# ---- instr_cache_refill ----
instr_cache_refill/gates.png
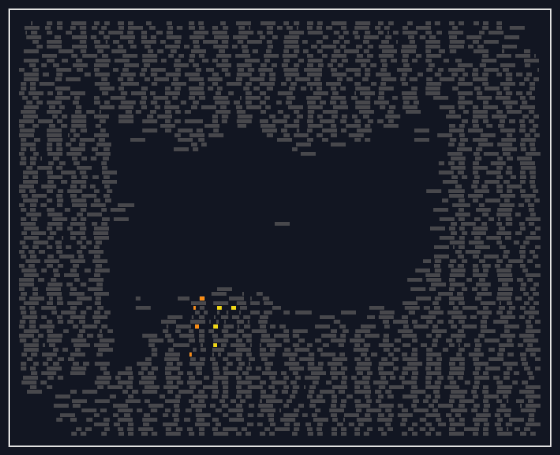
--- src/rtl/instr_cache_refill.sv ---
// Instruction-cache miss/refill engine: fetches one line as a fixed burst of beats,
// assembles it, and presents it as a single-cycle fill write to the tag/data arrays.
module instr_cache_refill #(
  parameter int unsigned PADDR_WIDTH = 32,
  parameter int unsigned LINE_BYTES  = 64,
  parameter int unsigned BEAT_BYTES  = 8
) (
  input  logic                     i_clk,
  input  logic                     i_rst,
  input  logic                     i_flush,
  input  logic                     i_miss_req,
  input  logic [PADDR_WIDTH-1:0]   i_miss_paddr,
  output logic                     o_miss_avail,
  output logic                     o_mem_req,
  output logic [PADDR_WIDTH-1:0]   o_mem_addr,
  input  logic                     i_mem_ack,
  input  logic                     i_mem_data_valid,
  input  logic [8*BEAT_BYTES-1:0]  i_mem_data,
  input  logic                     i_mem_err,
  output logic                     o_fill_valid,
  output logic [PADDR_WIDTH-1:0]   o_fill_paddr,
  output logic [8*LINE_BYTES-1:0]  o_fill_data,
  output logic                     o_fill_err
);

  localparam int unsigned BEATS  = LINE_BYTES / BEAT_BYTES;
  localparam int unsigned OFS    = $clog2(LINE_BYTES);
  localparam int unsigned CNT_W  = (BEATS > 1) ? $clog2(BEATS) : 1;
  localparam int unsigned BEAT_W = 8 * BEAT_BYTES;
  localparam int unsigned LINE_W = 8 * LINE_BYTES;

  typedef enum logic [2:0] {StIdle, StReq, StRecv, StDrain, StFill} state_e;

  state_e                 state_q;
  logic [CNT_W-1:0]       cnt_q;
  logic [LINE_W-1:0]      line_q;
  logic                   err_q;
  logic [PADDR_WIDTH-1:0] addr_q;

  logic cnt_last;
  logic unused_paddr_lsbs;

  assign cnt_last          = (cnt_q == CNT_W'(BEATS - 1));
  assign unused_paddr_lsbs = ^i_miss_paddr[OFS-1:0];

  always_ff @(posedge i_clk or posedge i_rst) begin
    if (i_rst) begin
      state_q <= StIdle;
      cnt_q   <= '0;
      line_q  <= '0;
      err_q   <= 1'b0;
      addr_q  <= '0;
    end else begin
      case (state_q)
        StIdle: begin
          if (i_miss_req && !i_flush) begin
            addr_q  <= {i_miss_paddr[PADDR_WIDTH-1:OFS], {OFS{1'b0}}};
            cnt_q   <= '0;
            err_q   <= 1'b0;
            state_q <= StReq;
          end
        end
        StReq: begin
          // A flush racing the ack must still swallow the burst memory is now committed to.
          if (i_mem_ack) begin
            state_q <= i_flush ? StDrain : StRecv;
          end else if (i_flush) begin
            state_q <= StIdle;
          end
        end
        StRecv: begin
          if (i_mem_data_valid) begin
            cnt_q <= cnt_last ? '0 : cnt_q + 1'b1;
            if (!i_flush) begin
              for (int b = 0; b < BEATS; b++) begin
                if (cnt_q == CNT_W'(b)) line_q[b*BEAT_W +: BEAT_W] <= i_mem_data;
              end
              err_q <= err_q | i_mem_err;
            end
            if (cnt_last) begin
              state_q <= i_flush ? StIdle : StFill;
            end else if (i_flush) begin
              state_q <= StDrain;
            end
          end else if (i_flush) begin
            state_q <= StDrain;
          end
        end
        StDrain: begin
          if (i_mem_data_valid) begin
            cnt_q <= cnt_last ? '0 : cnt_q + 1'b1;
            if (cnt_last) state_q <= StIdle;
          end
        end
        StFill: begin
          state_q <= StIdle;
        end
        default: begin
          state_q <= StIdle;
        end
      endcase
    end
  end

  assign o_miss_avail = (state_q == StIdle);
  assign o_mem_req    = (state_q == StReq);
  assign o_mem_addr   = addr_q;
  assign o_fill_valid = (state_q == StFill) && !i_flush;
  assign o_fill_paddr = addr_q;
  assign o_fill_data  = line_q;
  assign o_fill_err   = err_q;

endmodule

--- config.mk ---
export PLATFORM = sky130hd
export DESIGN_NAME = instr_cache_refill
export DESIGN_NICKNAME = d
export VERILOG_FILES = /design/src/rtl/instr_cache_refill.sv
export SDC_FILE = /design/constraint.sdc
export NUM_CORES = 1
export LEC_CHECK = 0
export ABC_CLOCK_PERIOD_IN_PS = 16250
export CELL_PAD_IN_SITES_DETAIL_PLACEMENT = 2
export CELL_PAD_IN_SITES_GLOBAL_PLACEMENT = 2
export CORE_ASPECT_RATIO = 0.8
export CORE_MARGIN = 5
export CORE_UTILIZATION = 28
export DETAILED_ROUTE_END_ITERATION = 8
export GPL_TIMING_DRIVEN = 0
export MAX_ROUTING_LAYER = met4
export PLACE_DENSITY = 0.85
export REMOVE_ABC_BUFFERS = 1
export SLEW_MARGIN = 30
export SYNTH_ARGS = -nofsm -noshare
export SYNTH_HDL_FRONTEND = slang
export SYNTH_SLANG_ARGS = --single-unit
--- constraint.sdc ---
create_clock -name i_clk -period 16.25 [get_ports i_clk]
set_clock_uncertainty 0.1 [all_clocks]
set_input_delay 2.4375 -clock i_clk [delete_from_list [all_inputs] [get_ports i_clk]]
set_output_delay 2.4375 -clock i_clk [all_outputs]
set_load 0.02 [all_outputs]
==> results.toml <==
# synthesis and place-and-route metrics
[outcome]
outcome = "finished, final reports clean"

[timing]
holdWs_ps = 392
setup_violations = 0
layout_setup_ws_ps = 9660
finalHoldViolations = 0

[final_layout]
stdcell_count = 2971
post-route-cell-area_sq_um = 30900
utilization_pct = 41.9

[logic_synthesis]
aoi_share_pct = 0.288
synth-async-reset-ratio_pct = 100
yosys-mux-area-fraction_pct = 29.2
synth_top_flop_cell = "dfrtp_1"
ys_seq_share_pct = 65.5

[routing]
wl_met2_mm = 43.1
drt_wl_total_mm = 81.0

[clocking]
postCtsHoldBufs = 0
postCtsSetupRepairBufs = 0
cts-root-buf = "clkbuf_16"
clock_latency_ps = 600

[floorplan]
die_width_microns = 315
die_area_sq_um = 79900

[global_routing]
overflow = 0
grtUsageMet1_pct = 21.6
grt_start_max_net_pins = 92

[critical_path]
r2r_cells = 7

[power]
fin_total_pwr_uw = 5990
power.density_nw_per_um2 = 194

[flow_run]
warning_count = 35

[placed_design]
dp_hpwl_mm = 59.1
Notes on instr_cache_refill/gates.png above:
| color | family | cells |
|---|---|---|
| orange | aoi and oai cells | 4 |
| yellow | non-inverting ao/oa cells | 4 |

state kept, by name (all words and copies together), names as in the netlist:
signal,flops
state_q,3
o_fill_paddr,26
o_fill_err,1
o_fill_data,512
cnt_q,3
kinds of logic (layout without fill, tap and decap cells):
family                   Yosys count  in the layout
AND/OR/NAND/NOR                   28             28
buffers and inverters             99            830
adder cells (fa/ha/maj)            6              6
flip-flops                       545            545
multiplexers                     539            539
XOR/XNOR                           1              1
other                              1             13
AND-OR/OR-AND                      8              8
layout make-up:
cell class | count | area [sq um] | area share, %
diodes | 1 | 2.50 | 0.00810
clock buffers | 89 | 1760 | 5.70
clock inverters | 14 | 176 | 0.571
inverters | 5 | 26.3 | 0.0851
multi-input cells | 594 | 6500 | 21.0
flip-flops and latches | 545 | 13600 | 44.2
well taps | 1001 | 1250 | 4.06
repair buffers | 722 | 7520 | 24.4
report_power, final:
part / switching (uW) / internal, uW
sequential: 326 / 1830
clock: 564 / 802
combinational: 1250 / 1210
critical path, cell delays in order:
cell and delay, ps:
clkdlybuf4s50_1 520, nor4b_1 340, clkdlybuf4s50_1 750

# ---- fetch_unit ----
fetch_unit/port_trees.png
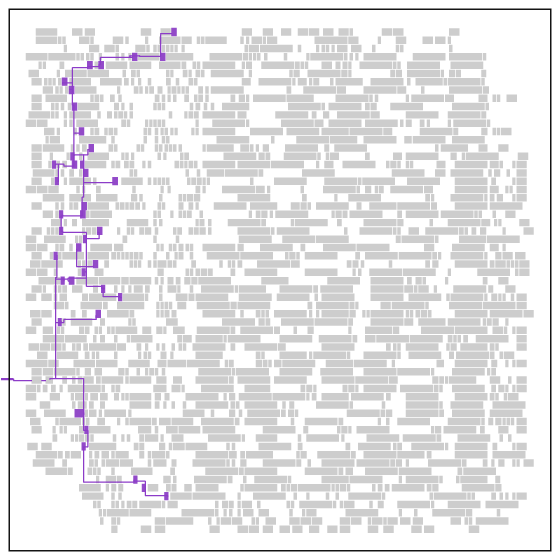
fetch_unit/gates.png
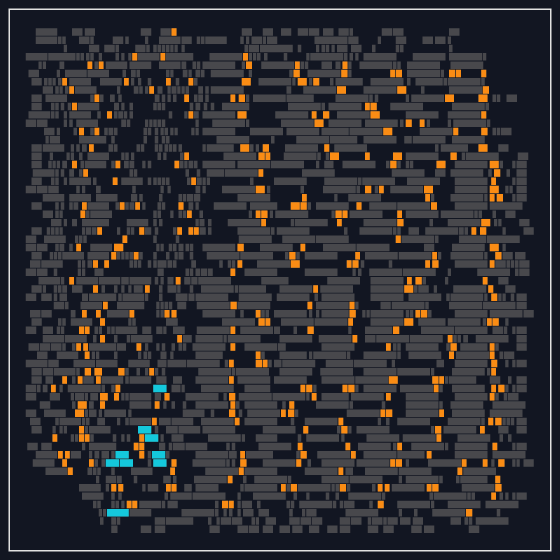
fetch_unit/clock_wires.png
Scale bar: 50 microns.
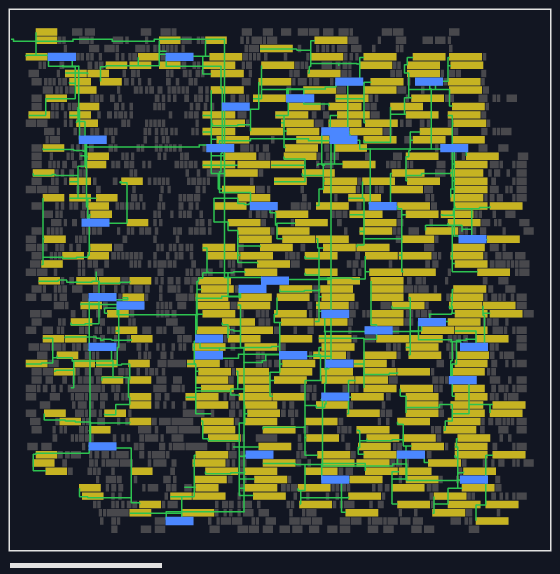
`src/rtl/fetch_pkg.sv`:
```
// Shared types and constants for the instruction fetch stage.
package fetch_pkg;

    localparam int              PC_W             = 32;
    localparam logic [PC_W-1:0] RESET_PC_DEFAULT = 32'h0000_0000;

    typedef enum logic [1:0] {
        IDLE = 2'd0,
        WAIT = 2'd1,
        DROP = 2'd2
    } fetch_state_e;

    typedef struct packed {
        logic [PC_W-1:0] inst;
        logic [PC_W-1:0] pc_plus4;
    } fetch_entry_t;

endpackage

```
`src/rtl/fetch_fifo.sv`:
```
// Prefetch queue of {inst, pc_plus4}; first-word-fall-through head, flush drops all entries.
// DEPTH must be a power of two so the pointers wrap naturally.
module fetch_fifo
    import fetch_pkg::*;
#(
    parameter int DEPTH = 4
) (
    input  logic                   clk,
    input  logic                   rst,
    input  logic                   push,
    input  logic                   pop,
    input  logic                   flush,
    input  fetch_entry_t           wdata,
    output fetch_entry_t           head,
    output logic [$clog2(DEPTH):0] count
);
    localparam int AW = $clog2(DEPTH);
    localparam int CW = AW + 1;

    fetch_entry_t  mem_q [DEPTH];
    fetch_entry_t  mem_d [DEPTH];
    logic [AW-1:0] rd_ptr_q, rd_ptr_d;
    logic [AW-1:0] wr_ptr_q, wr_ptr_d;
    logic [CW-1:0] count_q, count_d;

    always_comb begin
        mem_d    = mem_q;
        rd_ptr_d = rd_ptr_q;
        wr_ptr_d = wr_ptr_q;
        count_d  = count_q;
        if (flush) begin
            rd_ptr_d = '0;
            wr_ptr_d = '0;
            count_d  = '0;
        end else begin
            if (push) begin
                mem_d[wr_ptr_q] = wdata;
                wr_ptr_d        = wr_ptr_q + AW'(1);
            end
            if (pop) begin
                rd_ptr_d = rd_ptr_q + AW'(1);
            end
            case ({push, pop})
                2'b10:   count_d = count_q + CW'(1);
                2'b01:   count_d = count_q - CW'(1);
                default: count_d = count_q;
            endcase
        end
    end

    always_ff @(posedge clk) begin
        if (rst) begin
            rd_ptr_q <= '0;
            wr_ptr_q <= '0;
            count_q  <= '0;
        end else begin
            rd_ptr_q <= rd_ptr_d;
            wr_ptr_q <= wr_ptr_d;
            count_q  <= count_d;
        end
    end

    // Payload storage needs no reset; only the pointers define validity.
    always_ff @(posedge clk) begin
        mem_q <= mem_d;
    end

    assign head  = mem_q[rd_ptr_q];
    assign count = count_q;

endmodule

```
`src/rtl/fetch_unit.sv`:
```
// Instruction fetch stage: owns the PC, issues single-outstanding imem reads, feeds IF/ID from a prefetch queue.
// Optional FETCH_BYPASS_EN: an acked word goes straight to IF/ID when the queue is empty and IF/ID accepts.
module fetch_unit
    import fetch_pkg::*;
#(
    parameter int              DEPTH    = 4,
    parameter logic [PC_W-1:0] RESET_PC = RESET_PC_DEFAULT
) (
    input  logic            clk,
    input  logic            rst,
    input  logic            redirect,
    input  logic [PC_W-1:0] redirect_pc,
    input  logic            stall,
    output logic            imem_req,
    output logic [PC_W-1:0] imem_addr,
    input  logic            imem_ack,
    input  logic [PC_W-1:0] imem_rdata,
    output logic            inst_valid,
    output logic [PC_W-1:0] inst,
    output logic [PC_W-1:0] pc_plus4
);
    localparam int CW = $clog2(DEPTH) + 1;

    fetch_state_e    state_q, state_d;
    logic [PC_W-1:0] fetch_pc_q, fetch_pc_d;
    logic [PC_W-1:0] imem_addr_q, imem_addr_d;
    logic            imem_req_q, imem_req_d;

    logic [CW-1:0]   count, count_next;
    logic [PC_W-1:0] fetch_pc_plus4;
    logic            wait_ack, fifo_valid, fifo_push, fifo_pop;
    fetch_entry_t    head, wentry;

    assign fetch_pc_plus4 = fetch_pc_q + 32'd4;
    assign wait_ack       = (state_q == WAIT) && imem_ack;
    assign fifo_valid     = (count != '0);
    assign fifo_pop       = fifo_valid && !stall && !redirect;
    assign wentry         = '{inst: imem_rdata, pc_plus4: fetch_pc_plus4};

`ifdef FETCH_BYPASS_EN
    logic bypass;
    assign bypass    = wait_ack && !fifo_valid && !stall && !redirect;
    assign fifo_push = wait_ack && !redirect && !bypass;
`else
    assign fifo_push = wait_ack && !redirect;
`endif

    // Occupancy after this cycle's push/pop; a new request is only issued if a slot stays free.
    assign count_next = count + CW'(fifo_push) - CW'(fifo_pop);

    always_comb begin
        state_d    = state_q;
        fetch_pc_d = fetch_pc_q;
        case (state_q)
            IDLE: begin
                if (redirect || count_next < CW'(DEPTH)) state_d = WAIT;
            end
            WAIT: begin
                if (imem_ack) state_d = (redirect || count_next < CW'(DEPTH)) ? WAIT : IDLE;
                else if (redirect) state_d = DROP;
            end
            DROP: begin
                if (imem_ack) state_d = WAIT;
            end
            default: state_d = IDLE;
        endcase

        if (redirect)      fetch_pc_d = redirect_pc;
        else if (wait_ack) fetch_pc_d = fetch_pc_plus4;

        imem_req_d = (state_d != IDLE);
        // The stale request keeps its address until memory acks it.
        imem_addr_d = (state_d == DROP) ? imem_addr_q : fetch_pc_d;
    end

    always_ff @(posedge clk) begin
        if (rst) begin
            state_q     <= IDLE;
            fetch_pc_q  <= RESET_PC;
            imem_addr_q <= RESET_PC;
            imem_req_q  <= 1'b0;
        end else begin
            state_q     <= state_d;
            fetch_pc_q  <= fetch_pc_d;
            imem_addr_q <= imem_addr_d;
            imem_req_q  <= imem_req_d;
        end
    end

    fetch_fifo #(.DEPTH(DEPTH)) u_fifo (
        .clk   (clk),
        .rst   (rst),
        .push  (fifo_push),
        .pop   (fifo_pop),
        .flush (redirect),
        .wdata (wentry),
        .head  (head),
        .count (count)
    );

    always_comb begin
        inst_valid = fifo_valid;
        inst       = fifo_valid ? head.inst     : '0;
        pc_plus4   = fifo_valid ? head.pc_plus4 : '0;
`ifdef FETCH_BYPASS_EN
        if (bypass) begin
            inst_valid = 1'b1;
            inst       = imem_rdata;
            pc_plus4   = fetch_pc_plus4;
        end
`endif
    end

    assign imem_req  = imem_req_q;
    assign imem_addr = imem_addr_q;

endmodule

```
`config.mk`:
```
export PLATFORM = sky130hd
export DESIGN_NAME = fetch_unit
export DESIGN_NICKNAME = d
export VERILOG_FILES = /design/src/rtl/fetch_pkg.sv /design/src/rtl/fetch_fifo.sv /design/src/rtl/fetch_unit.sv
export SDC_FILE = /design/constraint.sdc
export NUM_CORES = 1
export LEC_CHECK = 0
export ABC_AREA = 1
export CAP_MARGIN = 15
export CORE_MARGIN = 5
export CORE_UTILIZATION = 51
export CTS_BUF_LIST = sky130_fd_sc_hd__clkbuf_8 sky130_fd_sc_hd__clkbuf_16
export DETAILED_ROUTE_END_ITERATION = 8
export PLACE_DENSITY_LB_ADDON = 0.08
export SLEW_MARGIN = 20
export SYNTH_ARGS = -nofsm -noshare
export SYNTH_HDL_FRONTEND = slang
export SYNTH_HIERARCHICAL = 1
export SYNTH_SLANG_ARGS = --single-unit
```
`constraint.sdc`:
```
create_clock -name clk -period 4.8 [get_ports clk]
set_clock_uncertainty 0.2 [all_clocks]
set_input_delay 0.48 -clock clk [delete_from_list [all_inputs] [get_ports clk]]
set_output_delay 0.48 -clock clk [all_outputs]
set_load 0.02 [all_outputs]
```
==> results.toml <==
# synthesis and place-and-route metrics
[clocking]
numCtsBuffers = 36
postCtsSetupRepairBufs = 0
postCtsHoldBufs = 0

[global_routing]
grt_pass1_wl_mm = 51.9
grt-busiest-layer = "met2"
grt_start_max_net_pins = 86
met2_usage_pct = 34.7

[routing]
dr.pass1.iters = 5
routed-wl-met3_mm = 1.57

[logic_synthesis]
fp_nets = 1498
edf_count = 256
ys_ff = 330
yosysTopAreaCell = "edfxtp_1"
yosys-mux-area-fraction_pct = 0.140
ys_sh_xor_pct = 0.614

[critical_path]
startpoint = "u_fifo/rd_ptr_q[0]"
cp_slowest_cell = "buf_4"
critPathKind = "reg2out"
cp_cell_sequence = "buf_4 -> o21ai_0 -> o22ai_1 -> inv_1 -> nor2_1 -> clkdlybuf4s50_1"

[final_layout]
antenna_cells = 0

[placed_design]
dp_hpwl_mm = 20.0
portBuffers = 166

[flow_run]
maxCapViolations = 0

[outcome]
outcome = "finished, final reports clean"

[floorplan]
initCoreUtil_pct = 51.5
Notes on fetch_unit/port_trees.png above:
| color | port | bits | direction | end cells | buffers | wire |
|---|---|---|---|---|---|---|
| purple | rst | 1 | input | 39 | 2 | 368 microns |

Notes on fetch_unit/gates.png above:
| color | family | cells | where |
|---|---|---|---|
| cyan | fa/ha/maj cells | 9 | lower left |
| orange | aoi and oai cells | 293 | spread over the die |

Notes on fetch_unit/clock_wires.png above:
[green] clock wires | length: 3,620 microns
[yellow] flip-flops | count: 330
[blue] clock-net drivers | count: 36
routed clock nets: 37
flops lie: spread over the die

where the power goes:
part | internal [uW] | total, uW | switching [uW]
clock network | 1420 | 2470 | 1050
registers | 3150 | 3200 | 47.6
logic | 207 | 500 | 293
placed cells by master (no fill, tap or decap), drive strengths merged, types with 18 or more instances in the layout:
| cell | count |
|---|---|
| inv | 152 |
| edfxtp | 256 |
| o21ai | 160 |
| clkbuf | 36 |
| o22ai | 65 |
| nand2 | 219 |
| clkdlybuf4s50 | 165 |
| nand3 | 47 |
| a21oi | 65 |
| dfxtp | 74 |
| buf | 18 |
| nor2 | 280 |
tightest hold or removal path: cells and delay by family, from the launching register on:
| family | cells | cell delay, ps |
|---|---|---|
| simple gates | 2 | 110 |
| flops | 1 | 310 |
cell families after synthesis:
group,count (synthesis)
mux,2
xor+xnor,10
flops,330
fa+ha+maj,9
buf+inv,216
compound gates,294
simple gates,559
layout make-up:
cell class / count / area (sq um)
timing repair buffer: 183 / 1850
clock inverter: 24 / 156
tap: 378 / 473
sequential: 330 / 9170
fill: 2334 / 10400
inverter: 145 / 547
clock buffer: 36 / 901
multi-input combinational: 874 / 4180

# ---- syscall_console ----
syscall_console/clock_nets.png
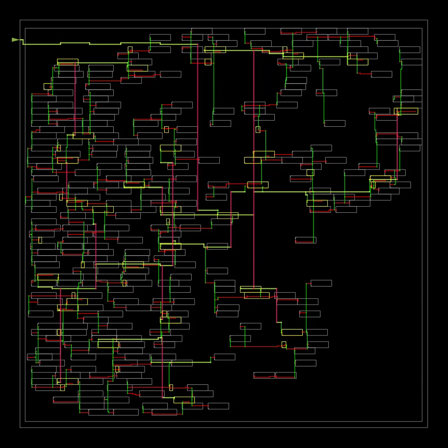
syscall_console/layers.png
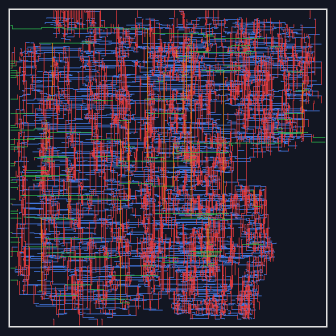
===== config.mk =====
export PLATFORM = sky130hd
export DESIGN_NAME = syscall_console
export DESIGN_NICKNAME = d
export VERILOG_FILES = /design/src/rtl/syscall_console.sv
export SDC_FILE = /design/constraint.sdc
export NUM_CORES = 1
export LEC_CHECK = 0
export ABC_AREA = 1
export CAP_MARGIN = 5
export CORE_MARGIN = 2
export CORE_UTILIZATION = 48
export DETAILED_ROUTE_END_ITERATION = 7
export PLACE_DENSITY = 0.66
export SETUP_SLACK_MARGIN = 0.15
export SYNTH_ARGS = -nofsm -noshare
export SYNTH_HDL_FRONTEND = slang
export SYNTH_SLANG_ARGS = --single-unit

===== constraint.sdc =====
create_clock -name clk -period 12 [get_ports clk]
set_clock_uncertainty 0.1 [all_clocks]
set_input_delay 3 -clock clk [delete_from_list [all_inputs] [get_ports clk]]
set_output_delay 3 -clock clk [all_outputs]
set_load 0.02 [all_outputs]

===== src/rtl/syscall_console.sv =====
// Console back end for committed MIPS syscalls: queues print-int, print-char and exit
// requests and streams the resulting ASCII bytes over a valid/ready interface.
module syscall_console #(
    parameter int unsigned FIFO_DEPTH = 4,
    parameter int unsigned PTR_W      = 2
) (
    input  logic        clk,
    input  logic        rst_n,
    input  logic        syscall_valid,
    input  logic [31:0] v0,
    input  logic [31:0] a0,
    output logic        req_ready,
    output logic        tx_valid,
    output logic [7:0]  tx_data,
    input  logic        tx_ready,
    output logic        halt,
    output logic        bad_syscall,
    output logic        busy
);

    localparam logic [3:0]     CodePrintInt  = 4'd1;
    localparam logic [3:0]     CodeExit      = 4'd10;
    localparam logic [3:0]     CodePrintChar = 4'd11;
    localparam logic [PTR_W:0] DepthC        = FIFO_DEPTH[PTR_W:0];
    localparam int unsigned    NumDigits     = 10;

    typedef enum logic [3:0] {
        StIdle,
        StLoad,
        StConv,
        StSign,
        StDigits,
        StNl,
        StChar,
        StExit,
        StHalted
    } state_t;

    // Request FIFO
    logic [35:0]      fifo_mem [FIFO_DEPTH];
    logic [PTR_W-1:0] wr_ptr_q, rd_ptr_q;
    logic [PTR_W:0]   count_q, count_d;
    logic             req_ready_q, req_ready_d;
    logic             exit_pending_q, exit_pending_d;
    logic             bad_q;
    logic             supported, accept, push, pop;
    logic [35:0]      head;

    // Conversion / emit state
    state_t      state_q;
    logic [31:0] arg_q;
    logic        neg_q;
    logic [31:0] mag_q;
    logic [3:0]  digit_q [NumDigits];
    logic [3:0]  ndig_q;
    logic        tx_valid_q;
    logic [7:0]  tx_data_q;
    logic        halt_q;

    logic [31:0] quot;
    logic [3:0]  rem;
    logic [3:0]  top_digit;
    logic [7:0]  top_ascii;

    always_comb begin
        supported = (v0 == 32'd1) || (v0 == 32'd10) || (v0 == 32'd11);
        accept    = syscall_valid && req_ready_q;
        push      = accept && supported;
        pop       = (state_q == StIdle) && (count_q != '0);
        head      = fifo_mem[rd_ptr_q];

        count_d = count_q;
        if (push && !pop) begin
            count_d = count_q + 1'b1;
        end else if (pop && !push) begin
            count_d = count_q - 1'b1;
        end

        exit_pending_d = exit_pending_q || (push && (v0 == 32'd10));
        // Registered from the next count so a pop never opens a slot in the same cycle
        req_ready_d    = (count_d < DepthC) && !exit_pending_d && !halt_q;
    end

    always_ff @(posedge clk) begin
        if (push) begin
            fifo_mem[wr_ptr_q] <= {v0[3:0], a0};
        end
    end

    always_ff @(posedge clk or negedge rst_n) begin
        if (!rst_n) begin
            wr_ptr_q       <= '0;
            rd_ptr_q       <= '0;
            count_q        <= '0;
            req_ready_q    <= 1'b1;
            exit_pending_q <= 1'b0;
            bad_q          <= 1'b0;
        end else begin
            if (push) begin
                wr_ptr_q <= wr_ptr_q + 1'b1;
            end
            if (pop) begin
                rd_ptr_q <= rd_ptr_q + 1'b1;
            end
            count_q        <= count_d;
            req_ready_q    <= req_ready_d;
            exit_pending_q <= exit_pending_d;
            bad_q          <= accept && !supported;
        end
    end

    always_comb begin
        quot      = mag_q / 32'd10;
        rem       = 4'(mag_q % 32'd10);
        top_digit = digit_q[ndig_q - 4'd1];
        top_ascii = {4'h3, top_digit};
    end

    always_ff @(posedge clk or negedge rst_n) begin
        if (!rst_n) begin
            state_q    <= StIdle;
            arg_q      <= '0;
            neg_q      <= 1'b0;
            mag_q      <= '0;
            ndig_q     <= '0;
            tx_valid_q <= 1'b0;
            tx_data_q  <= '0;
            halt_q     <= 1'b0;
            for (int i = 0; i < NumDigits; i++) begin
                digit_q[i] <= '0;
            end
        end else begin
            case (state_q)
                StIdle: begin
                    if (count_q != '0) begin
                        arg_q <= head[31:0];
                        case (head[35:32])
                            CodePrintInt:  state_q <= StLoad;
                            CodePrintChar: state_q <= StChar;
                            CodeExit:      state_q <= StExit;
                            default:       state_q <= StIdle;
                        endcase
                    end
                end
                StLoad: begin
                    neg_q   <= arg_q[31];
                    mag_q   <= arg_q[31] ? (~arg_q + 32'd1) : arg_q;
                    ndig_q  <= '0;
                    state_q <= StConv;
                end
                StConv: begin
                    // Least significant digit lands at the bottom of the stack
                    digit_q[ndig_q] <= rem;
                    ndig_q          <= ndig_q + 4'd1;
                    mag_q           <= quot;
                    if (quot == '0) begin
                        state_q <= neg_q ? StSign : StDigits;
                    end
                end
                StSign: begin
                    if (!tx_valid_q) begin
                        tx_valid_q <= 1'b1;
                        tx_data_q  <= 8'h2D;
                    end else if (tx_ready) begin
                        tx_data_q <= top_ascii;
                        ndig_q    <= ndig_q - 4'd1;
                        state_q   <= StDigits;
                    end
                end
                StDigits: begin
                    if (!tx_valid_q) begin
                        tx_valid_q <= 1'b1;
                        tx_data_q  <= top_ascii;
                        ndig_q     <= ndig_q - 4'd1;
                    end else if (tx_ready) begin
                        if (ndig_q == '0) begin
                            tx_data_q <= 8'h0A;
                            state_q   <= StNl;
                        end else begin
                            tx_data_q <= top_ascii;
                            ndig_q    <= ndig_q - 4'd1;
                        end
                    end
                end
                StNl: begin
                    if (tx_ready) begin
                        tx_valid_q <= 1'b0;
                        state_q    <= StIdle;
                    end
                end
                StChar: begin
                    if (!tx_valid_q) begin
                        tx_valid_q <= 1'b1;
                        tx_data_q  <= arg_q[7:0];
                    end else if (tx_ready) begin
                        tx_valid_q <= 1'b0;
                        state_q    <= StIdle;
                    end
                end
                StExit: begin
                    halt_q  <= 1'b1;
                    state_q <= StHalted;
                end
                StHalted: begin
                    tx_valid_q <= 1'b0;
                end
                default: begin
                    state_q <= StIdle;
                end
            endcase
        end
    end

    always_comb begin
        req_ready   = req_ready_q;
        tx_valid    = tx_valid_q;
        tx_data     = tx_data_q;
        halt        = halt_q;
        bad_syscall = bad_q;
        busy        = !((state_q == StHalted) || ((state_q == StIdle) && (count_q == '0)));
    end

endmodule


==> results.toml <==
# synthesis and place-and-route metrics
[outcome]
outcome = "finished, final reports clean"

[logic_synthesis]
synth_area_sq_um = 14900
yosysWarnings = 0
yosys_cells = 1726

[global_routing]
grt-busiest-layer = "met2"
grtUsageMet1_pct = 29.2

[clocking]
clkTransAtPathRegs_ps = 60
cts-root-buf = "clkbuf_16"

[flow_run]
warning_count = 35

[final_layout]
drive_gt1_share_pct = 16.8
area_growth_pct = 17.6

[floorplan]
taps = 396
die_h_microns = 180

[critical_path]
cpMostUsedCell = "nand2_4"

[timing]
setup_violations = 0

[routing]
via_per_inst = 5.39
## Picture notes: syscall_console/clock_nets.png
# clk buffers: 37
CTS Buf Count: 29
flip-flops: 277
Clk Latency, worst-skew pair: 570 ps

## Picture notes: syscall_console/layers.png
| color | layer | wire length |
|---|---|---|
| blue | M1 | 15,900 microns |
| green | M3 | 1,510 microns |
| red | M2 | 16,500 microns |
| orange | M4 | 758 microns |

==> worst max-delay path: cells and delay by family, from the launching register on <==
kind	cells	cell delay, ps
AND/OR/NAND/NOR	112	9400
flip-flops	1	460
buffers and inverters	12	770
==> stage by stage <==
stage,util (%),cell area (sq um),std cells,hold slack (ps)
floorplan,-,14900,1726,336
global placement,52.9,16200,2166,337
detailed placement,52.9,16200,2166,330
CTS,55.8,17100,2220,346
global route,57.4,17600,2233,361
finish,57.4,17600,2233,337
==> path summary, 6_finish.rpt <==
kind / start / to / slack [ps]
min reg2reg: halt / req_ready / 340
min in group asynchronous: rst_n / digit_q[37] / 2400
max reg2reg: mag_q[31] / digit_q[34] / 1090
min: halt / req_ready / 340
max in group asynchronous: rst_n / rd_ptr_q[0] / 8200
max: mag_q[31] / digit_q[34] / 1090
==> registers in the layout (all words and copies together), names as in the netlist <==
name,flops
exit_pending_q,1
wr_ptr_q,2
rd_ptr_q,2
fifo_mem,144
tx_valid,1
arg_q,32
halt,1
digit_q,40
count_q,3
ndig_q,4
req_ready,1
bad_syscall,1
state_q,4
tx_data,8
mag_q,32
neg_q,1

# ---- spi_slave_counter_rx ----
$ cat src/rtl/spi_slave_counter_rx.sv
// SPI mode 0 slave that receives a two-byte 14-bit counter frame on the system clock.
// Optional miso echo of the last accepted value is built when SPI_SLAVE_ECHO_EN is defined.
module spi_slave_counter_rx #(
    parameter int unsigned SYNC_STAGES = 2
) (
    input  logic        clk,
    input  logic        reset,
    input  logic        sclk,
    input  logic        mosi,
    input  logic        ss,
    output logic        miso,
    output logic [13:0] o_counter,
    output logic        o_valid,
    output logic        o_frame_err,
    output logic [2:0]  o_state
);

    typedef enum logic [2:0] {
        StIdle    = 3'b000,
        StRxHigh  = 3'b001,
        StRxLow   = 3'b010,
        StWaitEnd = 3'b011
    } state_t;

    logic [SYNC_STAGES-1:0] sclk_sync_q, mosi_sync_q, ss_sync_q;
    logic                   sclk_prev_q, ss_prev_q;
    logic                   sclk_s, mosi_s, ss_s;
    logic                   sclk_rise, sclk_fall, ss_rise, ss_fall;

    state_t      state_q, state_d;
    logic [2:0]  bit_cnt_q, bit_cnt_d;
    logic        byte_idx_q, byte_idx_d;
    logic [7:0]  shift_q, shift_d;
    logic [7:0]  high_q, high_d;
    logic [7:0]  low_q, low_d;
    logic        overrun_q, overrun_d;
    logic [13:0] counter_q, counter_d;
    logic        valid_q, valid_d;
    logic        err_q, err_d;

    always_ff @(posedge clk) begin
        if (reset) begin
            sclk_sync_q <= '0;
            mosi_sync_q <= '0;
            ss_sync_q   <= '0;
            sclk_prev_q <= 1'b0;
            ss_prev_q   <= 1'b0;
        end else begin
            sclk_sync_q <= {sclk_sync_q[SYNC_STAGES-2:0], sclk};
            mosi_sync_q <= {mosi_sync_q[SYNC_STAGES-2:0], mosi};
            ss_sync_q   <= {ss_sync_q[SYNC_STAGES-2:0], ss};
            sclk_prev_q <= sclk_s;
            ss_prev_q   <= ss_s;
        end
    end

    assign sclk_s    = sclk_sync_q[SYNC_STAGES-1];
    assign mosi_s    = mosi_sync_q[SYNC_STAGES-1];
    assign ss_s      = ss_sync_q[SYNC_STAGES-1];
    assign sclk_rise = sclk_s & ~sclk_prev_q;
    assign sclk_fall = ~sclk_s & sclk_prev_q;
    assign ss_rise   = ss_s & ~ss_prev_q;
    assign ss_fall   = ~ss_s & ss_prev_q;

    always_comb begin
        state_d    = state_q;
        bit_cnt_d  = bit_cnt_q;
        byte_idx_d = byte_idx_q;
        shift_d    = shift_q;
        high_d     = high_q;
        low_d      = low_q;
        overrun_d  = overrun_q;
        counter_d  = counter_q;
        valid_d    = 1'b0;
        err_d      = 1'b0;

        // The sclk edge is applied first; the ss rise below then sees the updated state.
        case (state_q)
            StIdle: begin
                if (ss_fall) begin
                    bit_cnt_d  = 3'd0;
                    byte_idx_d = 1'b0;
                    shift_d    = 8'h00;
                    overrun_d  = 1'b0;
                    state_d    = StRxHigh;
                end
            end
            StRxHigh, StRxLow: begin
                if (sclk_rise) begin
                    shift_d   = {shift_q[6:0], mosi_s};
                    bit_cnt_d = bit_cnt_q + 3'd1;
                    if (bit_cnt_q == 3'd7) begin
                        if (!byte_idx_q) begin
                            high_d     = shift_d;
                            byte_idx_d = 1'b1;
                            state_d    = StRxLow;
                        end else begin
                            low_d   = shift_d;
                            state_d = StWaitEnd;
                        end
                    end
                end
            end
            StWaitEnd: begin
                if (sclk_rise) begin
                    overrun_d = 1'b1;
                end
            end
            default: state_d = StIdle;
        endcase

        if (ss_rise) begin
            case (state_d)
                StRxHigh, StRxLow: begin
                    err_d   = 1'b1;
                    state_d = StIdle;
                end
                StWaitEnd: begin
                    if (overrun_d || (high_d[7:6] != 2'b00)) begin
                        err_d = 1'b1;
                    end else begin
                        counter_d = {high_d[5:0], low_d};
                        valid_d   = 1'b1;
                    end
                    state_d = StIdle;
                end
                default: ;
            endcase
        end
    end

    always_ff @(posedge clk) begin
        if (reset) begin
            state_q    <= StIdle;
            bit_cnt_q  <= 3'd0;
            byte_idx_q <= 1'b0;
            shift_q    <= 8'h00;
            high_q     <= 8'h00;
            low_q      <= 8'h00;
            overrun_q  <= 1'b0;
            counter_q  <= 14'h0000;
            valid_q    <= 1'b0;
            err_q      <= 1'b0;
        end else begin
            state_q    <= state_d;
            bit_cnt_q  <= bit_cnt_d;
            byte_idx_q <= byte_idx_d;
            shift_q    <= shift_d;
            high_q     <= high_d;
            low_q      <= low_d;
            overrun_q  <= overrun_d;
            counter_q  <= counter_d;
            valid_q    <= valid_d;
            err_q      <= err_d;
        end
    end

`ifdef SPI_SLAVE_ECHO_EN
    logic [7:0] tx_q, tx_d;

    // No shift on the fall right after a byte boundary: the reload already presents bit 7.
    always_comb begin
        tx_d = tx_q;
        if (state_q != StRxHigh && state_d == StRxHigh) begin
            tx_d = {2'b00, counter_q[13:8]};
        end else if (state_q == StRxHigh && state_d == StRxLow) begin
            tx_d = counter_q[7:0];
        end else if (sclk_fall && bit_cnt_q != 3'd0) begin
            tx_d = {tx_q[6:0], 1'b0};
        end
    end

    always_ff @(posedge clk) begin
        if (reset) begin
            tx_q <= 8'h00;
        end else begin
            tx_q <= tx_d;
        end
    end

    assign miso = (state_q == StIdle) ? 1'b0 : tx_q[7];
`else
    assign miso = 1'b0;
`endif

    assign o_counter   = counter_q;
    assign o_valid     = valid_q;
    assign o_frame_err = err_q;
    assign o_state     = state_q;

endmodule

$ cat config.mk
export PLATFORM = sky130hd
export DESIGN_NAME = spi_slave_counter_rx
export DESIGN_NICKNAME = d
export VERILOG_FILES = /design/src/rtl/spi_slave_counter_rx.sv
export SDC_FILE = /design/constraint.sdc
export NUM_CORES = 1
export LEC_CHECK = 0
export CAP_MARGIN = 10
export CORE_MARGIN = 2
export CORE_UTILIZATION = 49
export DETAILED_ROUTE_END_ITERATION = 7
export GPL_TIMING_DRIVEN = 0
export HOLD_SLACK_MARGIN = 0.02
export PLACE_DENSITY = 0.74
export SETUP_SLACK_MARGIN = 0.02
export SLEW_MARGIN = 0
export SYNTH_ARGS = -nofsm -noshare
export SYNTH_HDL_FRONTEND = slang
export SYNTH_SLANG_ARGS = --single-unit
$ cat constraint.sdc
create_clock -name clk -period 2.3 [get_ports clk]
set_input_delay 0.23 -clock clk [delete_from_list [all_inputs] [get_ports clk]]
set_output_delay 0.23 -clock clk [all_outputs]
set_load 0.05 [all_outputs]
spi_slave_counter_rx/layers.png
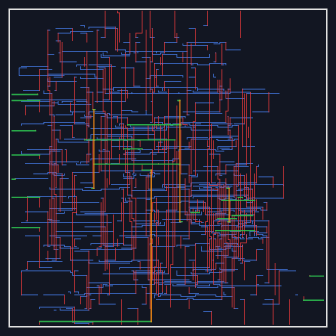
| color | layer | wire length |
|---|---|---|
| orange | M4 | 86.4 microns |
| green | M3 | 156 microns |
| blue | M1 | 1,910 microns |
| red | M2 | 1,890 microns |

==> results.toml <==
# synthesis and place-and-route metrics
[routing]
drtIter0Drc = 96
antenna_left = 0

[global_routing]
grt_start_max_net_pins = 17
grt_pass1_vias = 1354

[floorplan]
die_width_microns = 71
fp.coreArea_sq_um = 4350
taps = 52
die_h_microns = 71

[power]
ir_drop_uv = 470
p_seq_uw = 963
power.internal_uw = 1330
combPwrFrac_pct = 3.1

[placed_design]
dp_hpwl_mm = 2.65

[final_layout]
drive_gt1_share_pct = 19.1
sh_comb_area_pct = 38.5
comb_area_sq_um = 1050
area_growth_pct = 24.3

[critical_path]
path_buffers = 1
start_kind = "flip-flop"
critPathMaxStageDelay_ps = 350

[outcome]
outcome = "finished, final reports clean"

[logic_synthesis]
syn_inst = 198
yosys_cells = 198
yosysTopAreaCell = "dfxtp_1"
metal layers:
metal	vias to the layer above	wire, microns	global-route usage, %
met5	-	0	0
met4	0	86	7.55
met3	10	155	2.99
met2	36	1890	24.7
met1	688	1910	22.6
li1	747	-	-
placed cells by master, fill, tap and decap left out, drive strengths merged, types with 2 or more instances in the layout:
| cell type | n |
|---|---|
| ha | 3 |
| nor4 | 3 |
| nor2 | 30 |
| dfxtp | 55 |
| nand2b | 2 |
| a22oi | 9 |
| buf | 12 |
| nand3b | 2 |
| conb | 2 |
| clkdlybuf4s50 | 22 |
| clkbuf | 13 |
| mux2 | 14 |
| nor2b | 24 |
| mux2i | 17 |
| nor3 | 4 |
through the flow:
stage / utilization, % / power (uW) / setup TNS [ps] / hold slack [ps] / cells
6_report: 62.8 / 1670 / 0 / 397 / 287
4_1_cts: 60.3 / 1680 / 0 / 412 / 282
3_3_place_gp: 57.2 / 1040 / -1140 / 420 / 273
2_1_floorplan: - / 1020 / 0 / 358 / 199
5_1_grt: 62.8 / 1720 / 0 / 461 / 287
3_5_place_dp: 57.2 / 1040 / -1140 / 425 / 273

# ---- pong_engine ----
===== config.mk =====
export PLATFORM = sky130hd
export DESIGN_NAME = pong_engine
export DESIGN_NICKNAME = d
export VERILOG_FILES = /design/src/rtl/pong_pkg.sv /design/src/rtl/pong_paddle.sv /design/src/rtl/pong_engine.sv
export SDC_FILE = /design/constraint.sdc
export NUM_CORES = 1
export LEC_CHECK = 0
export CORE_ASPECT_RATIO = 1.25
export CORE_UTILIZATION = 46
export CTS_CLUSTER_SIZE = 12
export DETAILED_ROUTE_END_ITERATION = 10
export HOLD_SLACK_MARGIN = 0.06
export PLACE_DENSITY = 0.65
export SYNTH_ARGS = -nofsm -noshare
export SYNTH_HDL_FRONTEND = slang
export SYNTH_SLANG_ARGS = --single-unit

===== constraint.sdc =====
create_clock -name clk -period 3.47 [get_ports clk]
set_input_delay 0.694 -clock clk [delete_from_list [all_inputs] [get_ports clk]]
set_output_delay 0.694 -clock clk [all_outputs]
set_load 0.005 [all_outputs]

===== src/rtl/pong_pkg.sv =====
`default_nettype none
// ============================================================================
// Module  : pong_pkg
// Purpose : Shared types and constants for the pong engine: FSM state
//           encoding, readout select codes and the paddle-distance width rule.
// Revision: 1.0  initial release
// ============================================================================
package pong_pkg;

  // FSM states; encodings are visible on state_out
  typedef enum logic [1:0] {
    ST_IDLE  = 2'd0,
    ST_PLAY  = 2'd1,
    ST_POINT = 2'd2,
    ST_OVER  = 2'd3
  } pong_state_e;

  // Readout select codes
  localparam logic [2:0] SEL_BALL_X  = 3'd0;
  localparam logic [2:0] SEL_BALL_Y  = 3'd1;
  localparam logic [2:0] SEL_PAD_L   = 3'd2;
  localparam logic [2:0] SEL_PAD_R   = 3'd3;
  localparam logic [2:0] SEL_SCORES  = 3'd4;
  localparam logic [2:0] SEL_RALLY   = 3'd5;

  // Ball-to-paddle distance needs one extra bit so the difference of two
  // unsigned coordinates can be held as a signed value without overflow.
  function automatic int dist_width(input int coord_w);
    return coord_w + 1;
  endfunction

endpackage
`default_nettype wire


===== src/rtl/pong_paddle.sv =====
`default_nettype none
// ============================================================================
// Module  : pong_paddle
// Purpose : One paddle position register. Moves one cell per enabled step,
//           saturating so the whole paddle stays on screen. With track_en
//           set it follows the target coordinate instead of up/dn.
// Revision: 1.0  initial release
// ============================================================================
module pong_paddle #(
  parameter int COORD_W     = 8,
  parameter int SCREEN_H    = 120,
  parameter int PADDLE_HALF = 4
) (
  input  logic               clk,
  input  logic               reset,
  input  logic               en,
  input  logic               up,
  input  logic               dn,
  input  logic               track_en,
  input  logic [COORD_W-1:0] target,
  output logic [COORD_W-1:0] pos
);

  localparam logic [COORD_W-1:0] c_pos_min = COORD_W'(PADDLE_HALF);
  localparam logic [COORD_W-1:0] c_pos_max = COORD_W'(SCREEN_H - 1 - PADDLE_HALF);
  localparam logic [COORD_W-1:0] c_pos_mid = COORD_W'(SCREEN_H / 2);

  logic [COORD_W-1:0] pos_q, pos_d;
  logic               mv_up, mv_dn;

  // Choose direction (manual or tracking) and apply saturating step
  always_comb begin
    mv_up = track_en ? (target < pos_q) : (up && !dn);
    mv_dn = track_en ? (target > pos_q) : (dn && !up);
    pos_d = pos_q;
    if (en) begin
      if (mv_up) begin
        pos_d = (pos_q > c_pos_min) ? pos_q - 1'b1 : pos_q;
      end else if (mv_dn) begin
        pos_d = (pos_q < c_pos_max) ? pos_q + 1'b1 : pos_q;
      end
    end
  end

  // Position register, centred on reset
  always_ff @(posedge clk) begin
    if (reset) pos_q <= c_pos_mid;
    else       pos_q <= pos_d;
  end

  assign pos = pos_q;

endmodule
`default_nettype wire


===== src/rtl/pong_engine.sv =====
`default_nettype none
// ============================================================================
// Module  : pong_engine
// Purpose : Complete pong game core: ball kinematics, wall bounce, paddle
//           collision, scoring, serve pause, win detection and a registered
//           readout bus. All game state advances only on tick.
//           Optional build macro PONG_AUTO_RIGHT_EN makes the right paddle
//           track the ball and ignore right_up/right_dn.
// Revision: 1.0  initial release
// ============================================================================
module pong_engine
  import pong_pkg::*;
#(
  parameter int COORD_W     = 8,
  parameter int SCREEN_W    = 160,
  parameter int SCREEN_H    = 120,
  parameter int PADDLE_HALF = 4,
  parameter int SCORE_W     = 4,
  parameter int WIN_SCORE   = 9,
  parameter int PAUSE_TICKS = 30
) (
  input  logic               clk,
  input  logic               reset,
  input  logic               tick,
  input  logic               start,
  input  logic               left_up,
  input  logic               left_dn,
  input  logic               right_up,
  input  logic               right_dn,
  input  logic [2:0]         sel,
  output logic [COORD_W-1:0] data_out,
  output logic [1:0]         state_out,
  output logic [SCORE_W-1:0] score_left,
  output logic [SCORE_W-1:0] score_right,
  output logic               game_over
);

  localparam int c_dist_w  = dist_width(COORD_W);
  localparam int c_pause_w = (PAUSE_TICKS > 1) ? $clog2(PAUSE_TICKS) : 1;

  localparam logic [COORD_W-1:0]   c_x_min  = COORD_W'(1);
  localparam logic [COORD_W-1:0]   c_x_max  = COORD_W'(SCREEN_W - 2);
  localparam logic [COORD_W-1:0]   c_y_max  = COORD_W'(SCREEN_H - 1);
  localparam logic [COORD_W-1:0]   c_x_mid  = COORD_W'(SCREEN_W / 2);
  localparam logic [COORD_W-1:0]   c_y_mid  = COORD_W'(SCREEN_H / 2);
  localparam logic [c_dist_w-1:0]  c_reach  = c_dist_w'(PADDLE_HALF);
  localparam logic [SCORE_W-1:0]   c_win    = SCORE_W'(WIN_SCORE);
  localparam logic [c_pause_w-1:0] c_pause_init = c_pause_w'(PAUSE_TICKS - 1);

`ifdef PONG_AUTO_RIGHT_EN
  localparam logic c_right_track = 1'b1;
`else
  localparam logic c_right_track = 1'b0;
`endif

  // Parameter sanity checks at elaboration
  if (SCREEN_W > 2**COORD_W || SCREEN_H > 2**COORD_W) begin : g_chk_coord
    $error("pong_engine: screen does not fit in COORD_W");
  end
  if (2*PADDLE_HALF + 1 > SCREEN_H) begin : g_chk_paddle
    $error("pong_engine: paddle taller than screen");
  end
  if (PAUSE_TICKS < 1) begin : g_chk_pause
    $error("pong_engine: PAUSE_TICKS must be at least 1");
  end

  pong_state_e          state_q, state_d;
  logic [COORD_W-1:0]   ball_x_q, ball_x_d, ball_y_q, ball_y_d;
  logic                 vx_neg_q, vx_neg_d, vy_neg_q, vy_neg_d;
  logic [SCORE_W-1:0]   score_l_q, score_l_d, score_r_q, score_r_d;
  logic [c_pause_w-1:0] pause_q, pause_d;
  logic [COORD_W-1:0]   rally_q, rally_d;
  logic [COORD_W-1:0]   data_q, data_d;

  logic [COORD_W-1:0]   pad_l, pad_r;
  logic                 pad_en;
  logic signed [c_dist_w-1:0] diff_l, diff_r;
  logic [c_dist_w-1:0]  dist_l, dist_r;
  logic                 hit_l, hit_r;
  logic                 vy_neg_n;
  logic [SCORE_W-1:0]   score_inc;
  logic [COORD_W-1:0]   rally_inc;

  // Paddles move in every state except OVER
  assign pad_en = tick && (state_q != ST_OVER);

  pong_paddle #(.COORD_W(COORD_W), .SCREEN_H(SCREEN_H), .PADDLE_HALF(PADDLE_HALF)) u_pad_l (
    .clk(clk), .reset(reset), .en(pad_en), .up(left_up), .dn(left_dn),
    .track_en(1'b0), .target(ball_y_q), .pos(pad_l)
  );

  pong_paddle #(.COORD_W(COORD_W), .SCREEN_H(SCREEN_H), .PADDLE_HALF(PADDLE_HALF)) u_pad_r (
    .clk(clk), .reset(reset), .en(pad_en), .up(right_up), .dn(right_dn),
    .track_en(c_right_track), .target(ball_y_q), .pos(pad_r)
  );

  // Paddle reach test on the pre-step ball y using a signed difference
  always_comb begin
    diff_l = $signed({1'b0, ball_y_q}) - $signed({1'b0, pad_l});
    diff_r = $signed({1'b0, ball_y_q}) - $signed({1'b0, pad_r});
    dist_l = diff_l[c_dist_w-1] ? c_dist_w'(-diff_l) : c_dist_w'(diff_l);
    dist_r = diff_r[c_dist_w-1] ? c_dist_w'(-diff_r) : c_dist_w'(diff_r);
    hit_l  = (dist_l <= c_reach);
    hit_r  = (dist_r <= c_reach);
  end

  // Next-state logic for the game FSM, ball, scores, rally and readout
  always_comb begin
    state_d   = state_q;
    ball_x_d  = ball_x_q;
    ball_y_d  = ball_y_q;
    vx_neg_d  = vx_neg_q;
    vy_neg_d  = vy_neg_q;
    score_l_d = score_l_q;
    score_r_d = score_r_q;
    pause_d   = pause_q;
    rally_d   = rally_q;
    vy_neg_n  = vy_neg_q;
    score_inc = '0;
    rally_inc = (rally_q == '1) ? rally_q : rally_q + 1'b1;

    if (tick) begin
      case (state_q)
        ST_IDLE: begin
          if (start) state_d = ST_PLAY;
        end
        ST_PLAY: begin
          // Wall bounce first, then move with the updated direction
          if (ball_y_q == '0 && vy_neg_q)           vy_neg_n = 1'b0;
          else if (ball_y_q == c_y_max && !vy_neg_q) vy_neg_n = 1'b1;
          vy_neg_d = vy_neg_n;
          ball_y_d = vy_neg_n ? ball_y_q - 1'b1 : ball_y_q + 1'b1;

          if (ball_x_q == c_x_min && vx_neg_q) begin
            if (hit_l) begin
              vx_neg_d = 1'b0;
              ball_x_d = c_x_min + 1'b1;
              rally_d  = rally_inc;
            end else begin
              // Left player lost: next serve heads left
              score_inc = score_r_q + 1'b1;
              score_r_d = score_inc;
              vx_neg_d  = 1'b1;
              rally_d   = '0;
              pause_d   = c_pause_init;
              state_d   = (score_inc == c_win) ? ST_OVER : ST_POINT;
            end
          end else if (ball_x_q == c_x_max && !vx_neg_q) begin
            if (hit_r) begin
              vx_neg_d = 1'b1;
              ball_x_d = c_x_max - 1'b1;
              rally_d  = rally_inc;
            end else begin
              // Right player lost: next serve heads right
              score_inc = score_l_q + 1'b1;
              score_l_d = score_inc;
              vx_neg_d  = 1'b0;
              rally_d   = '0;
              pause_d   = c_pause_init;
              state_d   = (score_inc == c_win) ? ST_OVER : ST_POINT;
            end
          end else begin
            ball_x_d = vx_neg_q ? ball_x_q - 1'b1 : ball_x_q + 1'b1;
          end
        end
        ST_POINT: begin
          if (pause_q == '0) begin
            ball_x_d = c_x_mid;
            state_d  = ST_PLAY;
          end else begin
            pause_d = pause_q - 1'b1;
          end
        end
        default: begin // ST_OVER
          if (start) begin
            score_l_d = '0;
            score_r_d = '0;
            ball_x_d  = c_x_mid;
            ball_y_d  = c_y_mid;
            vx_neg_d  = 1'b0;
            vy_neg_d  = 1'b0;
            rally_d   = '0;
            state_d   = ST_PLAY;
          end
        end
      endcase
    end

    case (sel)
      SEL_BALL_X: data_d = ball_x_q;
      SEL_BALL_Y: data_d = ball_y_q;
      SEL_PAD_L:  data_d = pad_l;
      SEL_PAD_R:  data_d = pad_r;
      SEL_SCORES: data_d = COORD_W'({score_l_q, score_r_q});
      SEL_RALLY:  data_d = rally_q;
      default:    data_d = '0;
    endcase
  end

  // State registers; reset overrides any step in flight
  always_ff @(posedge clk) begin
    if (reset) begin
      state_q   <= ST_IDLE;
      ball_x_q  <= c_x_mid;
      ball_y_q  <= c_y_mid;
      vx_neg_q  <= 1'b0;
      vy_neg_q  <= 1'b0;
      score_l_q <= '0;
      score_r_q <= '0;
      pause_q   <= '0;
      rally_q   <= '0;
      data_q    <= '0;
    end else begin
      state_q   <= state_d;
      ball_x_q  <= ball_x_d;
      ball_y_q  <= ball_y_d;
      vx_neg_q  <= vx_neg_d;
      vy_neg_q  <= vy_neg_d;
      score_l_q <= score_l_d;
      score_r_q <= score_r_d;
      pause_q   <= pause_d;
      rally_q   <= rally_d;
      data_q    <= data_d;
    end
  end

  assign data_out    = data_q;
  assign state_out   = state_q;
  assign score_left  = score_l_q;
  assign score_right = score_r_q;
  assign game_over   = (state_q == ST_OVER);

endmodule
`default_nettype wire

pong_engine/layers.png
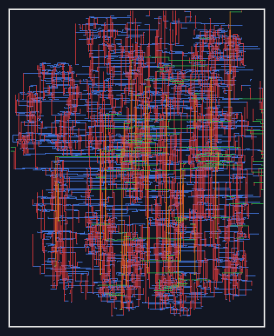
| color | layer | wire length |
|---|---|---|
| red | M2 | 8,200 microns |
| orange | M4 | 761 microns |
| blue | M1 | 6,540 microns |
| green | M3 | 743 microns |

pong_engine/clock_nets.png
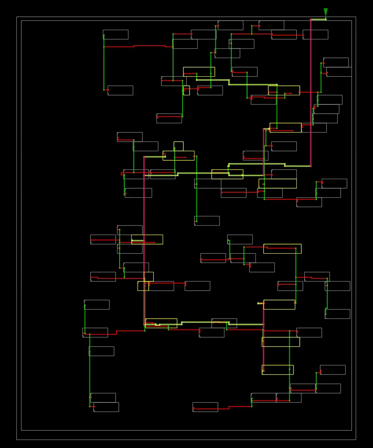
# clk buffers: 9
Final Skew: 5.76 ps
Sink Count: 65
Clk Latency, worst-skew pair: 340 ps

==> results.toml <==
# synthesis and place-and-route metrics
[outcome]
outcome = "finished, final reports clean"

[critical_path]
cp_cell_sequence = "inv_4 -> ha_4 -> inv_1 -> fa_2 -> a211o_1 -> a21o_1 -> a22oi_2 -> a211oi_2 -> o211a_1 -> o221ai_2 -> buf_6 -> o21ai_4 -> a221o_1 -> or4_4 -> o31ai_2"
r2r_slack_ps = 100
end_kind = "flip-flop"

[floorplan]
die_width_microns = 99.2
initCoreUtil_pct = 47.0
io_pins = 30

[timing]
worstMarginPinSlew_ps = 739
holdWs_ps = 518

[hold_path]
hold-path-endpoint = "u_pad_r.pos[3]"

[logic_synthesis]
fp_nets = 750
yosysWarnings = 0
synthTopCellsByCount = "dfxtp_1, a21oi_1, nor2_1, nand2_1, inv_1"
ys_sh_xor_pct = 5.64
synth.distinct_cells = 78

[flow_run]
warning_count = 31

[routing]
drt_wl_total_mm = 16.2
via_per_inst = 6.19
avgRoutedWirePerCell_microns = 17.8

[clocking]
postCtsHoldBufs = 0
clkTransAtPathRegs_ps = 60

[final_layout]
antenna_cells = 0
bufAreaShareNonClock_pct = 11.7
post-route-cell-area_sq_um = 6790
drive_gt1_share_pct = 17.7
comb_area_sq_um = 3990

[placed_design]
post-place-ws_ps = -156

[global_routing]
grt_pass1_vias = 5460

[power]
p_leak_uw = 0.00284
==> how the worst max path moves through the flow <==
stage          slack (ps)     endpoint  cells after the start         from
2_1_floorplan          90  ball_x_q[6]                     15  ball_y_q[0]
3_3_place_gp          -50  ball_x_q[7]                     17  ball_y_q[0]
3_5_place_dp         -160  ball_x_q[7]                     17  ball_y_q[0]
4_1_cts                 8   rally_q[4]                     15  ball_y_q[0]
5_1_grt               -50   pause_q[1]                     15  ball_y_q[0]
6_report              100   pause_q[1]                     15  ball_y_q[0]
==> report_power, final <==
part           internal (uW)  switching (uW)
clock                    701             363
sequential               776            27.3
combinational            461             534
total                   1940             925
==> worst max-delay path: cells and delay by family, from the launching register on <==
kind	cells	cell delay (ps)
AOI/OAI and AO/OA	9	1750
adders and majority gates	2	500
buffers and inverters	3	280
DFF	1	330
and+or+nand+nor	1	420
==> layer usage <==
| metal | part of all wire [%] | vias to the layer above | track usage, % |
|---|---|---|---|
| li1 | - | 2726 | - |
| met1 | 40 | 2676 | 29.6 |
| met2 | 50 | 187 | 49.5 |
| met3 | 4.6 | 53 | 4.13 |
| met4 | 4.7 | 0 | 15.3 |
| met5 | 0 | - | 0 |

# ---- fft_stage_ctrl ----
fft_stage_ctrl/clock_nets.png
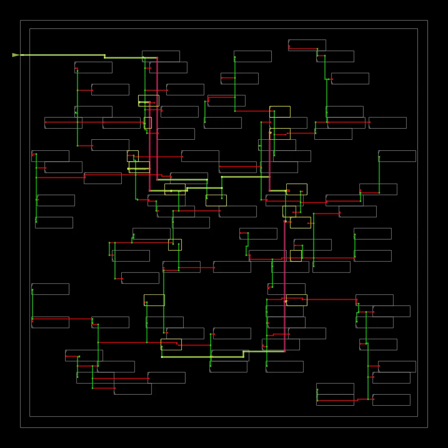
fft_stage_ctrl/port_trees.png
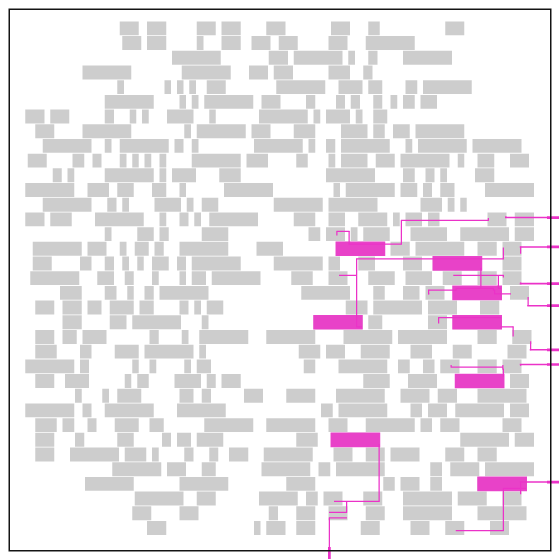
fft_stage_ctrl/layers.png
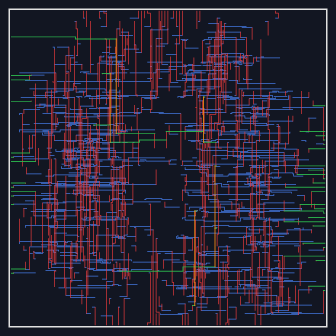
[src/rtl/fft_stage_ctrl.sv]
// fft_stage_ctrl: address/control sequencer for one radix-2 DIF stage.
//
// The read side sweeps butterfly index b over 0..N/2-1. For each b it issues the
// top read and then the bottom read, and it fetches the twiddle in the same
// cycle as the bottom read. The pair tags go forward to the butterfly. The
// write side turns returned tag pairs into two-cycle writes into the next stage
// RAM. A 1-deep skid buffer absorbs one early pair; a pair that arrives while
// the skid is still full is dropped and flagged as an overrun.
//
// Ports
//   clk, rst                      clock, async active-high reset
//   start, stall                  sweep start (IDLE only), read hold
//   en_rd, rd_ptr                 data RAM read port
//   en_tw, tw_ptr                 twiddle ROM read port
//   adr_ptr1_o, adr_ptr2_o        pair tags sent to the butterfly
//   en_back_mem_o                 pulse: pair tags valid
//   busy, done_o                  sweep status
//   en_back_mem, adr_ptr1/2       returned pair from the butterfly
//   en_wr, wr_ptr1/2, wr_half     next-stage RAM write port
//   wr_done, wr_overrun           N/2 pairs written, dropped pair (sticky)
//
// Read FSM
//   state  | meaning
//   IDLE   | waiting for start
//   RD_TOP | issue top read of pair b
//   RD_BOT | issue bottom read and twiddle, publish tags
//   DONE   | one-cycle done_o, then back to IDLE
// Write FSM
//   W_IDLE | no pair in flight
//   W1     | writing first half (wr_ptr1)
//   W2     | writing second half (wr_ptr2)
module fft_stage_ctrl #(
   parameter int N     = 256,
   parameter int SIZE  = 8,
   parameter int STAGE = 0
) (
   input  logic            clk,
   input  logic            rst,
   input  logic            start,
   input  logic            stall,
   output logic            en_rd,
   output logic [SIZE-1:0] rd_ptr,
   output logic            en_tw,
   output logic [SIZE-2:0] tw_ptr,
   output logic [SIZE-1:0] adr_ptr1_o,
   output logic [SIZE-1:0] adr_ptr2_o,
   output logic            en_back_mem_o,
   output logic            busy,
   output logic            done_o,
   input  logic            en_back_mem,
   input  logic [SIZE-1:0] adr_ptr1,
   input  logic [SIZE-1:0] adr_ptr2,
   output logic            en_wr,
   output logic [SIZE-1:0] wr_ptr1,
   output logic [SIZE-1:0] wr_ptr2,
   output logic            wr_half,
   output logic            wr_done,
   output logic            wr_overrun
);

   localparam int SH = SIZE - 1 - STAGE;
   localparam logic [SIZE-1:0] S_VAL      = SIZE'(2 ** SH);
   localparam logic [SIZE-1:0] S_MASK     = SIZE'(2 ** SH - 1);
   localparam logic [SIZE-2:0] B_LAST     = (SIZE-1)'(N / 2 - 1);
   localparam logic [SIZE-1:0] PAIRS_LAST = SIZE'(N / 2 - 1);

   typedef enum logic [1:0] {IDLE, RD_TOP, RD_BOT, DONE} rd_state_t;
   typedef enum logic [1:0] {W_IDLE, W1, W2} wr_state_t;

   rd_state_t       state_q, state_d;
   logic [SIZE-2:0] b_q, b_d;
   logic            en_rd_q, en_rd_d, en_tw_q, en_tw_d, en_bem_q, en_bem_d;
   logic            busy_q, busy_d, done_q, done_d;
   logic [SIZE-1:0] rd_ptr_q, rd_ptr_d, adr1_q, adr1_d, adr2_q, adr2_d;
   logic [SIZE-2:0] tw_ptr_q, tw_ptr_d;

   wr_state_t       wstate_q, wstate_d;
   logic            en_wr_q, en_wr_d, wr_half_q, wr_half_d;
   logic            wr_done_q, wr_done_d, ovr_q, ovr_d;
   logic [SIZE-1:0] wr_ptr1_q, wr_ptr1_d, wr_ptr2_q, wr_ptr2_d;
   logic            skid_vld_q, skid_vld_d;
   logic [SIZE-1:0] skid1_q, skid1_d, skid2_q, skid2_d;
   logic [SIZE-1:0] cnt_q, cnt_d;

   logic [SIZE-1:0] b_ext, grp, j, top, bot, tw_full;

   // Group g selects a block of 2S addresses; j is the offset inside the block.
   always_comb begin
      b_ext   = {1'b0, b_q};
      grp     = b_ext >> SH;
      j       = b_ext & S_MASK;
      top     = (grp << (SIZE - STAGE)) + j;
      bot     = top + S_VAL;
      tw_full = j << STAGE;
   end

   always_comb begin
      state_d  = state_q;
      b_d      = b_q;
      en_rd_d  = 1'b0;
      en_tw_d  = 1'b0;
      en_bem_d = 1'b0;
      done_d   = 1'b0;
      busy_d   = busy_q;
      rd_ptr_d = rd_ptr_q;
      tw_ptr_d = tw_ptr_q;
      adr1_d   = adr1_q;
      adr2_d   = adr2_q;
      case (state_q)
         IDLE: begin
            busy_d = 1'b0;
            if (start) begin
               state_d = RD_TOP;
               busy_d  = 1'b1;
            end
         end
         RD_TOP: if (!stall) begin
            en_rd_d  = 1'b1;
            rd_ptr_d = top;
            adr1_d   = top;
            state_d  = RD_BOT;
         end
         RD_BOT: if (!stall) begin
            en_rd_d  = 1'b1;
            rd_ptr_d = bot;
            adr2_d   = bot;
            en_tw_d  = 1'b1;
            tw_ptr_d = tw_full[SIZE-2:0];
            en_bem_d = 1'b1;
            if (b_q == B_LAST) begin
               state_d = DONE;
               b_d     = '0;
            end else begin
               state_d = RD_TOP;
               b_d     = b_q + 1'b1;
            end
         end
         DONE: begin
            rd_ptr_d = '0;
            done_d   = 1'b1;
            state_d  = IDLE;
         end
         default: state_d = IDLE;
      endcase
   end

   always_comb begin
      wstate_d   = wstate_q;
      en_wr_d    = 1'b0;
      wr_half_d  = 1'b0;
      wr_done_d  = 1'b0;
      wr_ptr1_d  = wr_ptr1_q;
      wr_ptr2_d  = wr_ptr2_q;
      skid_vld_d = skid_vld_q;
      skid1_d    = skid1_q;
      skid2_d    = skid2_q;
      ovr_d      = ovr_q;
      cnt_d      = cnt_q;
      case (wstate_q)
         W_IDLE: if (en_back_mem) begin
            wstate_d  = W1;
            en_wr_d   = 1'b1;
            wr_ptr1_d = adr_ptr1;
            wr_ptr2_d = adr_ptr2;
         end
         W1: begin
            wstate_d  = W2;
            en_wr_d   = 1'b1;
            wr_half_d = 1'b1;
            if (en_back_mem) begin
               if (skid_vld_q) begin
                  ovr_d = 1'b1;
               end else begin
                  skid_vld_d = 1'b1;
                  skid1_d    = adr_ptr1;
                  skid2_d    = adr_ptr2;
               end
            end
         end
         W2: begin
            // Second half is being written this cycle, so the pair is complete.
            if (cnt_q == PAIRS_LAST) begin
               cnt_d     = '0;
               wr_done_d = 1'b1;
            end else begin
               cnt_d = cnt_q + 1'b1;
            end
            if (skid_vld_q) begin
               wstate_d   = W1;
               en_wr_d    = 1'b1;
               wr_ptr1_d  = skid1_q;
               wr_ptr2_d  = skid2_q;
               skid_vld_d = 1'b0;
               if (en_back_mem) ovr_d = 1'b1;
            end else if (en_back_mem) begin
               // Back-to-back pair goes straight to W1 so writes stay continuous.
               wstate_d  = W1;
               en_wr_d   = 1'b1;
               wr_ptr1_d = adr_ptr1;
               wr_ptr2_d = adr_ptr2;
            end else begin
               wstate_d = W_IDLE;
            end
         end
         default: wstate_d = W_IDLE;
      endcase
   end

   always_ff @(posedge clk or posedge rst) begin
      if (rst) begin
         state_q    <= IDLE;
         b_q        <= '0;
         en_rd_q    <= 1'b0;
         en_tw_q    <= 1'b0;
         en_bem_q   <= 1'b0;
         busy_q     <= 1'b0;
         done_q     <= 1'b0;
         rd_ptr_q   <= '0;
         tw_ptr_q   <= '0;
         adr1_q     <= '0;
         adr2_q     <= '0;
         wstate_q   <= W_IDLE;
         en_wr_q    <= 1'b0;
         wr_half_q  <= 1'b0;
         wr_done_q  <= 1'b0;
         ovr_q      <= 1'b0;
         wr_ptr1_q  <= '0;
         wr_ptr2_q  <= '0;
         skid_vld_q <= 1'b0;
         skid1_q    <= '0;
         skid2_q    <= '0;
         cnt_q      <= '0;
      end else begin
         state_q    <= state_d;
         b_q        <= b_d;
         en_rd_q    <= en_rd_d;
         en_tw_q    <= en_tw_d;
         en_bem_q   <= en_bem_d;
         busy_q     <= busy_d;
         done_q     <= done_d;
         rd_ptr_q   <= rd_ptr_d;
         tw_ptr_q   <= tw_ptr_d;
         adr1_q     <= adr1_d;
         adr2_q     <= adr2_d;
         wstate_q   <= wstate_d;
         en_wr_q    <= en_wr_d;
         wr_half_q  <= wr_half_d;
         wr_done_q  <= wr_done_d;
         ovr_q      <= ovr_d;
         wr_ptr1_q  <= wr_ptr1_d;
         wr_ptr2_q  <= wr_ptr2_d;
         skid_vld_q <= skid_vld_d;
         skid1_q    <= skid1_d;
         skid2_q    <= skid2_d;
         cnt_q      <= cnt_d;
      end
   end

   assign en_rd         = en_rd_q;
   assign rd_ptr        = rd_ptr_q;
   assign en_tw         = en_tw_q;
   assign tw_ptr        = tw_ptr_q;
   assign adr_ptr1_o    = adr1_q;
   assign adr_ptr2_o    = adr2_q;
   assign en_back_mem_o = en_bem_q;
   assign busy          = busy_q;
   assign done_o        = done_q;
   assign en_wr         = en_wr_q;
   assign wr_ptr1       = wr_ptr1_q;
   assign wr_ptr2       = wr_ptr2_q;
   assign wr_half       = wr_half_q;
   assign wr_done       = wr_done_q;
   assign wr_overrun    = ovr_q;

endmodule

[config.mk]
export PLATFORM = sky130hd
export DESIGN_NAME = fft_stage_ctrl
export DESIGN_NICKNAME = d
export VERILOG_FILES = /design/src/rtl/fft_stage_ctrl.sv
export SDC_FILE = /design/constraint.sdc
export NUM_CORES = 1
export LEC_CHECK = 0
export CELL_PAD_IN_SITES_DETAIL_PLACEMENT = 1
export CELL_PAD_IN_SITES_GLOBAL_PLACEMENT = 1
export CORE_MARGIN = 2
export CORE_UTILIZATION = 40
export DETAILED_ROUTE_END_ITERATION = 10
export PLACE_DENSITY_LB_ADDON = 0.3
export SETUP_SLACK_MARGIN = 0.3
export SLEW_MARGIN = 20
export SYNTH_ARGS = -nofsm -noshare
export SYNTH_HDL_FRONTEND = slang
export SYNTH_SLANG_ARGS = --single-unit
[constraint.sdc]
create_clock -name clk -period 2.87 [get_ports clk]
set_input_delay 0.287 -clock clk [delete_from_list [all_inputs] [get_ports clk]]
set_output_delay 0.287 -clock clk [all_outputs]
set_load 0.02 [all_outputs]
==> results.toml <==
# synthesis and place-and-route metrics
[outcome]
outcome = "finished, final reports clean"

[power]
p_clk_share_pct = 16.5
power.density_nw_per_um2 = 1030

[logic_synthesis]
yosys-mux-area-fraction_pct = 9.51
synth_top_flop_cell = "dfrtp_1"
yosys_cells = 306
yosys.area.top_type_share_pct = 56.4
ys_sh_xor_pct = 1.43
synthTopCellsByCount = "dfrtp_1, nand2_1, o21ai_0, a221o_1, mux2_2"
area_leaders = "dfrtp_1, a221o_1, mux2_4"

[floorplan]
rows = 35
fp.coreArea_sq_um = 9060
die_h_microns = 100
die_width_microns = 100

[clocking]
clockBufferDepth = 2
postCtsSetupRepairBufs = 0

[final_layout]
area_growth_pct = 25.3

[placed_design]
place_area_sq_um = 4430
portBuffers = 75
dp_hpwl_mm = 5.43

[global_routing]
grtUsageMet1_pct = 22.1
grt_pass1_wl_mm = 13.1

[routing]
via_per_inst = 5.19

[critical_path]
critical_path.max_fanout = 16
startpoint = "state_q[0]"
start_kind = "flip-flop"
r2r_cells = 6

[timing]
period_needed_ps = 1970
skew_ps = 9.11
About fft_stage_ctrl/clock_nets.png:
CTS Buf Count: 9
Clk Latency, worst-skew pair: 350 ps
flip-flops: 83

About fft_stage_ctrl/port_trees.png:
| color | port | bits | direction | end cells | buffers | wire |
|---|---|---|---|---|---|---|
| magenta | wr_ptr1 | 8 | output | 8 | 8 | 239 microns |

About fft_stage_ctrl/layers.png:
| color | layer | wire length |
|---|---|---|
| orange | M4 | 128 microns |
| red | M2 | 3,830 microns |
| blue | M1 | 3,540 microns |
| green | M3 | 310 microns |

[critical path: stages (launching register included)]
cell	delay, ps
dfrtp_1	440
inv_1	160
ha_1	300
nand2b_1	360
inv_2	270
a41oi_1	140
a211oi_1	200
[per-stage QoR]
| step | instances | hold slack (ps) | power, uW | util, % | setup WS [ps] |
|---|---|---|---|---|---|
| after floorplan | 306 | 353 | 3210 | - | 446 |
| after global placement | 470 | 452 | 3940 | 48.8 | 930 |
| after detailed placement | 470 | 451 | 4010 | 48.8 | 839 |
| after CTS | 486 | 368 | 4810 | 50.9 | 883 |
| after global routing | 486 | 415 | 5070 | 50.9 | 660 |
| final | 486 | 344 | 4740 | 50.9 | 898 |
[sequential cells by signal (all words and copies together), names as in the netlist, 2 cells and up]
signal	cells
adr_ptr2_o	8
wstate_q	2
b_q	7
wr_ptr2	8
adr_ptr1_o	7
skid2_q	8
wr_ptr1	8
skid1_q	8
rd_ptr	8
state_q	2
cnt_q	8
[cell type report]
cell class	count	area (sq um)	share of cell area, %
sequential	83	2080	45.0
clock inverter	5	37.5	0.813
inverter	13	50.0	1.08
clock buffer	11	151	3.28
multi-input combinational	187	1390	30.1
tap	111	139	3.01
timing repair buffer	76	771	16.7

# ---- bcd_hex_cascade_counter ----
**src/rtl/bcd_hex_cascade_counter.sv**
```systemverilog
// bcd_hex_cascade_counter
//   Multi-digit up/down counter built from DIGITS cascaded 4-bit stages.
//   Each stage counts decimal (0-9) or hexadecimal (0-F). Carry and borrow
//   ripple between stages within one clock cycle.
//
// Ports
//   clk       counter clock, rising edge
//   rst_n     asynchronous active-low reset (count=0, wrap=0)
//   clear     synchronous clear to 0 (highest priority)
//   load      synchronous raw parallel load of load_val
//   load_val  load value, digit i = load_val[4i+3:4i]
//   mode      1 = hex digits, 0 = decimal digits
//   incr      1 = count up, 0 = count down
//   pause     1 = hold count
//   wrap_en   1 = wrap at the terminal value, 0 = saturate
//   count     registered count, digit 0 least significant
//   at_limit  combinational, count equals the terminal value for mode/incr
//   wrap      registered one-cycle pulse after a wrap step
module bcd_hex_cascade_counter #(
  parameter int DIGITS = 4,
  parameter int W      = 4 * DIGITS
) (
  input  logic         clk,
  input  logic         rst_n,
  input  logic         clear,
  input  logic         load,
  input  logic [W-1:0] load_val,
  input  logic         mode,
  input  logic         incr,
  input  logic         pause,
  input  logic         wrap_en,
  output logic [W-1:0] count,
  output logic         at_limit,
  output logic         wrap
);

  logic [W-1:0] step_val;
  logic [W-1:0] maxv;
  logic         carry_out;

  // Returns {carry_or_borrow, next_digit} for one digit stage.
  // Decimal digits A..F recover to 0 with carry going up, and to 9 without
  // borrow going down.
  function automatic logic [4:0] digit_step(input logic [3:0] d,
                                            input logic       hex,
                                            input logic       up);
    logic [4:0] r;
    r = '0;
    if (up) begin
      if (hex)              r = {(d == 4'hF), d + 4'd1};
      else if (d >= 4'd9)   r = {1'b1, 4'd0};
      else                  r = {1'b0, d + 4'd1};
    end else begin
      if (hex)              r = {(d == 4'h0), d - 4'd1};
      else if (d == 4'd0)   r = {1'b1, 4'd9};
      else if (d > 4'd9)    r = {1'b0, 4'd9};
      else                  r = {1'b0, d - 4'd1};
    end
    return r;
  endfunction

  // Ripple chain: en is the enable into the current digit; after the last
  // digit it is the carry/borrow out of the whole counter.
  always_comb begin : ripple
    logic       en;
    logic [4:0] r;
    step_val = count;
    en       = 1'b1;
    r        = '0;
    for (int unsigned i = 0; i < DIGITS; i++) begin
      r = digit_step(count[4*i +: 4], mode, incr);
      if (en) step_val[4*i +: 4] = r[3:0];
      en = en & r[4];
    end
    carry_out = en;
  end

  always_comb begin
    maxv = '0;
    for (int unsigned i = 0; i < DIGITS; i++) begin
      maxv[4*i +: 4] = mode ? 4'hF : 4'h9;
    end
  end

  assign at_limit = incr ? (count == maxv) : (count == '0);

  // A carry out of the top digit with wrap disabled covers both saturation
  // at the terminal value and illegal-digit recovery overflow: hold in both.
  always_ff @(posedge clk or negedge rst_n) begin
    if (!rst_n) begin
      count <= '0;
      wrap  <= 1'b0;
    end else if (clear) begin
      count <= '0;
      wrap  <= 1'b0;
    end else if (load) begin
      count <= load_val;
      wrap  <= 1'b0;
    end else if (pause) begin
      wrap  <= 1'b0;
    end else if (carry_out && !wrap_en) begin
      wrap  <= 1'b0;
    end else begin
      count <= step_val;
      wrap  <= carry_out;
    end
  end

endmodule

```
**config.mk**
```make
export PLATFORM = sky130hd
export DESIGN_NAME = bcd_hex_cascade_counter
export DESIGN_NICKNAME = d
export VERILOG_FILES = /design/src/rtl/bcd_hex_cascade_counter.sv
export SDC_FILE = /design/constraint.sdc
export NUM_CORES = 1
export LEC_CHECK = 0
export ABC_AREA = 1
export CAP_MARGIN = 20
export CORE_MARGIN = 4
export CORE_UTILIZATION = 67
export DETAILED_ROUTE_END_ITERATION = 10
export DONT_BUFFER_PORTS = 1
export PLACE_DENSITY = 0.83
export SLEW_MARGIN = 20
export SYNTH_ARGS = -nofsm -noshare
export SYNTH_HDL_FRONTEND = slang
export SYNTH_SLANG_ARGS = --single-unit
```
**constraint.sdc**
```tcl
create_clock -name clk -period 3.6 [get_ports clk]
set_clock_uncertainty 0.15 [all_clocks]
set_input_delay 0.36 -clock clk [delete_from_list [all_inputs] [get_ports clk]]
set_output_delay 0.36 -clock clk [all_outputs]
set_load 0.01 [all_outputs]
```
bcd_hex_cascade_counter/gates.png
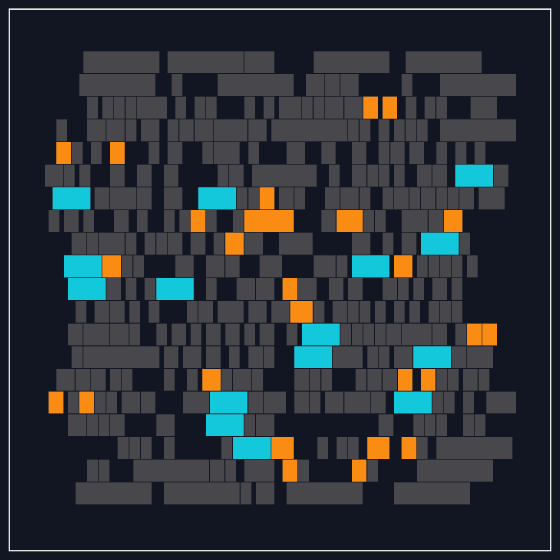
| color | family | cells |
|---|---|---|
| orange | aoi and oai cells | 26 |
| cyan | fa/ha/maj cells | 15 |

==> results.toml <==
# synthesis and place-and-route metrics
[global_routing]
met2_usage_pct = 43.0

[timing]
timing.slew.headroom_pct = 45.5
max_freq_ghz = 0.398
layout_setup_ws_ps = 1090
finalMaxSlewViolations = 0
period_needed_ps = 2510

[logic_synthesis]
avgSynthCellArea_sq_um = 6.36
edf_count = 0
syn_inst = 339

[final_layout]
bufAreaShareNonClock_pct = 0.934
lay_top_count = "nand2_1"
area_growth_pct = -0.638
area_share_clock_buf_inv_pct = 1.23
largest_class = "multi-input combinational cells"
logic_gate_count = 274

[outcome]
outcome = "finished, final reports clean"

[placed_design]
portBuffers = 0

[clocking]
clkTransAtPathRegs_ps = 110
cts.htree.levels = 1

[routing]
drtIter0Drc = 269

[hold_path]
hold_start = "wrap_en"
holdCritPathClass = "in2reg"

[power]
p_leak_uw = 0.00108

[critical_path]
critical_path.max_fanout = 16
[layer usage]
layer  vias up  wire (microns)  share of wire [%]
li1       1104               -                  -
met1      1000            2490                 44
met2       140            2510                 44
met3         9             631                 11
met4         0              72                1.3
met5         -               0                  0
[critical path: stages, from the launching register on]
cell     delay (ps)
dfrtp_1         590
inv_1           150
ha_1            270
nand2_2          80
nand2_1          60
nand2_2          90
nand2_2          90
nand2_2          80
nand2_2          70
nor2_4          150
nand4_4         250
nand2_2         240
nand2_1          80
o21ai_1          90
[where the power goes]
group | switching [uW] | total, uW | internal [uW] | leakage [uW]
combinational | 208 | 330 | 122 | 0.000842
clock | 64.2 | 107 | 43.3 | 0.0000150
sequential | 82.9 | 297 | 214 | 0.000220
[repair_timing]
item / in CTS / in global routing
hold endpoints to repair: 18 / 0
setup buffers: 0 / 0
hold buffers: 2 / 0
resized: 0 / 0
[through the flow]
step,total power (uW),hold WS (ps),instances
6_report,735,20.0,372
3_3_place_gp,612,-85.2,366
3_5_place_dp,616,-85.1,366
2_1_floorplan,569,-85.6,339
5_1_grt,794,14.1,372
4_1_cts,730,10.3,372
[state kept, by name, indices dropped and copies added (netlist names)]
| register | flops |
|---|---|
| count | 16 |
| wrap | 1 |

# ---- hazard_control_unit ----
hazard_control_unit/clock_nets.png
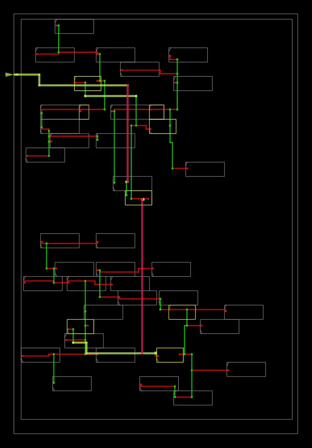
**config.mk**
```make
export PLATFORM = sky130hd
export DESIGN_NAME = hazard_control_unit
export DESIGN_NICKNAME = d
export VERILOG_FILES = /design/src/rtl/hazard_pkg.sv /design/src/rtl/hazard_control_unit_sat_counter.sv /design/src/rtl/hazard_control_unit.sv
export SDC_FILE = /design/constraint.sdc
export NUM_CORES = 1
export LEC_CHECK = 0
export CORE_ASPECT_RATIO = 1.5
export CORE_UTILIZATION = 45
export CTS_CLUSTER_SIZE = 28
export DETAILED_ROUTE_END_ITERATION = 8
export PLACE_DENSITY = 0.79
export SYNTH_ARGS = -nofsm -noshare
export SYNTH_HDL_FRONTEND = slang
export SYNTH_SLANG_ARGS = --single-unit
```
**constraint.sdc**
```tcl
create_clock -name clk -period 2.5 [get_ports clk]
set_input_delay 0.5 -clock clk [delete_from_list [all_inputs] [get_ports clk]]
set_output_delay 0.5 -clock clk [all_outputs]
set_load 0.02 [all_outputs]
```
**src/rtl/hazard_pkg.sv**
```systemverilog
// Shared types and constants for the
// pipeline hazard control unit.
package hazard_pkg;

  typedef enum logic [0:0] {
    RUN      = 1'b0,
    MEM_WAIT = 1'b1
  } state_e;

  localparam logic [4:0] REG_ZERO = 5'd0;
  localparam int PERF_CNT_W = 16;

endpackage

```
**src/rtl/hazard_control_unit_sat_counter.sv**
```systemverilog
// Saturating up-counter with synchronous
// active-low clear.
module sat_counter #(
  parameter int W = 16
) (
  input  logic         clk,
  input  logic         clr_n,
  input  logic         inc,
  output logic [W-1:0] cnt
);

  logic [W-1:0] cnt_q;
  logic [W-1:0] cnt_d;
  logic         sat;

  assign sat = &cnt_q;

  // Next count: hold at all-ones once reached.
  always_comb begin
    cnt_d = cnt_q;
    if (inc && !sat) begin
      cnt_d = cnt_q + {{(W-1){1'b0}}, 1'b1};
    end
  end

  // Count register, clear wins over increment.
  always_ff @(posedge clk) begin
    if (!clr_n) begin
      cnt_q <= '0;
    end else begin
      cnt_q <= cnt_d;
    end
  end

  assign cnt = cnt_q;

endmodule

```
**src/rtl/hazard_control_unit.sv**
```systemverilog
// Stall / flush / freeze control for the
// five-stage pipeline, with perf counters.
module hazard_control_unit
  import hazard_pkg::*;
(
  input  logic        clk,
  input  logic        arst_n,
  input  logic [4:0]  rs1_id,
  input  logic [4:0]  rs2_id,
  input  logic        use_rs1_id,
  input  logic        use_rs2_id,
  input  logic [4:0]  rd_ex,
  input  logic        mem_read_ex,
  input  logic        branch_taken_ex,
  input  logic        mem_busy,
  output logic        pc_write,
  output logic        if_id_write,
  output logic        id_ex_write,
  output logic        ex_mem_write,
  output logic        mem_wb_write,
  output logic        id_ex_bubble,
  output logic        if_id_flush,
  output logic        id_ex_flush,
  output logic [15:0] stall_cnt,
  output logic [15:0] flush_cnt
);

  state_e state_q;
  state_e state_d;
  logic   pend_q;
  logic   pend_d;

  logic rs1_hit;
  logic rs2_hit;
  logic load_use;
  logic br;

  logic sel_rst;
  logic sel_frz;
  logic sel_fls;
  logic sel_stl;

  assign rs1_hit = use_rs1_id
                 & (rs1_id == rd_ex);
  assign rs2_hit = use_rs2_id
                 & (rs2_id == rd_ex);
  assign load_use = mem_read_ex
                  & (rd_ex != REG_ZERO)
                  & (rs1_hit | rs2_hit);
  assign br = branch_taken_ex | pend_q;

  // Mutually exclusive priority selects:
  // reset > freeze > flush > stall.
  assign sel_rst = ~arst_n;
  assign sel_frz = arst_n & mem_busy;
  assign sel_fls = arst_n & ~mem_busy & br;
  assign sel_stl = arst_n & ~mem_busy
                 & ~br & load_use;

  // Control outputs from the active select.
  always_comb begin
    pc_write     = 1'b1;
    if_id_write  = 1'b1;
    id_ex_write  = 1'b1;
    ex_mem_write = 1'b1;
    mem_wb_write = 1'b1;
    id_ex_bubble = 1'b0;
    if_id_flush  = 1'b0;
    id_ex_flush  = 1'b0;
    unique case (1'b1)
      sel_rst: begin
      end
      sel_frz: begin
        pc_write     = 1'b0;
        if_id_write  = 1'b0;
        id_ex_write  = 1'b0;
        ex_mem_write = 1'b0;
        mem_wb_write = 1'b0;
      end
      sel_fls: begin
        if_id_flush = 1'b1;
        id_ex_flush = 1'b1;
      end
      sel_stl: begin
        pc_write     = 1'b0;
        if_id_write  = 1'b0;
        id_ex_bubble = 1'b1;
      end
      default: begin
      end
    endcase
  end

  // Next state and pending-branch capture.
  // A branch resolved while frozen in
  // MEM_WAIT is remembered until release.
  always_comb begin
    state_d = mem_busy ? MEM_WAIT : RUN;
    pend_d  = pend_q;
    if (mem_busy) begin
      if (state_q == MEM_WAIT
          && branch_taken_ex) begin
        pend_d = 1'b1;
      end
    end else if (br) begin
      pend_d = 1'b0;
    end
  end

  // State registers, synchronous reset.
  always_ff @(posedge clk) begin
    if (!arst_n) begin
      state_q <= RUN;
      pend_q  <= 1'b0;
    end else begin
      state_q <= state_d;
      pend_q  <= pend_d;
    end
  end

  sat_counter #(
    .W (PERF_CNT_W)
  ) u_stall_cnt (
    .clk   (clk),
    .clr_n (arst_n),
    .inc   (~pc_write),
    .cnt   (stall_cnt)
  );

  sat_counter #(
    .W (PERF_CNT_W)
  ) u_flush_cnt (
    .clk   (clk),
    .clr_n (arst_n),
    .inc   (if_id_flush),
    .cnt   (flush_cnt)
  );

endmodule

```
==> results.toml <==
# synthesis and place-and-route metrics
[outcome]
outcome = "finished, final reports clean"

[logic_synthesis]
synth_area_sq_um = 1820
ys_ff = 34
avgSynthCellArea_sq_um = 8.59
yosys_cells = 212
yosysTopAreaCell = "dfxtp_1"

[critical_path]
cp_cell_sequence = "clkdlybuf4s15_1 -> or4_4 -> o2111ai_4 -> inv_2 -> and2_4 -> nor2_4 -> buf_6"
startpoint = "rd_ex[3]"
start_kind = "input port"

[routing]
route.detailed.drc = 0
drt_wl_total_mm = 4.67

[global_routing]
grt_usage_pct = 23.0
grt_pass1_wl_mm = 7.18

[final_layout]
area_growth_pct = 47.0
post-route-cell-area_sq_um = 2680

[hold_path]
holdCritPathClass = "reg2reg"
min_path_cells = 2

[timing]
layout_setup_ws_ps = 75.7

[power]
ir_drop_uv = 420
p_clk_share_pct = 37.5
power.density_nw_per_um2 = 422

[placed_design]
gp_congestion = 0.879
place_area_sq_um = 2570

[flow_run]
maxCapViolations = 0

[clocking]
clockBufferDepth = 2
About hazard_control_unit/clock_nets.png:
# clk buffers: 6
Clk. pwr: 423 uW

## routing by layer
| metal | vias to the layer above | global-route usage (%) |
|---|---|---|
| met5 | - | 0 |
| met4 | 0 | 10.3 |
| met3 | 13 | 5.71 |
| met2 | 70 | 42.8 |
| met1 | 831 | 22.1 |
| li1 | 914 | - |
## timing repair
| action | in CTS | in global routing |
|---|---|---|
| endpoints found under the setup margin | 8 | 2 |
| buffers inserted | 1 | 0 |
| resized | 27 | 5 |
| pin swaps | 3 | 3 |
## power by group through the flow
stage	clock network [uW]	registers (uW)	logic [uW]
after floorplan	0	571	63.0
after global placement	0	566	149
after detailed placement	0	567	152
after CTS	433	554	150
after global routing	453	555	163
final	423	554	152
## layout make-up
cell class	count	area, sq um	share of cell area, %
multi-input cells	164	1090	40.8
repair buffers	79	731	27.3
flip-flops and latches	34	681	25.4
clock buffers	6	82.6	3.09
well taps	45	56.3	2.10
inverters	6	22.5	0.842
clock inverters	2	12.5	0.468
## tightest hold or removal path: stages, from the launching register on
cell and delay [ps]:
dfxtp_1 310, a21oi_1 60, nor2_1 70

# ---- pll_rst_seq ----
<file path="config.mk">
export PLATFORM = sky130hd
export DESIGN_NAME = pll_rst_seq
export DESIGN_NICKNAME = d
export VERILOG_FILES = /design/src/rtl/pll_rst_seq.sv
export SDC_FILE = /design/constraint.sdc
export NUM_CORES = 1
export LEC_CHECK = 0
export CAP_MARGIN = 25
export CORE_AREA = 2 2 63 65
export CTS_BUF_LIST = sky130_fd_sc_hd__clkbuf_8
export CTS_CLUSTER_SIZE = 25
export DETAILED_ROUTE_END_ITERATION = 16
export DIE_AREA = 0 0 65 67
export GPL_ROUTABILITY_DRIVEN = 0
export PLACE_DENSITY = 0.84
export SLEW_MARGIN = 5
export SYNTH_ARGS = -nofsm -noshare
export SYNTH_HDL_FRONTEND = slang
export SYNTH_SLANG_ARGS = --single-unit
export TNS_END_PERCENT = 1
</file>
<file path="constraint.sdc">
create_clock -name clk -period 3.9 [get_ports clk]
set_input_delay 0.39 -clock clk [delete_from_list [all_inputs] [get_ports clk]]
set_output_delay 0.39 -clock clk [all_outputs]
set_load 0.05 [all_outputs]
</file>
<file path="src/rtl/pll_rst_seq.sv">
// PLL reset/lock sequencer: resets the PLL, waits for a settled lock, then releases the system reset.
// Define LOSS_CNT_EN to build the saturating lock-loss counter on loss_cnt (constant 0 otherwise).
//
// state  | meaning
// PRST   | PLL held in reset for RST_CYCLES
// WLOCK  | waiting for synchronized lock, LOCK_TIMEOUT per attempt
// SETTLE | lock must stay high for SETTLE_CYCLES consecutive cycles
// RUN    | clock good, system reset released
// FAIL   | MAX_TRIES attempts failed, PLL held in reset until restart
module pll_rst_seq #(
   parameter int unsigned RST_CYCLES    = 16,
   parameter int unsigned LOCK_TIMEOUT  = 65535,
   parameter int unsigned SETTLE_CYCLES = 1024,
   parameter int unsigned MAX_TRIES     = 8
) (
   input  logic       clk,
   input  logic       rst_n,
   input  logic       pll_locked,
   input  logic       restart,
   output logic       pll_rst,
   output logic       sys_rst_n,
   output logic       clk_ok,
   output logic       fail,
   output logic [2:0] state,
   output logic [7:0] tries,
   output logic [7:0] loss_cnt
);

   localparam int unsigned MAX_A = (RST_CYCLES > LOCK_TIMEOUT) ? RST_CYCLES : LOCK_TIMEOUT;
   localparam int unsigned MAXC  = (MAX_A > SETTLE_CYCLES) ? MAX_A : SETTLE_CYCLES;
   localparam int          CW    = $clog2(MAXC + 1);

   localparam logic [CW-1:0] T_RST  = CW'(RST_CYCLES);
   localparam logic [CW-1:0] T_LOCK = CW'(LOCK_TIMEOUT);
   localparam logic [CW-1:0] T_SET  = CW'(SETTLE_CYCLES);
   localparam logic [7:0]    T_TRY  = 8'(MAX_TRIES);

   typedef enum logic [2:0] {
      PRST   = 3'd0,
      WLOCK  = 3'd1,
      SETTLE = 3'd2,
      RUN    = 3'd3,
      FAIL   = 3'd4
   } state_t;

   state_t        cur, nxt;
   logic [CW-1:0] cnt, cnt_nxt;
   logic [7:0]    tries_nxt;
   logic          lk_m, lk_s;
   logic          enter;

   always_ff @(posedge clk or negedge rst_n) begin
      if (!rst_n) begin
         lk_m <= 1'b0;
         lk_s <= 1'b0;
      end else begin
         lk_m <= pll_locked;
         lk_s <= lk_m;
      end
   end

   // cnt holds the number of cycles spent in the current state, counting the
   // entry cycle as 1; reset leaves it at 0 so PRST timing starts at the first edge.
   always_comb begin
      nxt       = cur;
      tries_nxt = tries;
      cnt_nxt   = cnt;
      enter     = 1'b0;
      case (cur)
         PRST:   if (cnt == T_RST) nxt = WLOCK;
         WLOCK: begin
            if (lk_s) begin
               nxt = SETTLE;
            end else if (cnt == T_LOCK) begin
               tries_nxt = tries + 8'd1;
               nxt       = (tries_nxt == T_TRY) ? FAIL : PRST;
            end
         end
         SETTLE: begin
            if (!lk_s)              nxt = WLOCK;
            else if (cnt == T_SET)  nxt = RUN;
         end
         RUN: begin
            if (!lk_s) begin
               nxt       = PRST;
               tries_nxt = 8'd0;
            end
         end
         FAIL:   nxt = FAIL;
         default: nxt = PRST;
      endcase
      if (restart) begin
         nxt       = PRST;
         tries_nxt = 8'd0;
      end
      enter = restart || (nxt != cur);
      if (enter)
         cnt_nxt = CW'(1);
      else if (cur == PRST || cur == WLOCK || cur == SETTLE)
         cnt_nxt = cnt + CW'(1);
   end

   always_ff @(posedge clk or negedge rst_n) begin
      if (!rst_n) begin
         cur       <= PRST;
         cnt       <= '0;
         tries     <= 8'd0;
         pll_rst   <= 1'b1;
         sys_rst_n <= 1'b0;
         clk_ok    <= 1'b0;
         fail      <= 1'b0;
      end else begin
         cur       <= nxt;
         cnt       <= cnt_nxt;
         tries     <= tries_nxt;
         pll_rst   <= (nxt == PRST) || (nxt == FAIL);
         sys_rst_n <= (nxt == RUN);
         clk_ok    <= (nxt == RUN);
         fail      <= (nxt == FAIL);
      end
   end

   assign state = cur;

`ifdef LOSS_CNT_EN
   logic       lost;
   logic [7:0] loss_q;

   // a restart in the same cycle wins, so that loss is not counted
   assign lost = (cur == RUN) && !lk_s && !restart;

   always_ff @(posedge clk or negedge rst_n) begin
      if (!rst_n)
         loss_q <= 8'd0;
      else if (lost && loss_q != 8'hff)
         loss_q <= loss_q + 8'd1;
   end

   assign loss_cnt = loss_q;
`else
   assign loss_cnt = 8'd0;
`endif

endmodule
</file>
==> results.toml <==
# synthesis and place-and-route metrics
[final_layout]
inverters = 3
bufAreaShareNonClock_pct = 8.92
area_share_clock_buf_inv_pct = 4.76
sh_comb_area_pct = 44.8

[flow_run]
warning_count = 27

[critical_path]
cp-endpoint = "cnt[4]"
end_kind = "flip-flop"
crit_arrival_ps = 2410

[outcome]
outcome = "finished, final reports clean"

[global_routing]
grt_pass1_vias = 1415

[clocking]
numCtsBuffers = 5

[hold_path]
hold-path-endpoint = "lk_s"

[logic_synthesis]
yosysMostFrequentCell = "dfrtp_1"
synth-async-reset-ratio_pct = 100
synth_area_sq_um = 1830

[timing]
finalMaxSlewViolations = 0
worstMarginPinSlew_ps = 594

[routing]
vias = 1506

[power]
fin_total_pwr_uw = 670

[floorplan]
initCoreUtil_pct = 50.8
## power groups by stage
stage               logic, uW  clock network, uW  registers, uW
floorplan                42.2                  0            348
global placement         48.3                  0            349
detailed placement       49.8                  0            349
CTS                      49.9                284            344
global route             55.1                299            344
finish                   49.2                277            344
## worst max-delay path, delay by kind of cell (launching register included)
kind                     cells  cell delay (ps)
flip-flops                   1              420
adder cells (fa/ha/maj)      1              150
AND/OR/NAND/NOR              5             1440
buffers and inverters        1              110
## layer usage
layer / part of all wire [%] / up-vias / track usage, %
met4: 0.56 / 0 / 7.45
met5: 0 / - / 0
met2: 48 / 41 / 30.4
met1: 46 / 748 / 24.9
li1: - / 715 / -
met3: 4.9 / 2 / 5.91
## kinds of logic after synthesis
kind of cell	count (synthesis)	share of synthesized area, %
adders and majority gates	3	2.05
DFF	32	43.8
muxes	1	0.546
xor gates and xnor gates	16	7.65
AOI/OAI and AO/OA	29	9.91
other	1	0.205
and+or+nand+nor	97	29.6
buffers and inverters	19	6.22
## sequential cells by signal (all words and copies together), names as in the netlist
name	count
state	3
fail	1
clk_ok	1
lk_m	1
cnt	16
lk_s	1
pll_rst	1
tries	8
pll_rst_seq/port_trees.png
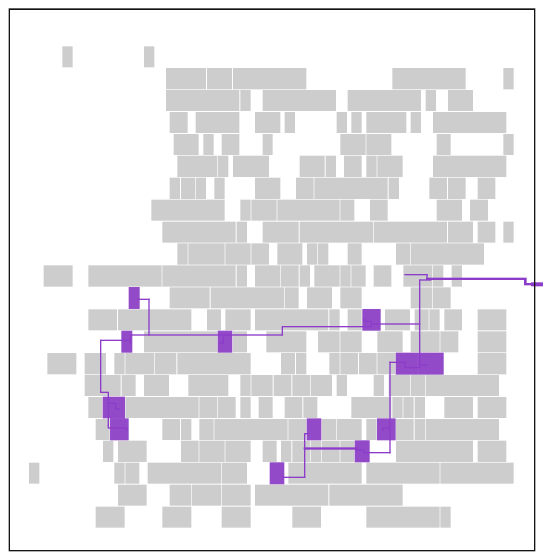
| color | port | bits | direction | end cells | buffers | wire |
|---|---|---|---|---|---|---|
| purple | restart | 1 | input | 12 | 1 | 134 microns |

pll_rst_seq/layers.png
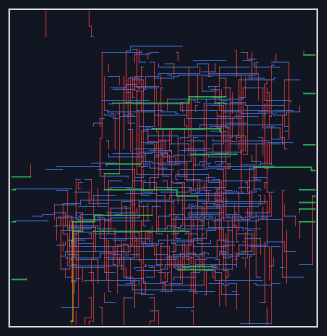
| color | layer | wire length |
|---|---|---|
| green | M3 | 183 microns |
| red | M2 | 1,810 microns |
| blue | M1 | 1,720 microns |
| orange | M4 | 21.1 microns |


# ---- mix_jump_unit_flat ----
## src/rtl/mix_jump_unit_if.sv

```systemverilog
// mix_jump_unit_if: request/result bundle between a MIX sequencer and the jump unit
interface mix_jump_unit_if #(
  parameter int MAG_W  = 30,
  parameter int ADDR_W = 12,
  parameter int NREG   = 8
);
  logic                        start;
  logic [5:0]                  opcode;
  logic [3:0]                  field;
  logic [ADDR_W-1:0]           addr;
  logic [ADDR_W-1:0]           pc_next;
  logic [(MAG_W+1)*NREG-1:0]   regs;
  logic [1:0]                  cmp;
  logic                        ovf_set;
  logic                        busy;
  logic                        done;
  logic                        taken;
  logic [ADDR_W-1:0]           target;
  logic                        illegal;
  logic [ADDR_W-1:0]           j_reg;
  logic                        ovf;
  modport master (
    output start, opcode, field, addr, pc_next, regs, cmp, ovf_set,
    input  busy, done, taken, target, illegal, j_reg, ovf
  );
  modport slave (
    input  start, opcode, field, addr, pc_next, regs, cmp, ovf_set,
    output busy, done, taken, target, illegal, j_reg, ovf
  );
endinterface

```

## src/rtl/mix_jump_unit.sv

```systemverilog
// mix_jump_unit: evaluates MIX conditional/register jumps and maintains J and overflow
module mix_jump_unit #(
  parameter int MAG_W  = 30,
  parameter int ADDR_W = 12,
  parameter int NREG   = 8
) (
  input logic            clk,
  input logic            rst,
  mix_jump_unit_if.slave bus
);
  localparam int W = MAG_W + 1;
  typedef enum logic {IDLE, EVAL} state_t;
  state_t            state, nxt;
  logic [5:0]        c_op;
  logic [3:0]        c_f;
  logic [ADDR_W-1:0] c_addr, c_pc;
  logic [W-1:0]      c_reg, sel;
  logic [1:0]        c_cmp;
  logic              c_ovf, accept, ev, is_jmp, is_reg, z, neg, lt, gt, eq, tk, ill, ovf_clr;
  logic [15:0]       rc, jc;
  assign accept  = state == IDLE && bus.start;
  assign ev      = state == EVAL;
  assign bus.busy = ev;
  assign is_jmp  = c_op == 6'd39;
  assign is_reg  = c_op >= 6'd40 && 32'(c_op) < 32'(40 + NREG);
  assign z       = c_reg[MAG_W-1:0] == '0;
  assign neg     = c_reg[MAG_W] & ~z;
  assign lt      = c_cmp == 2'd1;
  assign gt      = c_cmp == 2'd2;
  assign eq      = ~lt & ~gt;
  assign rc      = {8'd0, c_reg[0], ~c_reg[0], z | c_reg[MAG_W], ~z, ~neg, ~z & ~c_reg[MAG_W], z, neg};
  assign jc      = {6'd0, ~gt, ~eq, ~lt, gt, eq, lt, ~c_ovf, c_ovf, 2'b11};
  assign ill     = is_jmp ? c_f > 4'd9 : is_reg ? c_f[3] : 1'b1;
  assign tk      = is_jmp ? jc[c_f] : is_reg & rc[c_f];
  assign ovf_clr = ev & is_jmp & (c_f == 4'd2 || c_f == 4'd3);
  // pick the register addressed by opcode-40; out-of-range opcodes capture zero
  always_comb begin
    sel = '0;
    for (int k = 0; k < NREG; k++)
      if (bus.opcode == 6'(40 + k)) sel = bus.regs[k*W +: W];
  end
  // state register
  always_ff @(posedge clk)
    state <= rst ? IDLE : nxt;
  // a request lasts exactly one evaluation cycle
  always_comb begin
    nxt = IDLE;
    nxt = (state == IDLE && bus.start) ? EVAL : IDLE;
  end
  // snapshot operands at acceptance so later input changes cannot disturb the result
  always_ff @(posedge clk)
    if (accept) begin
      c_op   <= bus.opcode;
      c_f    <= bus.field;
      c_addr <= bus.addr;
      c_pc   <= bus.pc_next;
      c_reg  <= sel;
      c_cmp  <= bus.cmp;
      c_ovf  <= bus.ovf;
    end
  // result registers, J update (JSJ excluded) and overflow toggle with set beating clear
  always_ff @(posedge clk)
    if (rst) begin
      bus.done    <= 1'b0;
      bus.taken   <= 1'b0;
      bus.target  <= '0;
      bus.illegal <= 1'b0;
      bus.j_reg   <= '0;
      bus.ovf     <= 1'b0;
    end else begin
      bus.done <= ev;
      if (ev) begin
        bus.taken   <= tk;
        bus.target  <= tk ? c_addr : '0;
        bus.illegal <= ill;
      end
      if (ev && tk && !(is_jmp && c_f == 4'd1)) bus.j_reg <= c_pc;
      bus.ovf <= bus.ovf_set | (bus.ovf & ~ovf_clr);
    end
endmodule

```

## src/flat_wrapper.sv

```systemverilog
// flat-port wrapper written by rule: the top's interface ports become plain ports
module mix_jump_unit_flat 
#(
  parameter int MAG_W  = 30,
  parameter int ADDR_W = 12,
  parameter int NREG   = 8
)
  (clk, rst, bus_start, bus_opcode, bus_field, bus_addr, bus_pc_next, bus_regs, bus_cmp, bus_ovf_set, bus_busy, bus_done, bus_taken, bus_target, bus_illegal, bus_j_reg, bus_ovf);
  mix_jump_unit_if #(.MAG_W(MAG_W), .ADDR_W(ADDR_W), .NREG(NREG)) bus_i ();
  input logic clk;
  input logic rst;
  input wire logic [$bits(bus_i.start)-1:0] bus_start;
  input wire logic [$bits(bus_i.opcode)-1:0] bus_opcode;
  input wire logic [$bits(bus_i.field)-1:0] bus_field;
  input wire logic [$bits(bus_i.addr)-1:0] bus_addr;
  input wire logic [$bits(bus_i.pc_next)-1:0] bus_pc_next;
  input wire logic [$bits(bus_i.regs)-1:0] bus_regs;
  input wire logic [$bits(bus_i.cmp)-1:0] bus_cmp;
  input wire logic [$bits(bus_i.ovf_set)-1:0] bus_ovf_set;
  output wire logic [$bits(bus_i.busy)-1:0] bus_busy;
  output wire logic [$bits(bus_i.done)-1:0] bus_done;
  output wire logic [$bits(bus_i.taken)-1:0] bus_taken;
  output wire logic [$bits(bus_i.target)-1:0] bus_target;
  output wire logic [$bits(bus_i.illegal)-1:0] bus_illegal;
  output wire logic [$bits(bus_i.j_reg)-1:0] bus_j_reg;
  output wire logic [$bits(bus_i.ovf)-1:0] bus_ovf;
  assign bus_i.start = bus_start;
  assign bus_i.opcode = bus_opcode;
  assign bus_i.field = bus_field;
  assign bus_i.addr = bus_addr;
  assign bus_i.pc_next = bus_pc_next;
  assign bus_i.regs = bus_regs;
  assign bus_i.cmp = bus_cmp;
  assign bus_i.ovf_set = bus_ovf_set;
  assign bus_busy = bus_i.busy;
  assign bus_done = bus_i.done;
  assign bus_taken = bus_i.taken;
  assign bus_target = bus_i.target;
  assign bus_illegal = bus_i.illegal;
  assign bus_j_reg = bus_i.j_reg;
  assign bus_ovf = bus_i.ovf;
  mix_jump_unit #(.MAG_W(MAG_W), .ADDR_W(ADDR_W), .NREG(NREG)) u_core (.clk(clk), .rst(rst), .bus(bus_i));
endmodule
```

## config.mk

```make
export PLATFORM = sky130hd
export DESIGN_NAME = mix_jump_unit_flat
export DESIGN_NICKNAME = d
export VERILOG_FILES = /design/src/rtl/mix_jump_unit_if.sv /design/src/rtl/mix_jump_unit.sv /design/src/flat_wrapper.sv
export SDC_FILE = /design/constraint.sdc
export NUM_CORES = 1
export LEC_CHECK = 0
export CORE_AREA = 2 2 123 125
export CTS_BUF_LIST = sky130_fd_sc_hd__clkbuf_16
export DETAILED_ROUTE_END_ITERATION = 10
export DIE_AREA = 0 0 125 127
export DONT_BUFFER_PORTS = 1
export PLACE_DENSITY_LB_ADDON = 0.05
export SLEW_MARGIN = 20
export SYNTH_ARGS = -nofsm -noshare
export SYNTH_HDL_FRONTEND = slang
export SYNTH_SLANG_ARGS = --single-unit
```

## constraint.sdc

```tcl
create_clock -name clk -period 4.1 [get_ports clk]
set_input_delay 0.82 -clock clk [delete_from_list [all_inputs] [get_ports clk]]
set_output_delay 0.82 -clock clk [all_outputs]
set_load 0.05 [all_outputs]
```

==> results.toml <==
# synthesis and place-and-route metrics
[power]
p_leak_uw = 0.00205
p_seq_uw = 1130

[logic_synthesis]
syn_inst = 463
avgSynthCellArea_sq_um = 11.9
ys_ff = 97
yosysTopAreaCell = "edfxtp_1"
yosys-mux-area-fraction_pct = 23.2

[global_routing]
use_met3_pct = 5.28

[outcome]
outcome = "finished, final reports clean"

[critical_path]
crit_arrival_ps = 2950
cp_slowest_cell = "a32oi_2"
critical_path.max_fanout = 12

[routing]
vias = 3755
via_per_inst = 5.99

[floorplan]
die_h_microns = 127

[timing]
max_freq_ghz = 0.373

[placed_design]
post-place-ws_ps = 1280

[clocking]
cts_tree = "built"
postCtsSetupRepairBufs = 0

[flow_run]
warning_count = 29

[hold_path]
holdCritPathClass = "reg2reg"

[final_layout]
final_cell_mix = "edfxtp_1, mux2i_1, nand2b_1"
## cells in the mapped netlist (3+ instances only)
| cell type | count |
|---|---|
| edfxtp_1 | 68 |
| mux2i_1 | 42 |
| nand2b_1 | 39 |
| a21oi_1 | 36 |
| dfxtp_1 | 29 |
| o21ai_0 | 29 |
| mux4_2 | 26 |
| a221oi_1 | 25 |
| mux2_2 | 24 |
| clkbuf_1 | 22 |
| nand2_1 | 21 |
| inv_1 | 12 |
| buf_2 | 9 |
| buf_1 | 7 |
| nor2b_1 | 7 |
| nor4_1 | 7 |
| nand3_1 | 6 |
| nor3_1 | 5 |
| o22ai_1 | 5 |
| a32o_1 | 4 |
| a32oi_1 | 4 |
| nor2_1 | 4 |
| nand4_1 | 3 |
## worst min-delay path by stage
stage	end	slack (ps)	cells after the start
6_report	u_core.bus.target[1]	510	2
5_1_grt	u_core.bus.done	520	1
4_1_cts	u_core.bus.target[1]	510	2
3_5_place_dp	u_core.bus.target[1]	500	2
3_3_place_gp	u_core.bus.target[1]	490	2
2_1_floorplan	u_core.bus.target[1]	470	2
mix_jump_unit_flat/port_trees.png
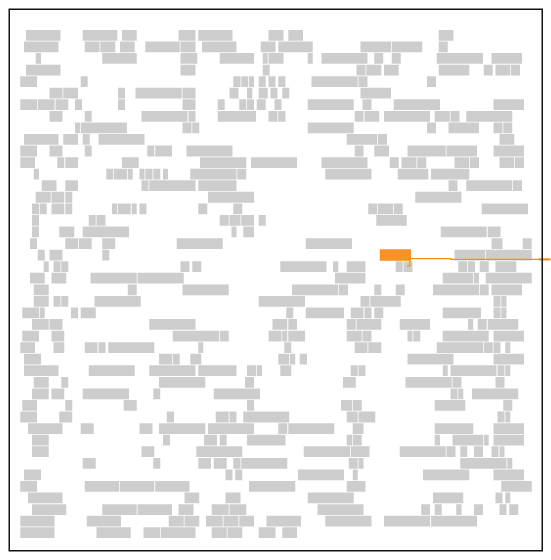
| color | port | bits | direction | end cells | buffers | wire |
|---|---|---|---|---|---|---|
| orange | bus_taken | 1 | output | 1 | 0 | 33.1 microns |


# ---- wb_arbiter ----
--- config.mk ---
export PLATFORM = sky130hd
export DESIGN_NAME = wb_arbiter
export DESIGN_NICKNAME = d
export VERILOG_FILES = /design/src/rtl/wb_arbiter.sv
export SDC_FILE = /design/constraint.sdc
export NUM_CORES = 1
export LEC_CHECK = 0
export CELL_PAD_IN_SITES_DETAIL_PLACEMENT = 1
export CELL_PAD_IN_SITES_GLOBAL_PLACEMENT = 1
export CORE_MARGIN = 3
export CORE_UTILIZATION = 43
export CTS_CLUSTER_DIAMETER = 100
export CTS_CLUSTER_SIZE = 24
export DETAILED_ROUTE_END_ITERATION = 16
export PLACE_DENSITY = 0.84
export SLEW_MARGIN = 20
export SYNTH_ARGS = -nofsm -noshare
export SYNTH_HDL_FRONTEND = slang
export SYNTH_SLANG_ARGS = --single-unit
--- constraint.sdc ---
create_clock -name cpu_clk -period 7.79 [get_ports cpu_clk]
set_input_delay 1.558 -clock cpu_clk [delete_from_list [all_inputs] [get_ports cpu_clk]]
set_output_delay 1.558 -clock cpu_clk [all_outputs]
set_load 0.01 [all_outputs]
--- src/rtl/wb_arbiter.sv ---
// Writeback arbiter: merges single-cycle ALU results with a 2-entry LSU result
// FIFO onto one register-file write port, with anti-starvation and pending tracking.
module wb_arbiter #(
  parameter int unsigned DATA_WIDTH   = 32,
  parameter int unsigned STARVE_LIMIT = 4
) (
  input  logic                  cpu_clk,
  input  logic                  cpu_rst,
  input  logic                  alu_wb_valid,
  input  logic [4:0]            alu_wb_rd,
  input  logic [DATA_WIDTH-1:0] alu_wb_data,
  output logic                  alu_wb_stall,
  input  logic                  lsu_issue_valid,
  input  logic [4:0]            lsu_issue_rd,
  input  logic                  lsu_wb_valid,
  output logic                  lsu_wb_ready,
  input  logic [4:0]            lsu_wb_rd,
  input  logic [DATA_WIDTH-1:0] lsu_wb_data,
  output logic                  wr_valid,
  output logic [4:0]            rd_wb,
  output logic [DATA_WIDTH-1:0] wr_data,
  input  logic [4:0]            rs1_dec,
  input  logic [4:0]            rs2_dec,
  output logic                  rs1_busy,
  output logic                  rs2_busy
);

  localparam int unsigned SW = $clog2(STARVE_LIMIT + 1);

  logic [4:0]            fifo_rd   [2];
  logic [DATA_WIDTH-1:0] fifo_data [2];
  logic                  wptr;
  logic                  rptr;
  logic [1:0]            count;
  logic [SW-1:0]         starve;
  logic [31:0]           pending;
  logic [31:0]           pending_next;

  logic                  has_head;
  logic                  alu_win;
  logic                  push;
  logic                  pop;
  logic [4:0]            head_rd;
  logic [DATA_WIDTH-1:0] head_data;

  // Ready and stall look only at registered state so a same-cycle pop never frees a slot.
  always_comb begin
    has_head     = (count != 2'd0);
    head_rd      = fifo_rd[rptr];
    head_data    = fifo_data[rptr];
    lsu_wb_ready = !cpu_rst && (count < 2'd2);
    alu_wb_stall = !cpu_rst && has_head && (starve == SW'(STARVE_LIMIT));
    alu_win      = alu_wb_valid && (alu_wb_rd != 5'd0) && !alu_wb_stall;
    pop          = has_head && !alu_win;
    push         = lsu_wb_valid && lsu_wb_ready;
  end

  // Set is applied after clear so a same-cycle issue to the popped index stays pending.
  always_comb begin
    pending_next = pending;
    if (pop && (head_rd != 5'd0))
      pending_next[head_rd] = 1'b0;
    if (lsu_issue_valid && (lsu_issue_rd != 5'd0))
      pending_next[lsu_issue_rd] = 1'b1;
    pending_next[0] = 1'b0;
  end

  always_comb begin
    rs1_busy = pending[rs1_dec];
    rs2_busy = pending[rs2_dec];
  end

  always_ff @(posedge cpu_clk) begin
    if (push) begin
      fifo_rd[wptr]   <= lsu_wb_rd;
      fifo_data[wptr] <= lsu_wb_data;
    end
  end

  always_ff @(posedge cpu_clk) begin
    if (cpu_rst) begin
      wptr     <= 1'b0;
      rptr     <= 1'b0;
      count    <= 2'd0;
      starve   <= '0;
      pending  <= '0;
      wr_valid <= 1'b0;
      rd_wb    <= '0;
      wr_data  <= '0;
    end else begin
      if (push)
        wptr <= ~wptr;
      if (pop)
        rptr <= ~rptr;

      case ({push, pop})
        2'b10:   count <= count + 2'd1;
        2'b01:   count <= count - 2'd1;
        default: count <= count;
      endcase

      if (!has_head || pop)
        starve <= '0;
      else if (starve != SW'(STARVE_LIMIT))
        starve <= starve + SW'(1);

      if (alu_win) begin
        wr_valid <= 1'b1;
        rd_wb    <= alu_wb_rd;
        wr_data  <= alu_wb_data;
      end else if (pop) begin
        wr_valid <= (head_rd != 5'd0);
        rd_wb    <= head_rd;
        wr_data  <= head_data;
      end else begin
        wr_valid <= 1'b0;
      end

      pending <= pending_next;
    end
  end

endmodule

wb_arbiter/gates.png
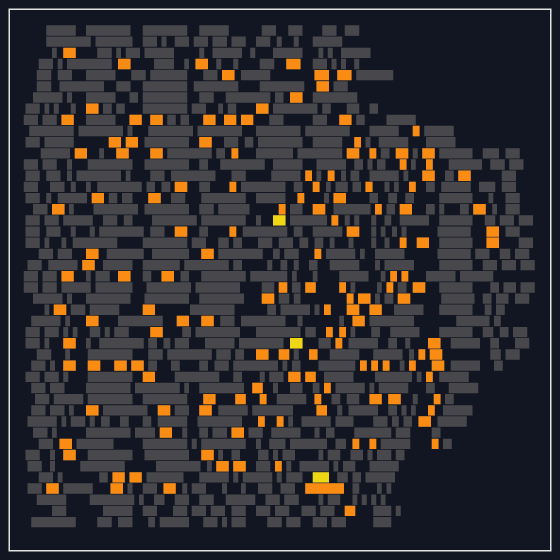
| color | family | cells |
|---|---|---|
| yellow | non-inverting ao/oa cells | 3 |
| orange | aoi and oai cells | 146 |

wb_arbiter/clock_wires.png
Scale bar: 50 microns.
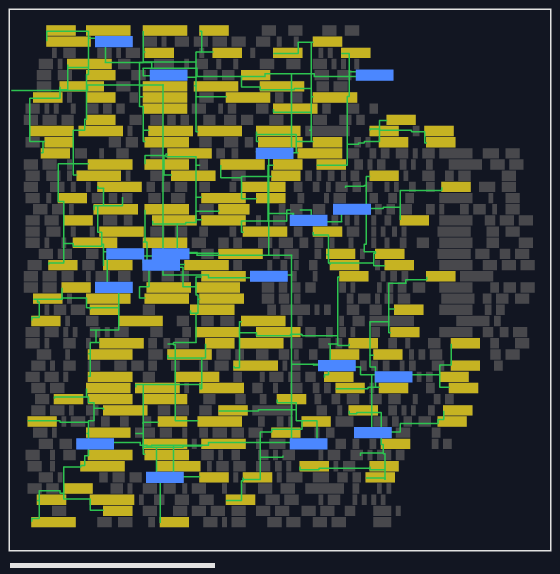
[blue] clock-net drivers | count: 17
[yellow] flip-flops | count: 151
[green] clock wires | length: 1,840 microns
routed clock nets: 18

==> results.toml <==
# synthesis and place-and-route metrics
[floorplan]
rows = 45

[critical_path]
critPathKind = "in2out"
crit_arrival_ps = 4140
crit_required_ps = 6230

[logic_synthesis]
yosysTopAreaCell = "edfxtp_1"
yosys.area.top_type_share_pct = 32.8
yosys_cells = 613
ys_sh_simple_pct = 15.3
aoi_share_pct = 16.8

[outcome]
outcome = "finished, final reports clean"

[placed_design]
portBuffers = 135
post-place-ws_ps = 2060

[timing]
period_needed_ps = 5690
timing.slew.headroom_pct = 30.0
skew_ps = 5.11

[final_layout]
utilization_pct = 57.7
fin_nets = 821
sh_comb_area_pct = 29.8

[global_routing]
grt_start_max_net_pins = 79

[clocking]
postCtsSetupRepairBufs = 0
cts.htree.levels = 4
postCtsHoldBufs = 0
cts_resized = 0

[power]
power.internal_uw = 1650
wb_arbiter/port_trees.png
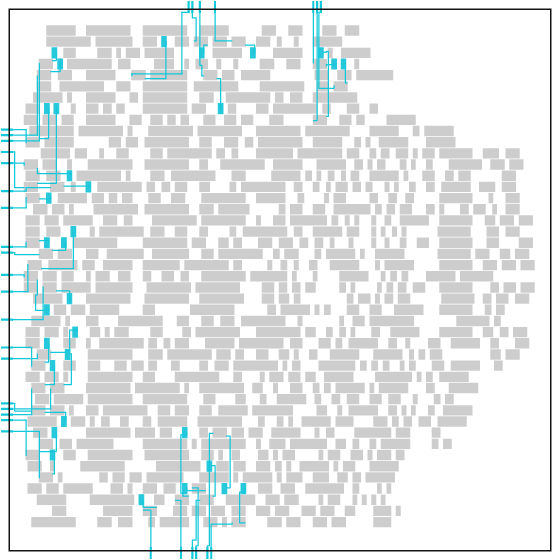
| color | port | bits | direction | end cells | buffers | wire |
|---|---|---|---|---|---|---|
| cyan | alu_wb_data | 32 | input | 32 | 32 | 708 microns |

## power groups by stage
stage	Combinational [uW]	Sequential [uW]	Clock, uW
4_1_cts	545	997	842
2_1_floorplan	278	1000	0
6_report	546	996	832
3_5_place_dp	533	1010	0
5_1_grt	597	1010	876
3_3_place_gp	508	1000	0
## metal layers
layer | part of all wire [%] | vias to the layer above | routed length [microns] | global-route usage (%)
met5 | 0 | - | 0 | 0
met1 | 41 | 2804 | 8450 | 28.3
li1 | - | 2553 | - | -
met3 | 6.2 | 29 | 1280 | 7.27
met2 | 51 | 177 | 10500 | 41.2
met4 | 1.6 | 0 | 327 | 6.94
## Yosys cell counts, types with 5 or more instances
library cell	instances
o21ai_0	11
o211ai_1	6
nand2_1	45
nor3_1	5
a2111oi_0	63
clkbuf_1	31
buf_2	6
edfxtp_1	74
a21oi_1	31
nor4_1	11
nor2_1	52
mux4_2	14
nor2b_1	38
o41ai_1	21
dfxtp_1	77
nand2b_1	15
inv_1	39
buf_6	7
## registers in the layout, indices dropped and copies added (netlist names), 2 cells and up, named ones only
name	flops
starve	3
count	2
pending	31
rd_wb	5
wr_data	32
fifo_rd	10
fifo_data	64

# ---- led_sequencer ----
## config.mk

```make
export PLATFORM = sky130hd
export DESIGN_NAME = led_sequencer
export DESIGN_NICKNAME = d
export VERILOG_FILES = /design/src/rtl/led_sequencer.sv
export SDC_FILE = /design/constraint.sdc
export NUM_CORES = 1
export LEC_CHECK = 0
export ABC_AREA = 1
export CAP_MARGIN = 20
export CELL_PAD_IN_SITES_DETAIL_PLACEMENT = 1
export CELL_PAD_IN_SITES_GLOBAL_PLACEMENT = 2
export CORE_ASPECT_RATIO = 1.1
export CORE_MARGIN = 5
export CORE_UTILIZATION = 25
export CTS_CLUSTER_DIAMETER = 30
export CTS_CLUSTER_SIZE = 20
export DETAILED_ROUTE_END_ITERATION = 10
export PLACE_DENSITY_LB_ADDON = 0.1
export SLEW_MARGIN = 20
export SYNTH_ARGS = -nofsm -noshare
export SYNTH_HDL_FRONTEND = slang
export SYNTH_SLANG_ARGS = --single-unit
```

## constraint.sdc

```tcl
create_clock -name clk -period 1.6 [get_ports clk]
set_input_delay 0.32 -clock clk [delete_from_list [all_inputs] [get_ports clk]]
set_output_delay 0.32 -clock clk [all_outputs]
set_load 0.02 [all_outputs]
```

## src/rtl/led_sequencer.sv

```systemverilog
// LED pattern sequencer: steps an 8-bit pattern (rotate, bounce, count or LFSR)
// on rising edges of a selectable tap of an upstream free-running counter.
module led_sequencer #(
  parameter int CNT_W = 16,
  parameter int LED_W = 8
) (
  input  logic             clk,
  input  logic             rst_n,
  input  logic [CNT_W-1:0] currentCount,
  input  logic [1:0]       rate_sel,
  input  logic [1:0]       mode,
  input  logic             start,
  input  logic             stop,
  output logic [LED_W-1:0] leds,
  output logic             busy,
  output logic             running,
  output logic             wrap
);

  typedef enum logic [1:0] {
    IDLE = 2'd0,
    RUN  = 2'd1,
    HOLD = 2'd2
  } state_t;

  state_t     state_q, state_d;
  logic [7:0] leds_q, leds_d;
  logic [7:0] step_q, step_d;
  logic [1:0] mode_q, mode_d;
  logic       dir_right_q, dir_right_d;
  logic       prev_tap_q, prev_tap_d;
  logic       wrap_q, wrap_d;
  logic       busy_q, busy_d;
  logic       running_q, running_d;

  logic [CNT_W-1:0] count_unused;
  logic [3:0]       taps;
  logic             tap;
  logic             tick;
  logic [8:0]       step_inc;
  logic [7:0]       next_pat;
  logic             next_dir_right;

  function automatic logic [7:0] seed_of(input logic [1:0] m);
    return (m == 2'd2) ? 8'h00 : 8'h01;
  endfunction

  function automatic logic [8:0] period_of(input logic [1:0] m);
    case (m)
      2'd0:    return 9'd8;
      2'd1:    return 9'd14;
      2'd2:    return 9'd256;
      default: return 9'd255;
    endcase
  endfunction

  assign count_unused = currentCount;
  assign taps         = currentCount[15:12];
  assign tap          = taps[rate_sel];
  assign tick         = tap & ~prev_tap_q;
  assign step_inc     = {1'b0, step_q} + 9'd1;

  always_comb begin
    next_pat       = leds_q;
    next_dir_right = dir_right_q;
    case (mode_q)
      2'd0: next_pat = {leds_q[6:0], leds_q[7]};
      2'd1: begin
        // Direction flips on the step that lands on an end, so the end value is shown once.
        if (dir_right_q) begin
          next_pat = {1'b0, leds_q[7:1]};
          if (next_pat == 8'h01) next_dir_right = 1'b0;
        end else begin
          next_pat = {leds_q[6:0], 1'b0};
          if (next_pat == 8'h80) next_dir_right = 1'b1;
        end
      end
      2'd2: next_pat = leds_q + 8'd1;
      default: next_pat = {leds_q[6:0], leds_q[7] ^ leds_q[5] ^ leds_q[4] ^ leds_q[3]};
    endcase
  end

  always_comb begin
    state_d     = state_q;
    leds_d      = leds_q;
    step_d      = step_q;
    mode_d      = mode_q;
    dir_right_d = dir_right_q;
    prev_tap_d  = tap;
    wrap_d      = 1'b0;

    case (state_q)
      IDLE: begin
        if (!stop && start) begin
          state_d     = RUN;
          mode_d      = mode;
          leds_d      = seed_of(mode);
          step_d      = '0;
          dir_right_d = 1'b0;
        end
      end
      RUN: begin
        if (stop) begin
          state_d = HOLD;
        end else if (tick) begin
          if (step_inc == period_of(mode_q)) begin
            step_d      = '0;
            leds_d      = seed_of(mode_q);
            dir_right_d = 1'b0;
            wrap_d      = 1'b1;
          end else begin
            step_d      = step_inc[7:0];
            leds_d      = next_pat;
            dir_right_d = next_dir_right;
          end
        end
      end
      HOLD: begin
        if (stop) begin
          state_d     = IDLE;
          leds_d      = '0;
          step_d      = '0;
          dir_right_d = 1'b0;
        end else if (start) begin
          state_d = RUN;
        end
      end
      default: begin
        state_d = IDLE;
        leds_d  = '0;
        step_d  = '0;
      end
    endcase

    busy_d    = (state_d != IDLE);
    running_d = (state_d == RUN);
  end

  always_ff @(posedge clk or negedge rst_n) begin
    if (!rst_n) begin
      state_q     <= IDLE;
      leds_q      <= '0;
      step_q      <= '0;
      mode_q      <= '0;
      dir_right_q <= 1'b0;
      prev_tap_q  <= 1'b0;
      wrap_q      <= 1'b0;
      busy_q      <= 1'b0;
      running_q   <= 1'b0;
    end else begin
      state_q     <= state_d;
      leds_q      <= leds_d;
      step_q      <= step_d;
      mode_q      <= mode_d;
      dir_right_q <= dir_right_d;
      prev_tap_q  <= prev_tap_d;
      wrap_q      <= wrap_d;
      busy_q      <= busy_d;
      running_q   <= running_d;
    end
  end

  assign leds    = leds_q;
  assign busy    = busy_q;
  assign running = running_q;
  assign wrap    = wrap_q;

endmodule

```

led_sequencer/port_trees.png
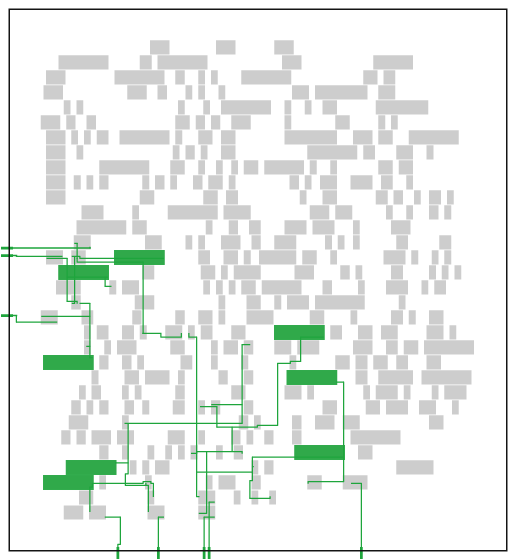
| color | port | bits | direction | end cells | buffers | wire |
|---|---|---|---|---|---|---|
| green | leds | 8 | output | 8 | 9 | 438 microns |

led_sequencer/gates.png
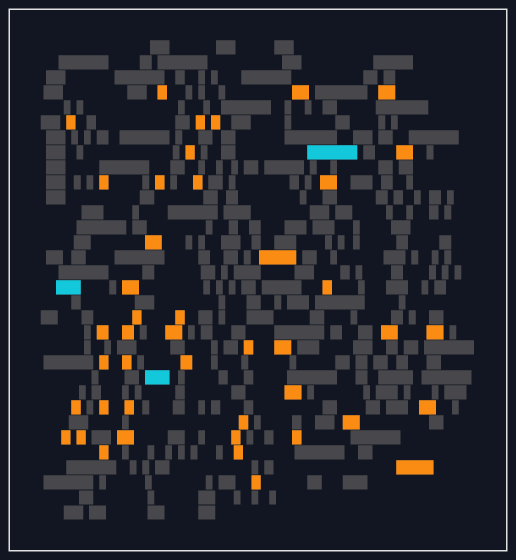
| color | family | cells |
|---|---|---|
| orange | aoi and oai cells | 44 |
| cyan | fa/ha/maj cells | 3 |

==> results.toml <==
# synthesis and place-and-route metrics
[final_layout]
largest_class = "multi-input combinational cells"
seq_share_pct = 23.4

[placed_design]
post-place-ws_ps = -368
portBuffers = 22

[routing]
drtIter0Drc = 11

[critical_path]
start_kind = "flip-flop"
crit_arrival_ps = 2020
critical_path_cell_count = 11

[timing]
setup_violations = 18
timing.slew.headroom_pct = 75.2
holdWs_ps = 409
layout_setup_ws_ps = -214

[floorplan]
rows = 32

[logic_synthesis]
synthAdderAreaFrac_pct = 2.14
synth-async-reset-ratio_pct = 100
syn_inst = 256

[clocking]
clockBufferDepth = 2
cts.htree.levels = 1

[outcome]
outcome = "finished with violations"
violations = "setup timing"

[global_routing]
grt_pass1_wl_mm = 9.52
grt_usage_pct = 12.8

[power]
p_leak_uw = 0.00127
## synthesized netlist by cell type (3+ instances only)
library cell | instances | share of area [%]
o21ai_0 | 13 | 3.7
buf_2 | 3 | 0.86
nor2_1 | 20 | 4.3
nand2_1 | 77 | 16
or2_2 | 3 | 1.1
ha_1 | 3 | 2.1
o21ai_1 | 7 | 2.0
inv_2 | 3 | 0.64
nand3_1 | 30 | 8.6
inv_1 | 27 | 5.8
nand2_2 | 4 | 1.4
a21oi_1 | 10 | 2.9
o21ai_2 | 7 | 3.5
dfrtp_1 | 25 | 36
## through the flow
step                      cell area (sq um)  instances
after floorplan                        1770        256
after global placement                 2400        399
after detailed placement               2400        399
after CTS                              2530        407
after global routing                   2690        411
final                                  2690        411
## placed cells by master, fill, tap and decap left out, types with 11 or more instances in the layout
cell,n
nand2_1,66
buf_4,42
inv_1,26
dfrtp_1,22
nand3_1,18
nor2_1,16
clkdlybuf4s50_1,14
nand2_2,13
o21ai_0,12
nand3_2,11
## power breakdown
group	leakage, uW	switching [uW]	internal (uW)
sequential	0.000329	58.2	699
clock	0.0000217	234	177
combinational	0.000917	603	524
total	0.00127	896	1400


==> gallery <==
Clock wiring as the flow saved it.
Plate I
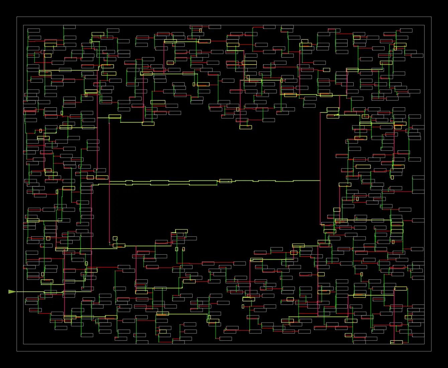
Plate II
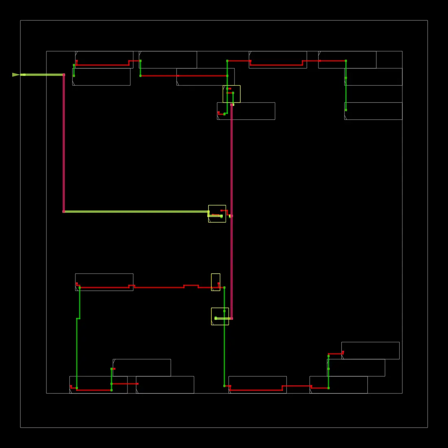
Plate III
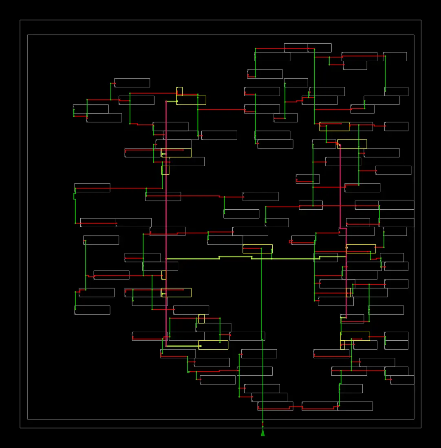
Plate IV
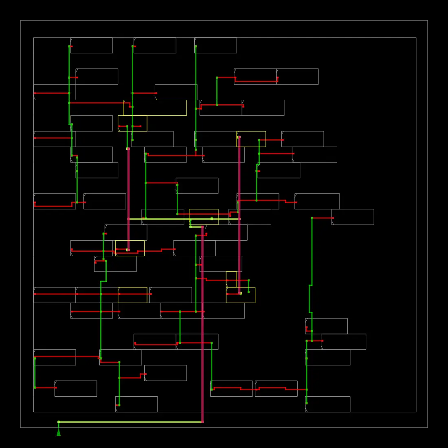
Plate V
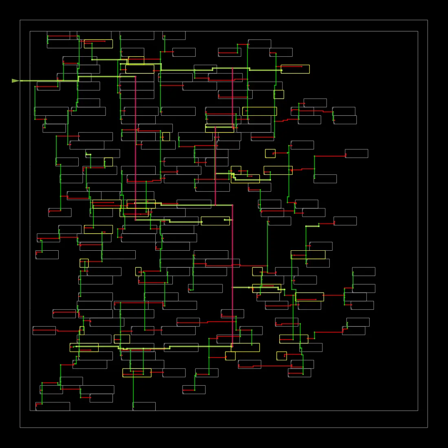
Plate VI
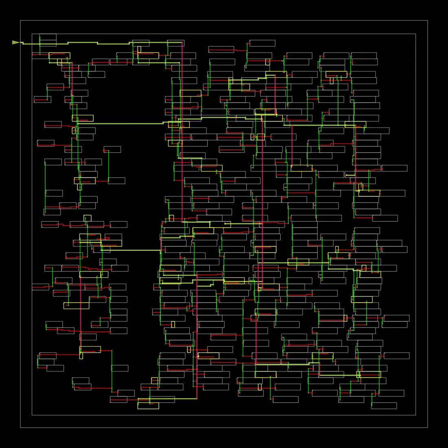
Plate IV: spi_slave_counter_rx
Plate VI: fetch_unit
Plate V: wb_arbiter
Plate I: instr_cache_refill
Plate III: mix_jump_unit_flat
Plate II: bcd_hex_cascade_counter


==> layout pictures side by side <==
Wires at chosen ports, followed through buffers.
picture 1
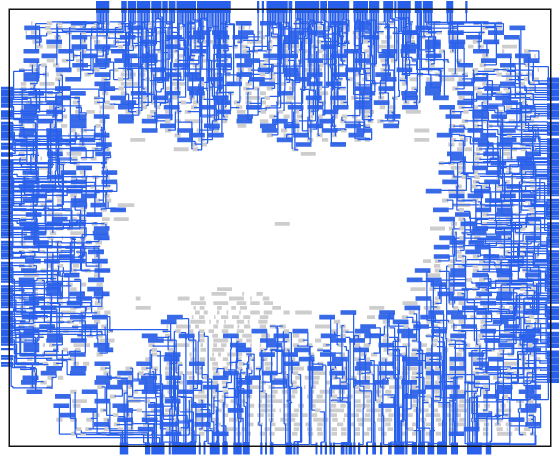
picture 2
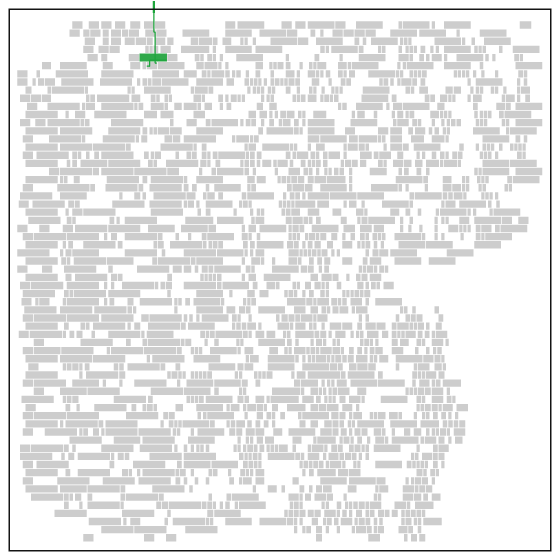
picture 3
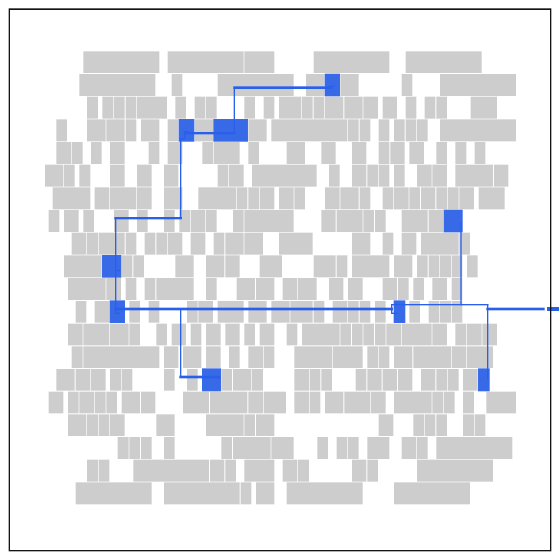
picture 4
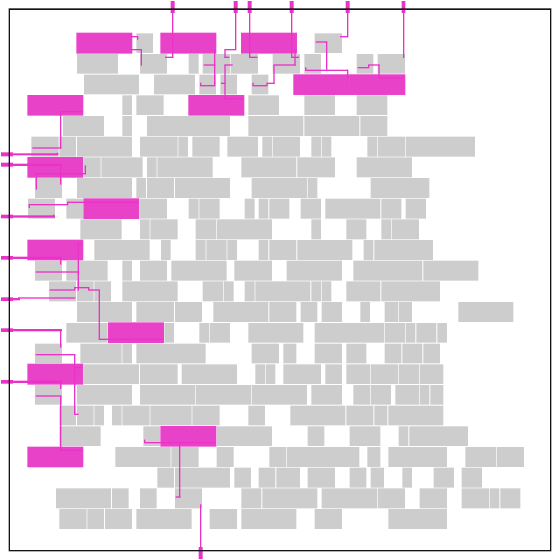
picture 5
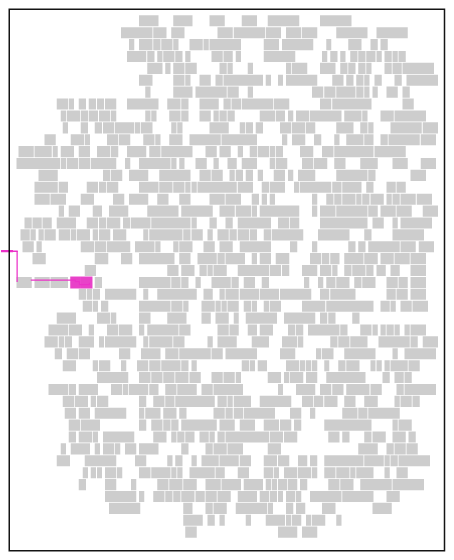
picture 6
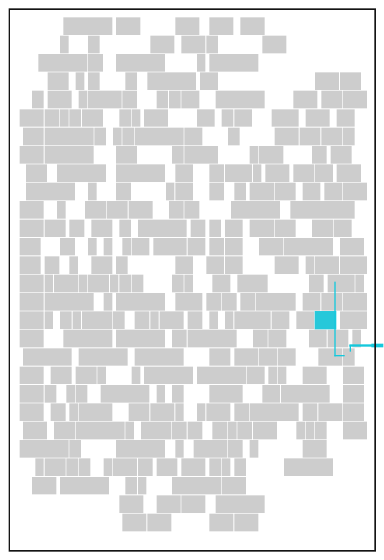
The one with the most cells is picture 1.
The one with the fewest cells is picture 4.
spi_slave_counter_rx: picture 4
hazard_control_unit: picture 6
bcd_hex_cascade_counter: picture 3
syscall_console: picture 2
instr_cache_refill: picture 1
pong_engine: picture 5

Key to picture 6:
| color | port | bits | direction | end cells | buffers | wire |
|---|---|---|---|---|---|---|
| cyan | id_ex_bubble | 1 | output | 1 | 1 | 16.3 microns |

Power is estimated from default activity; no workload was simulated.
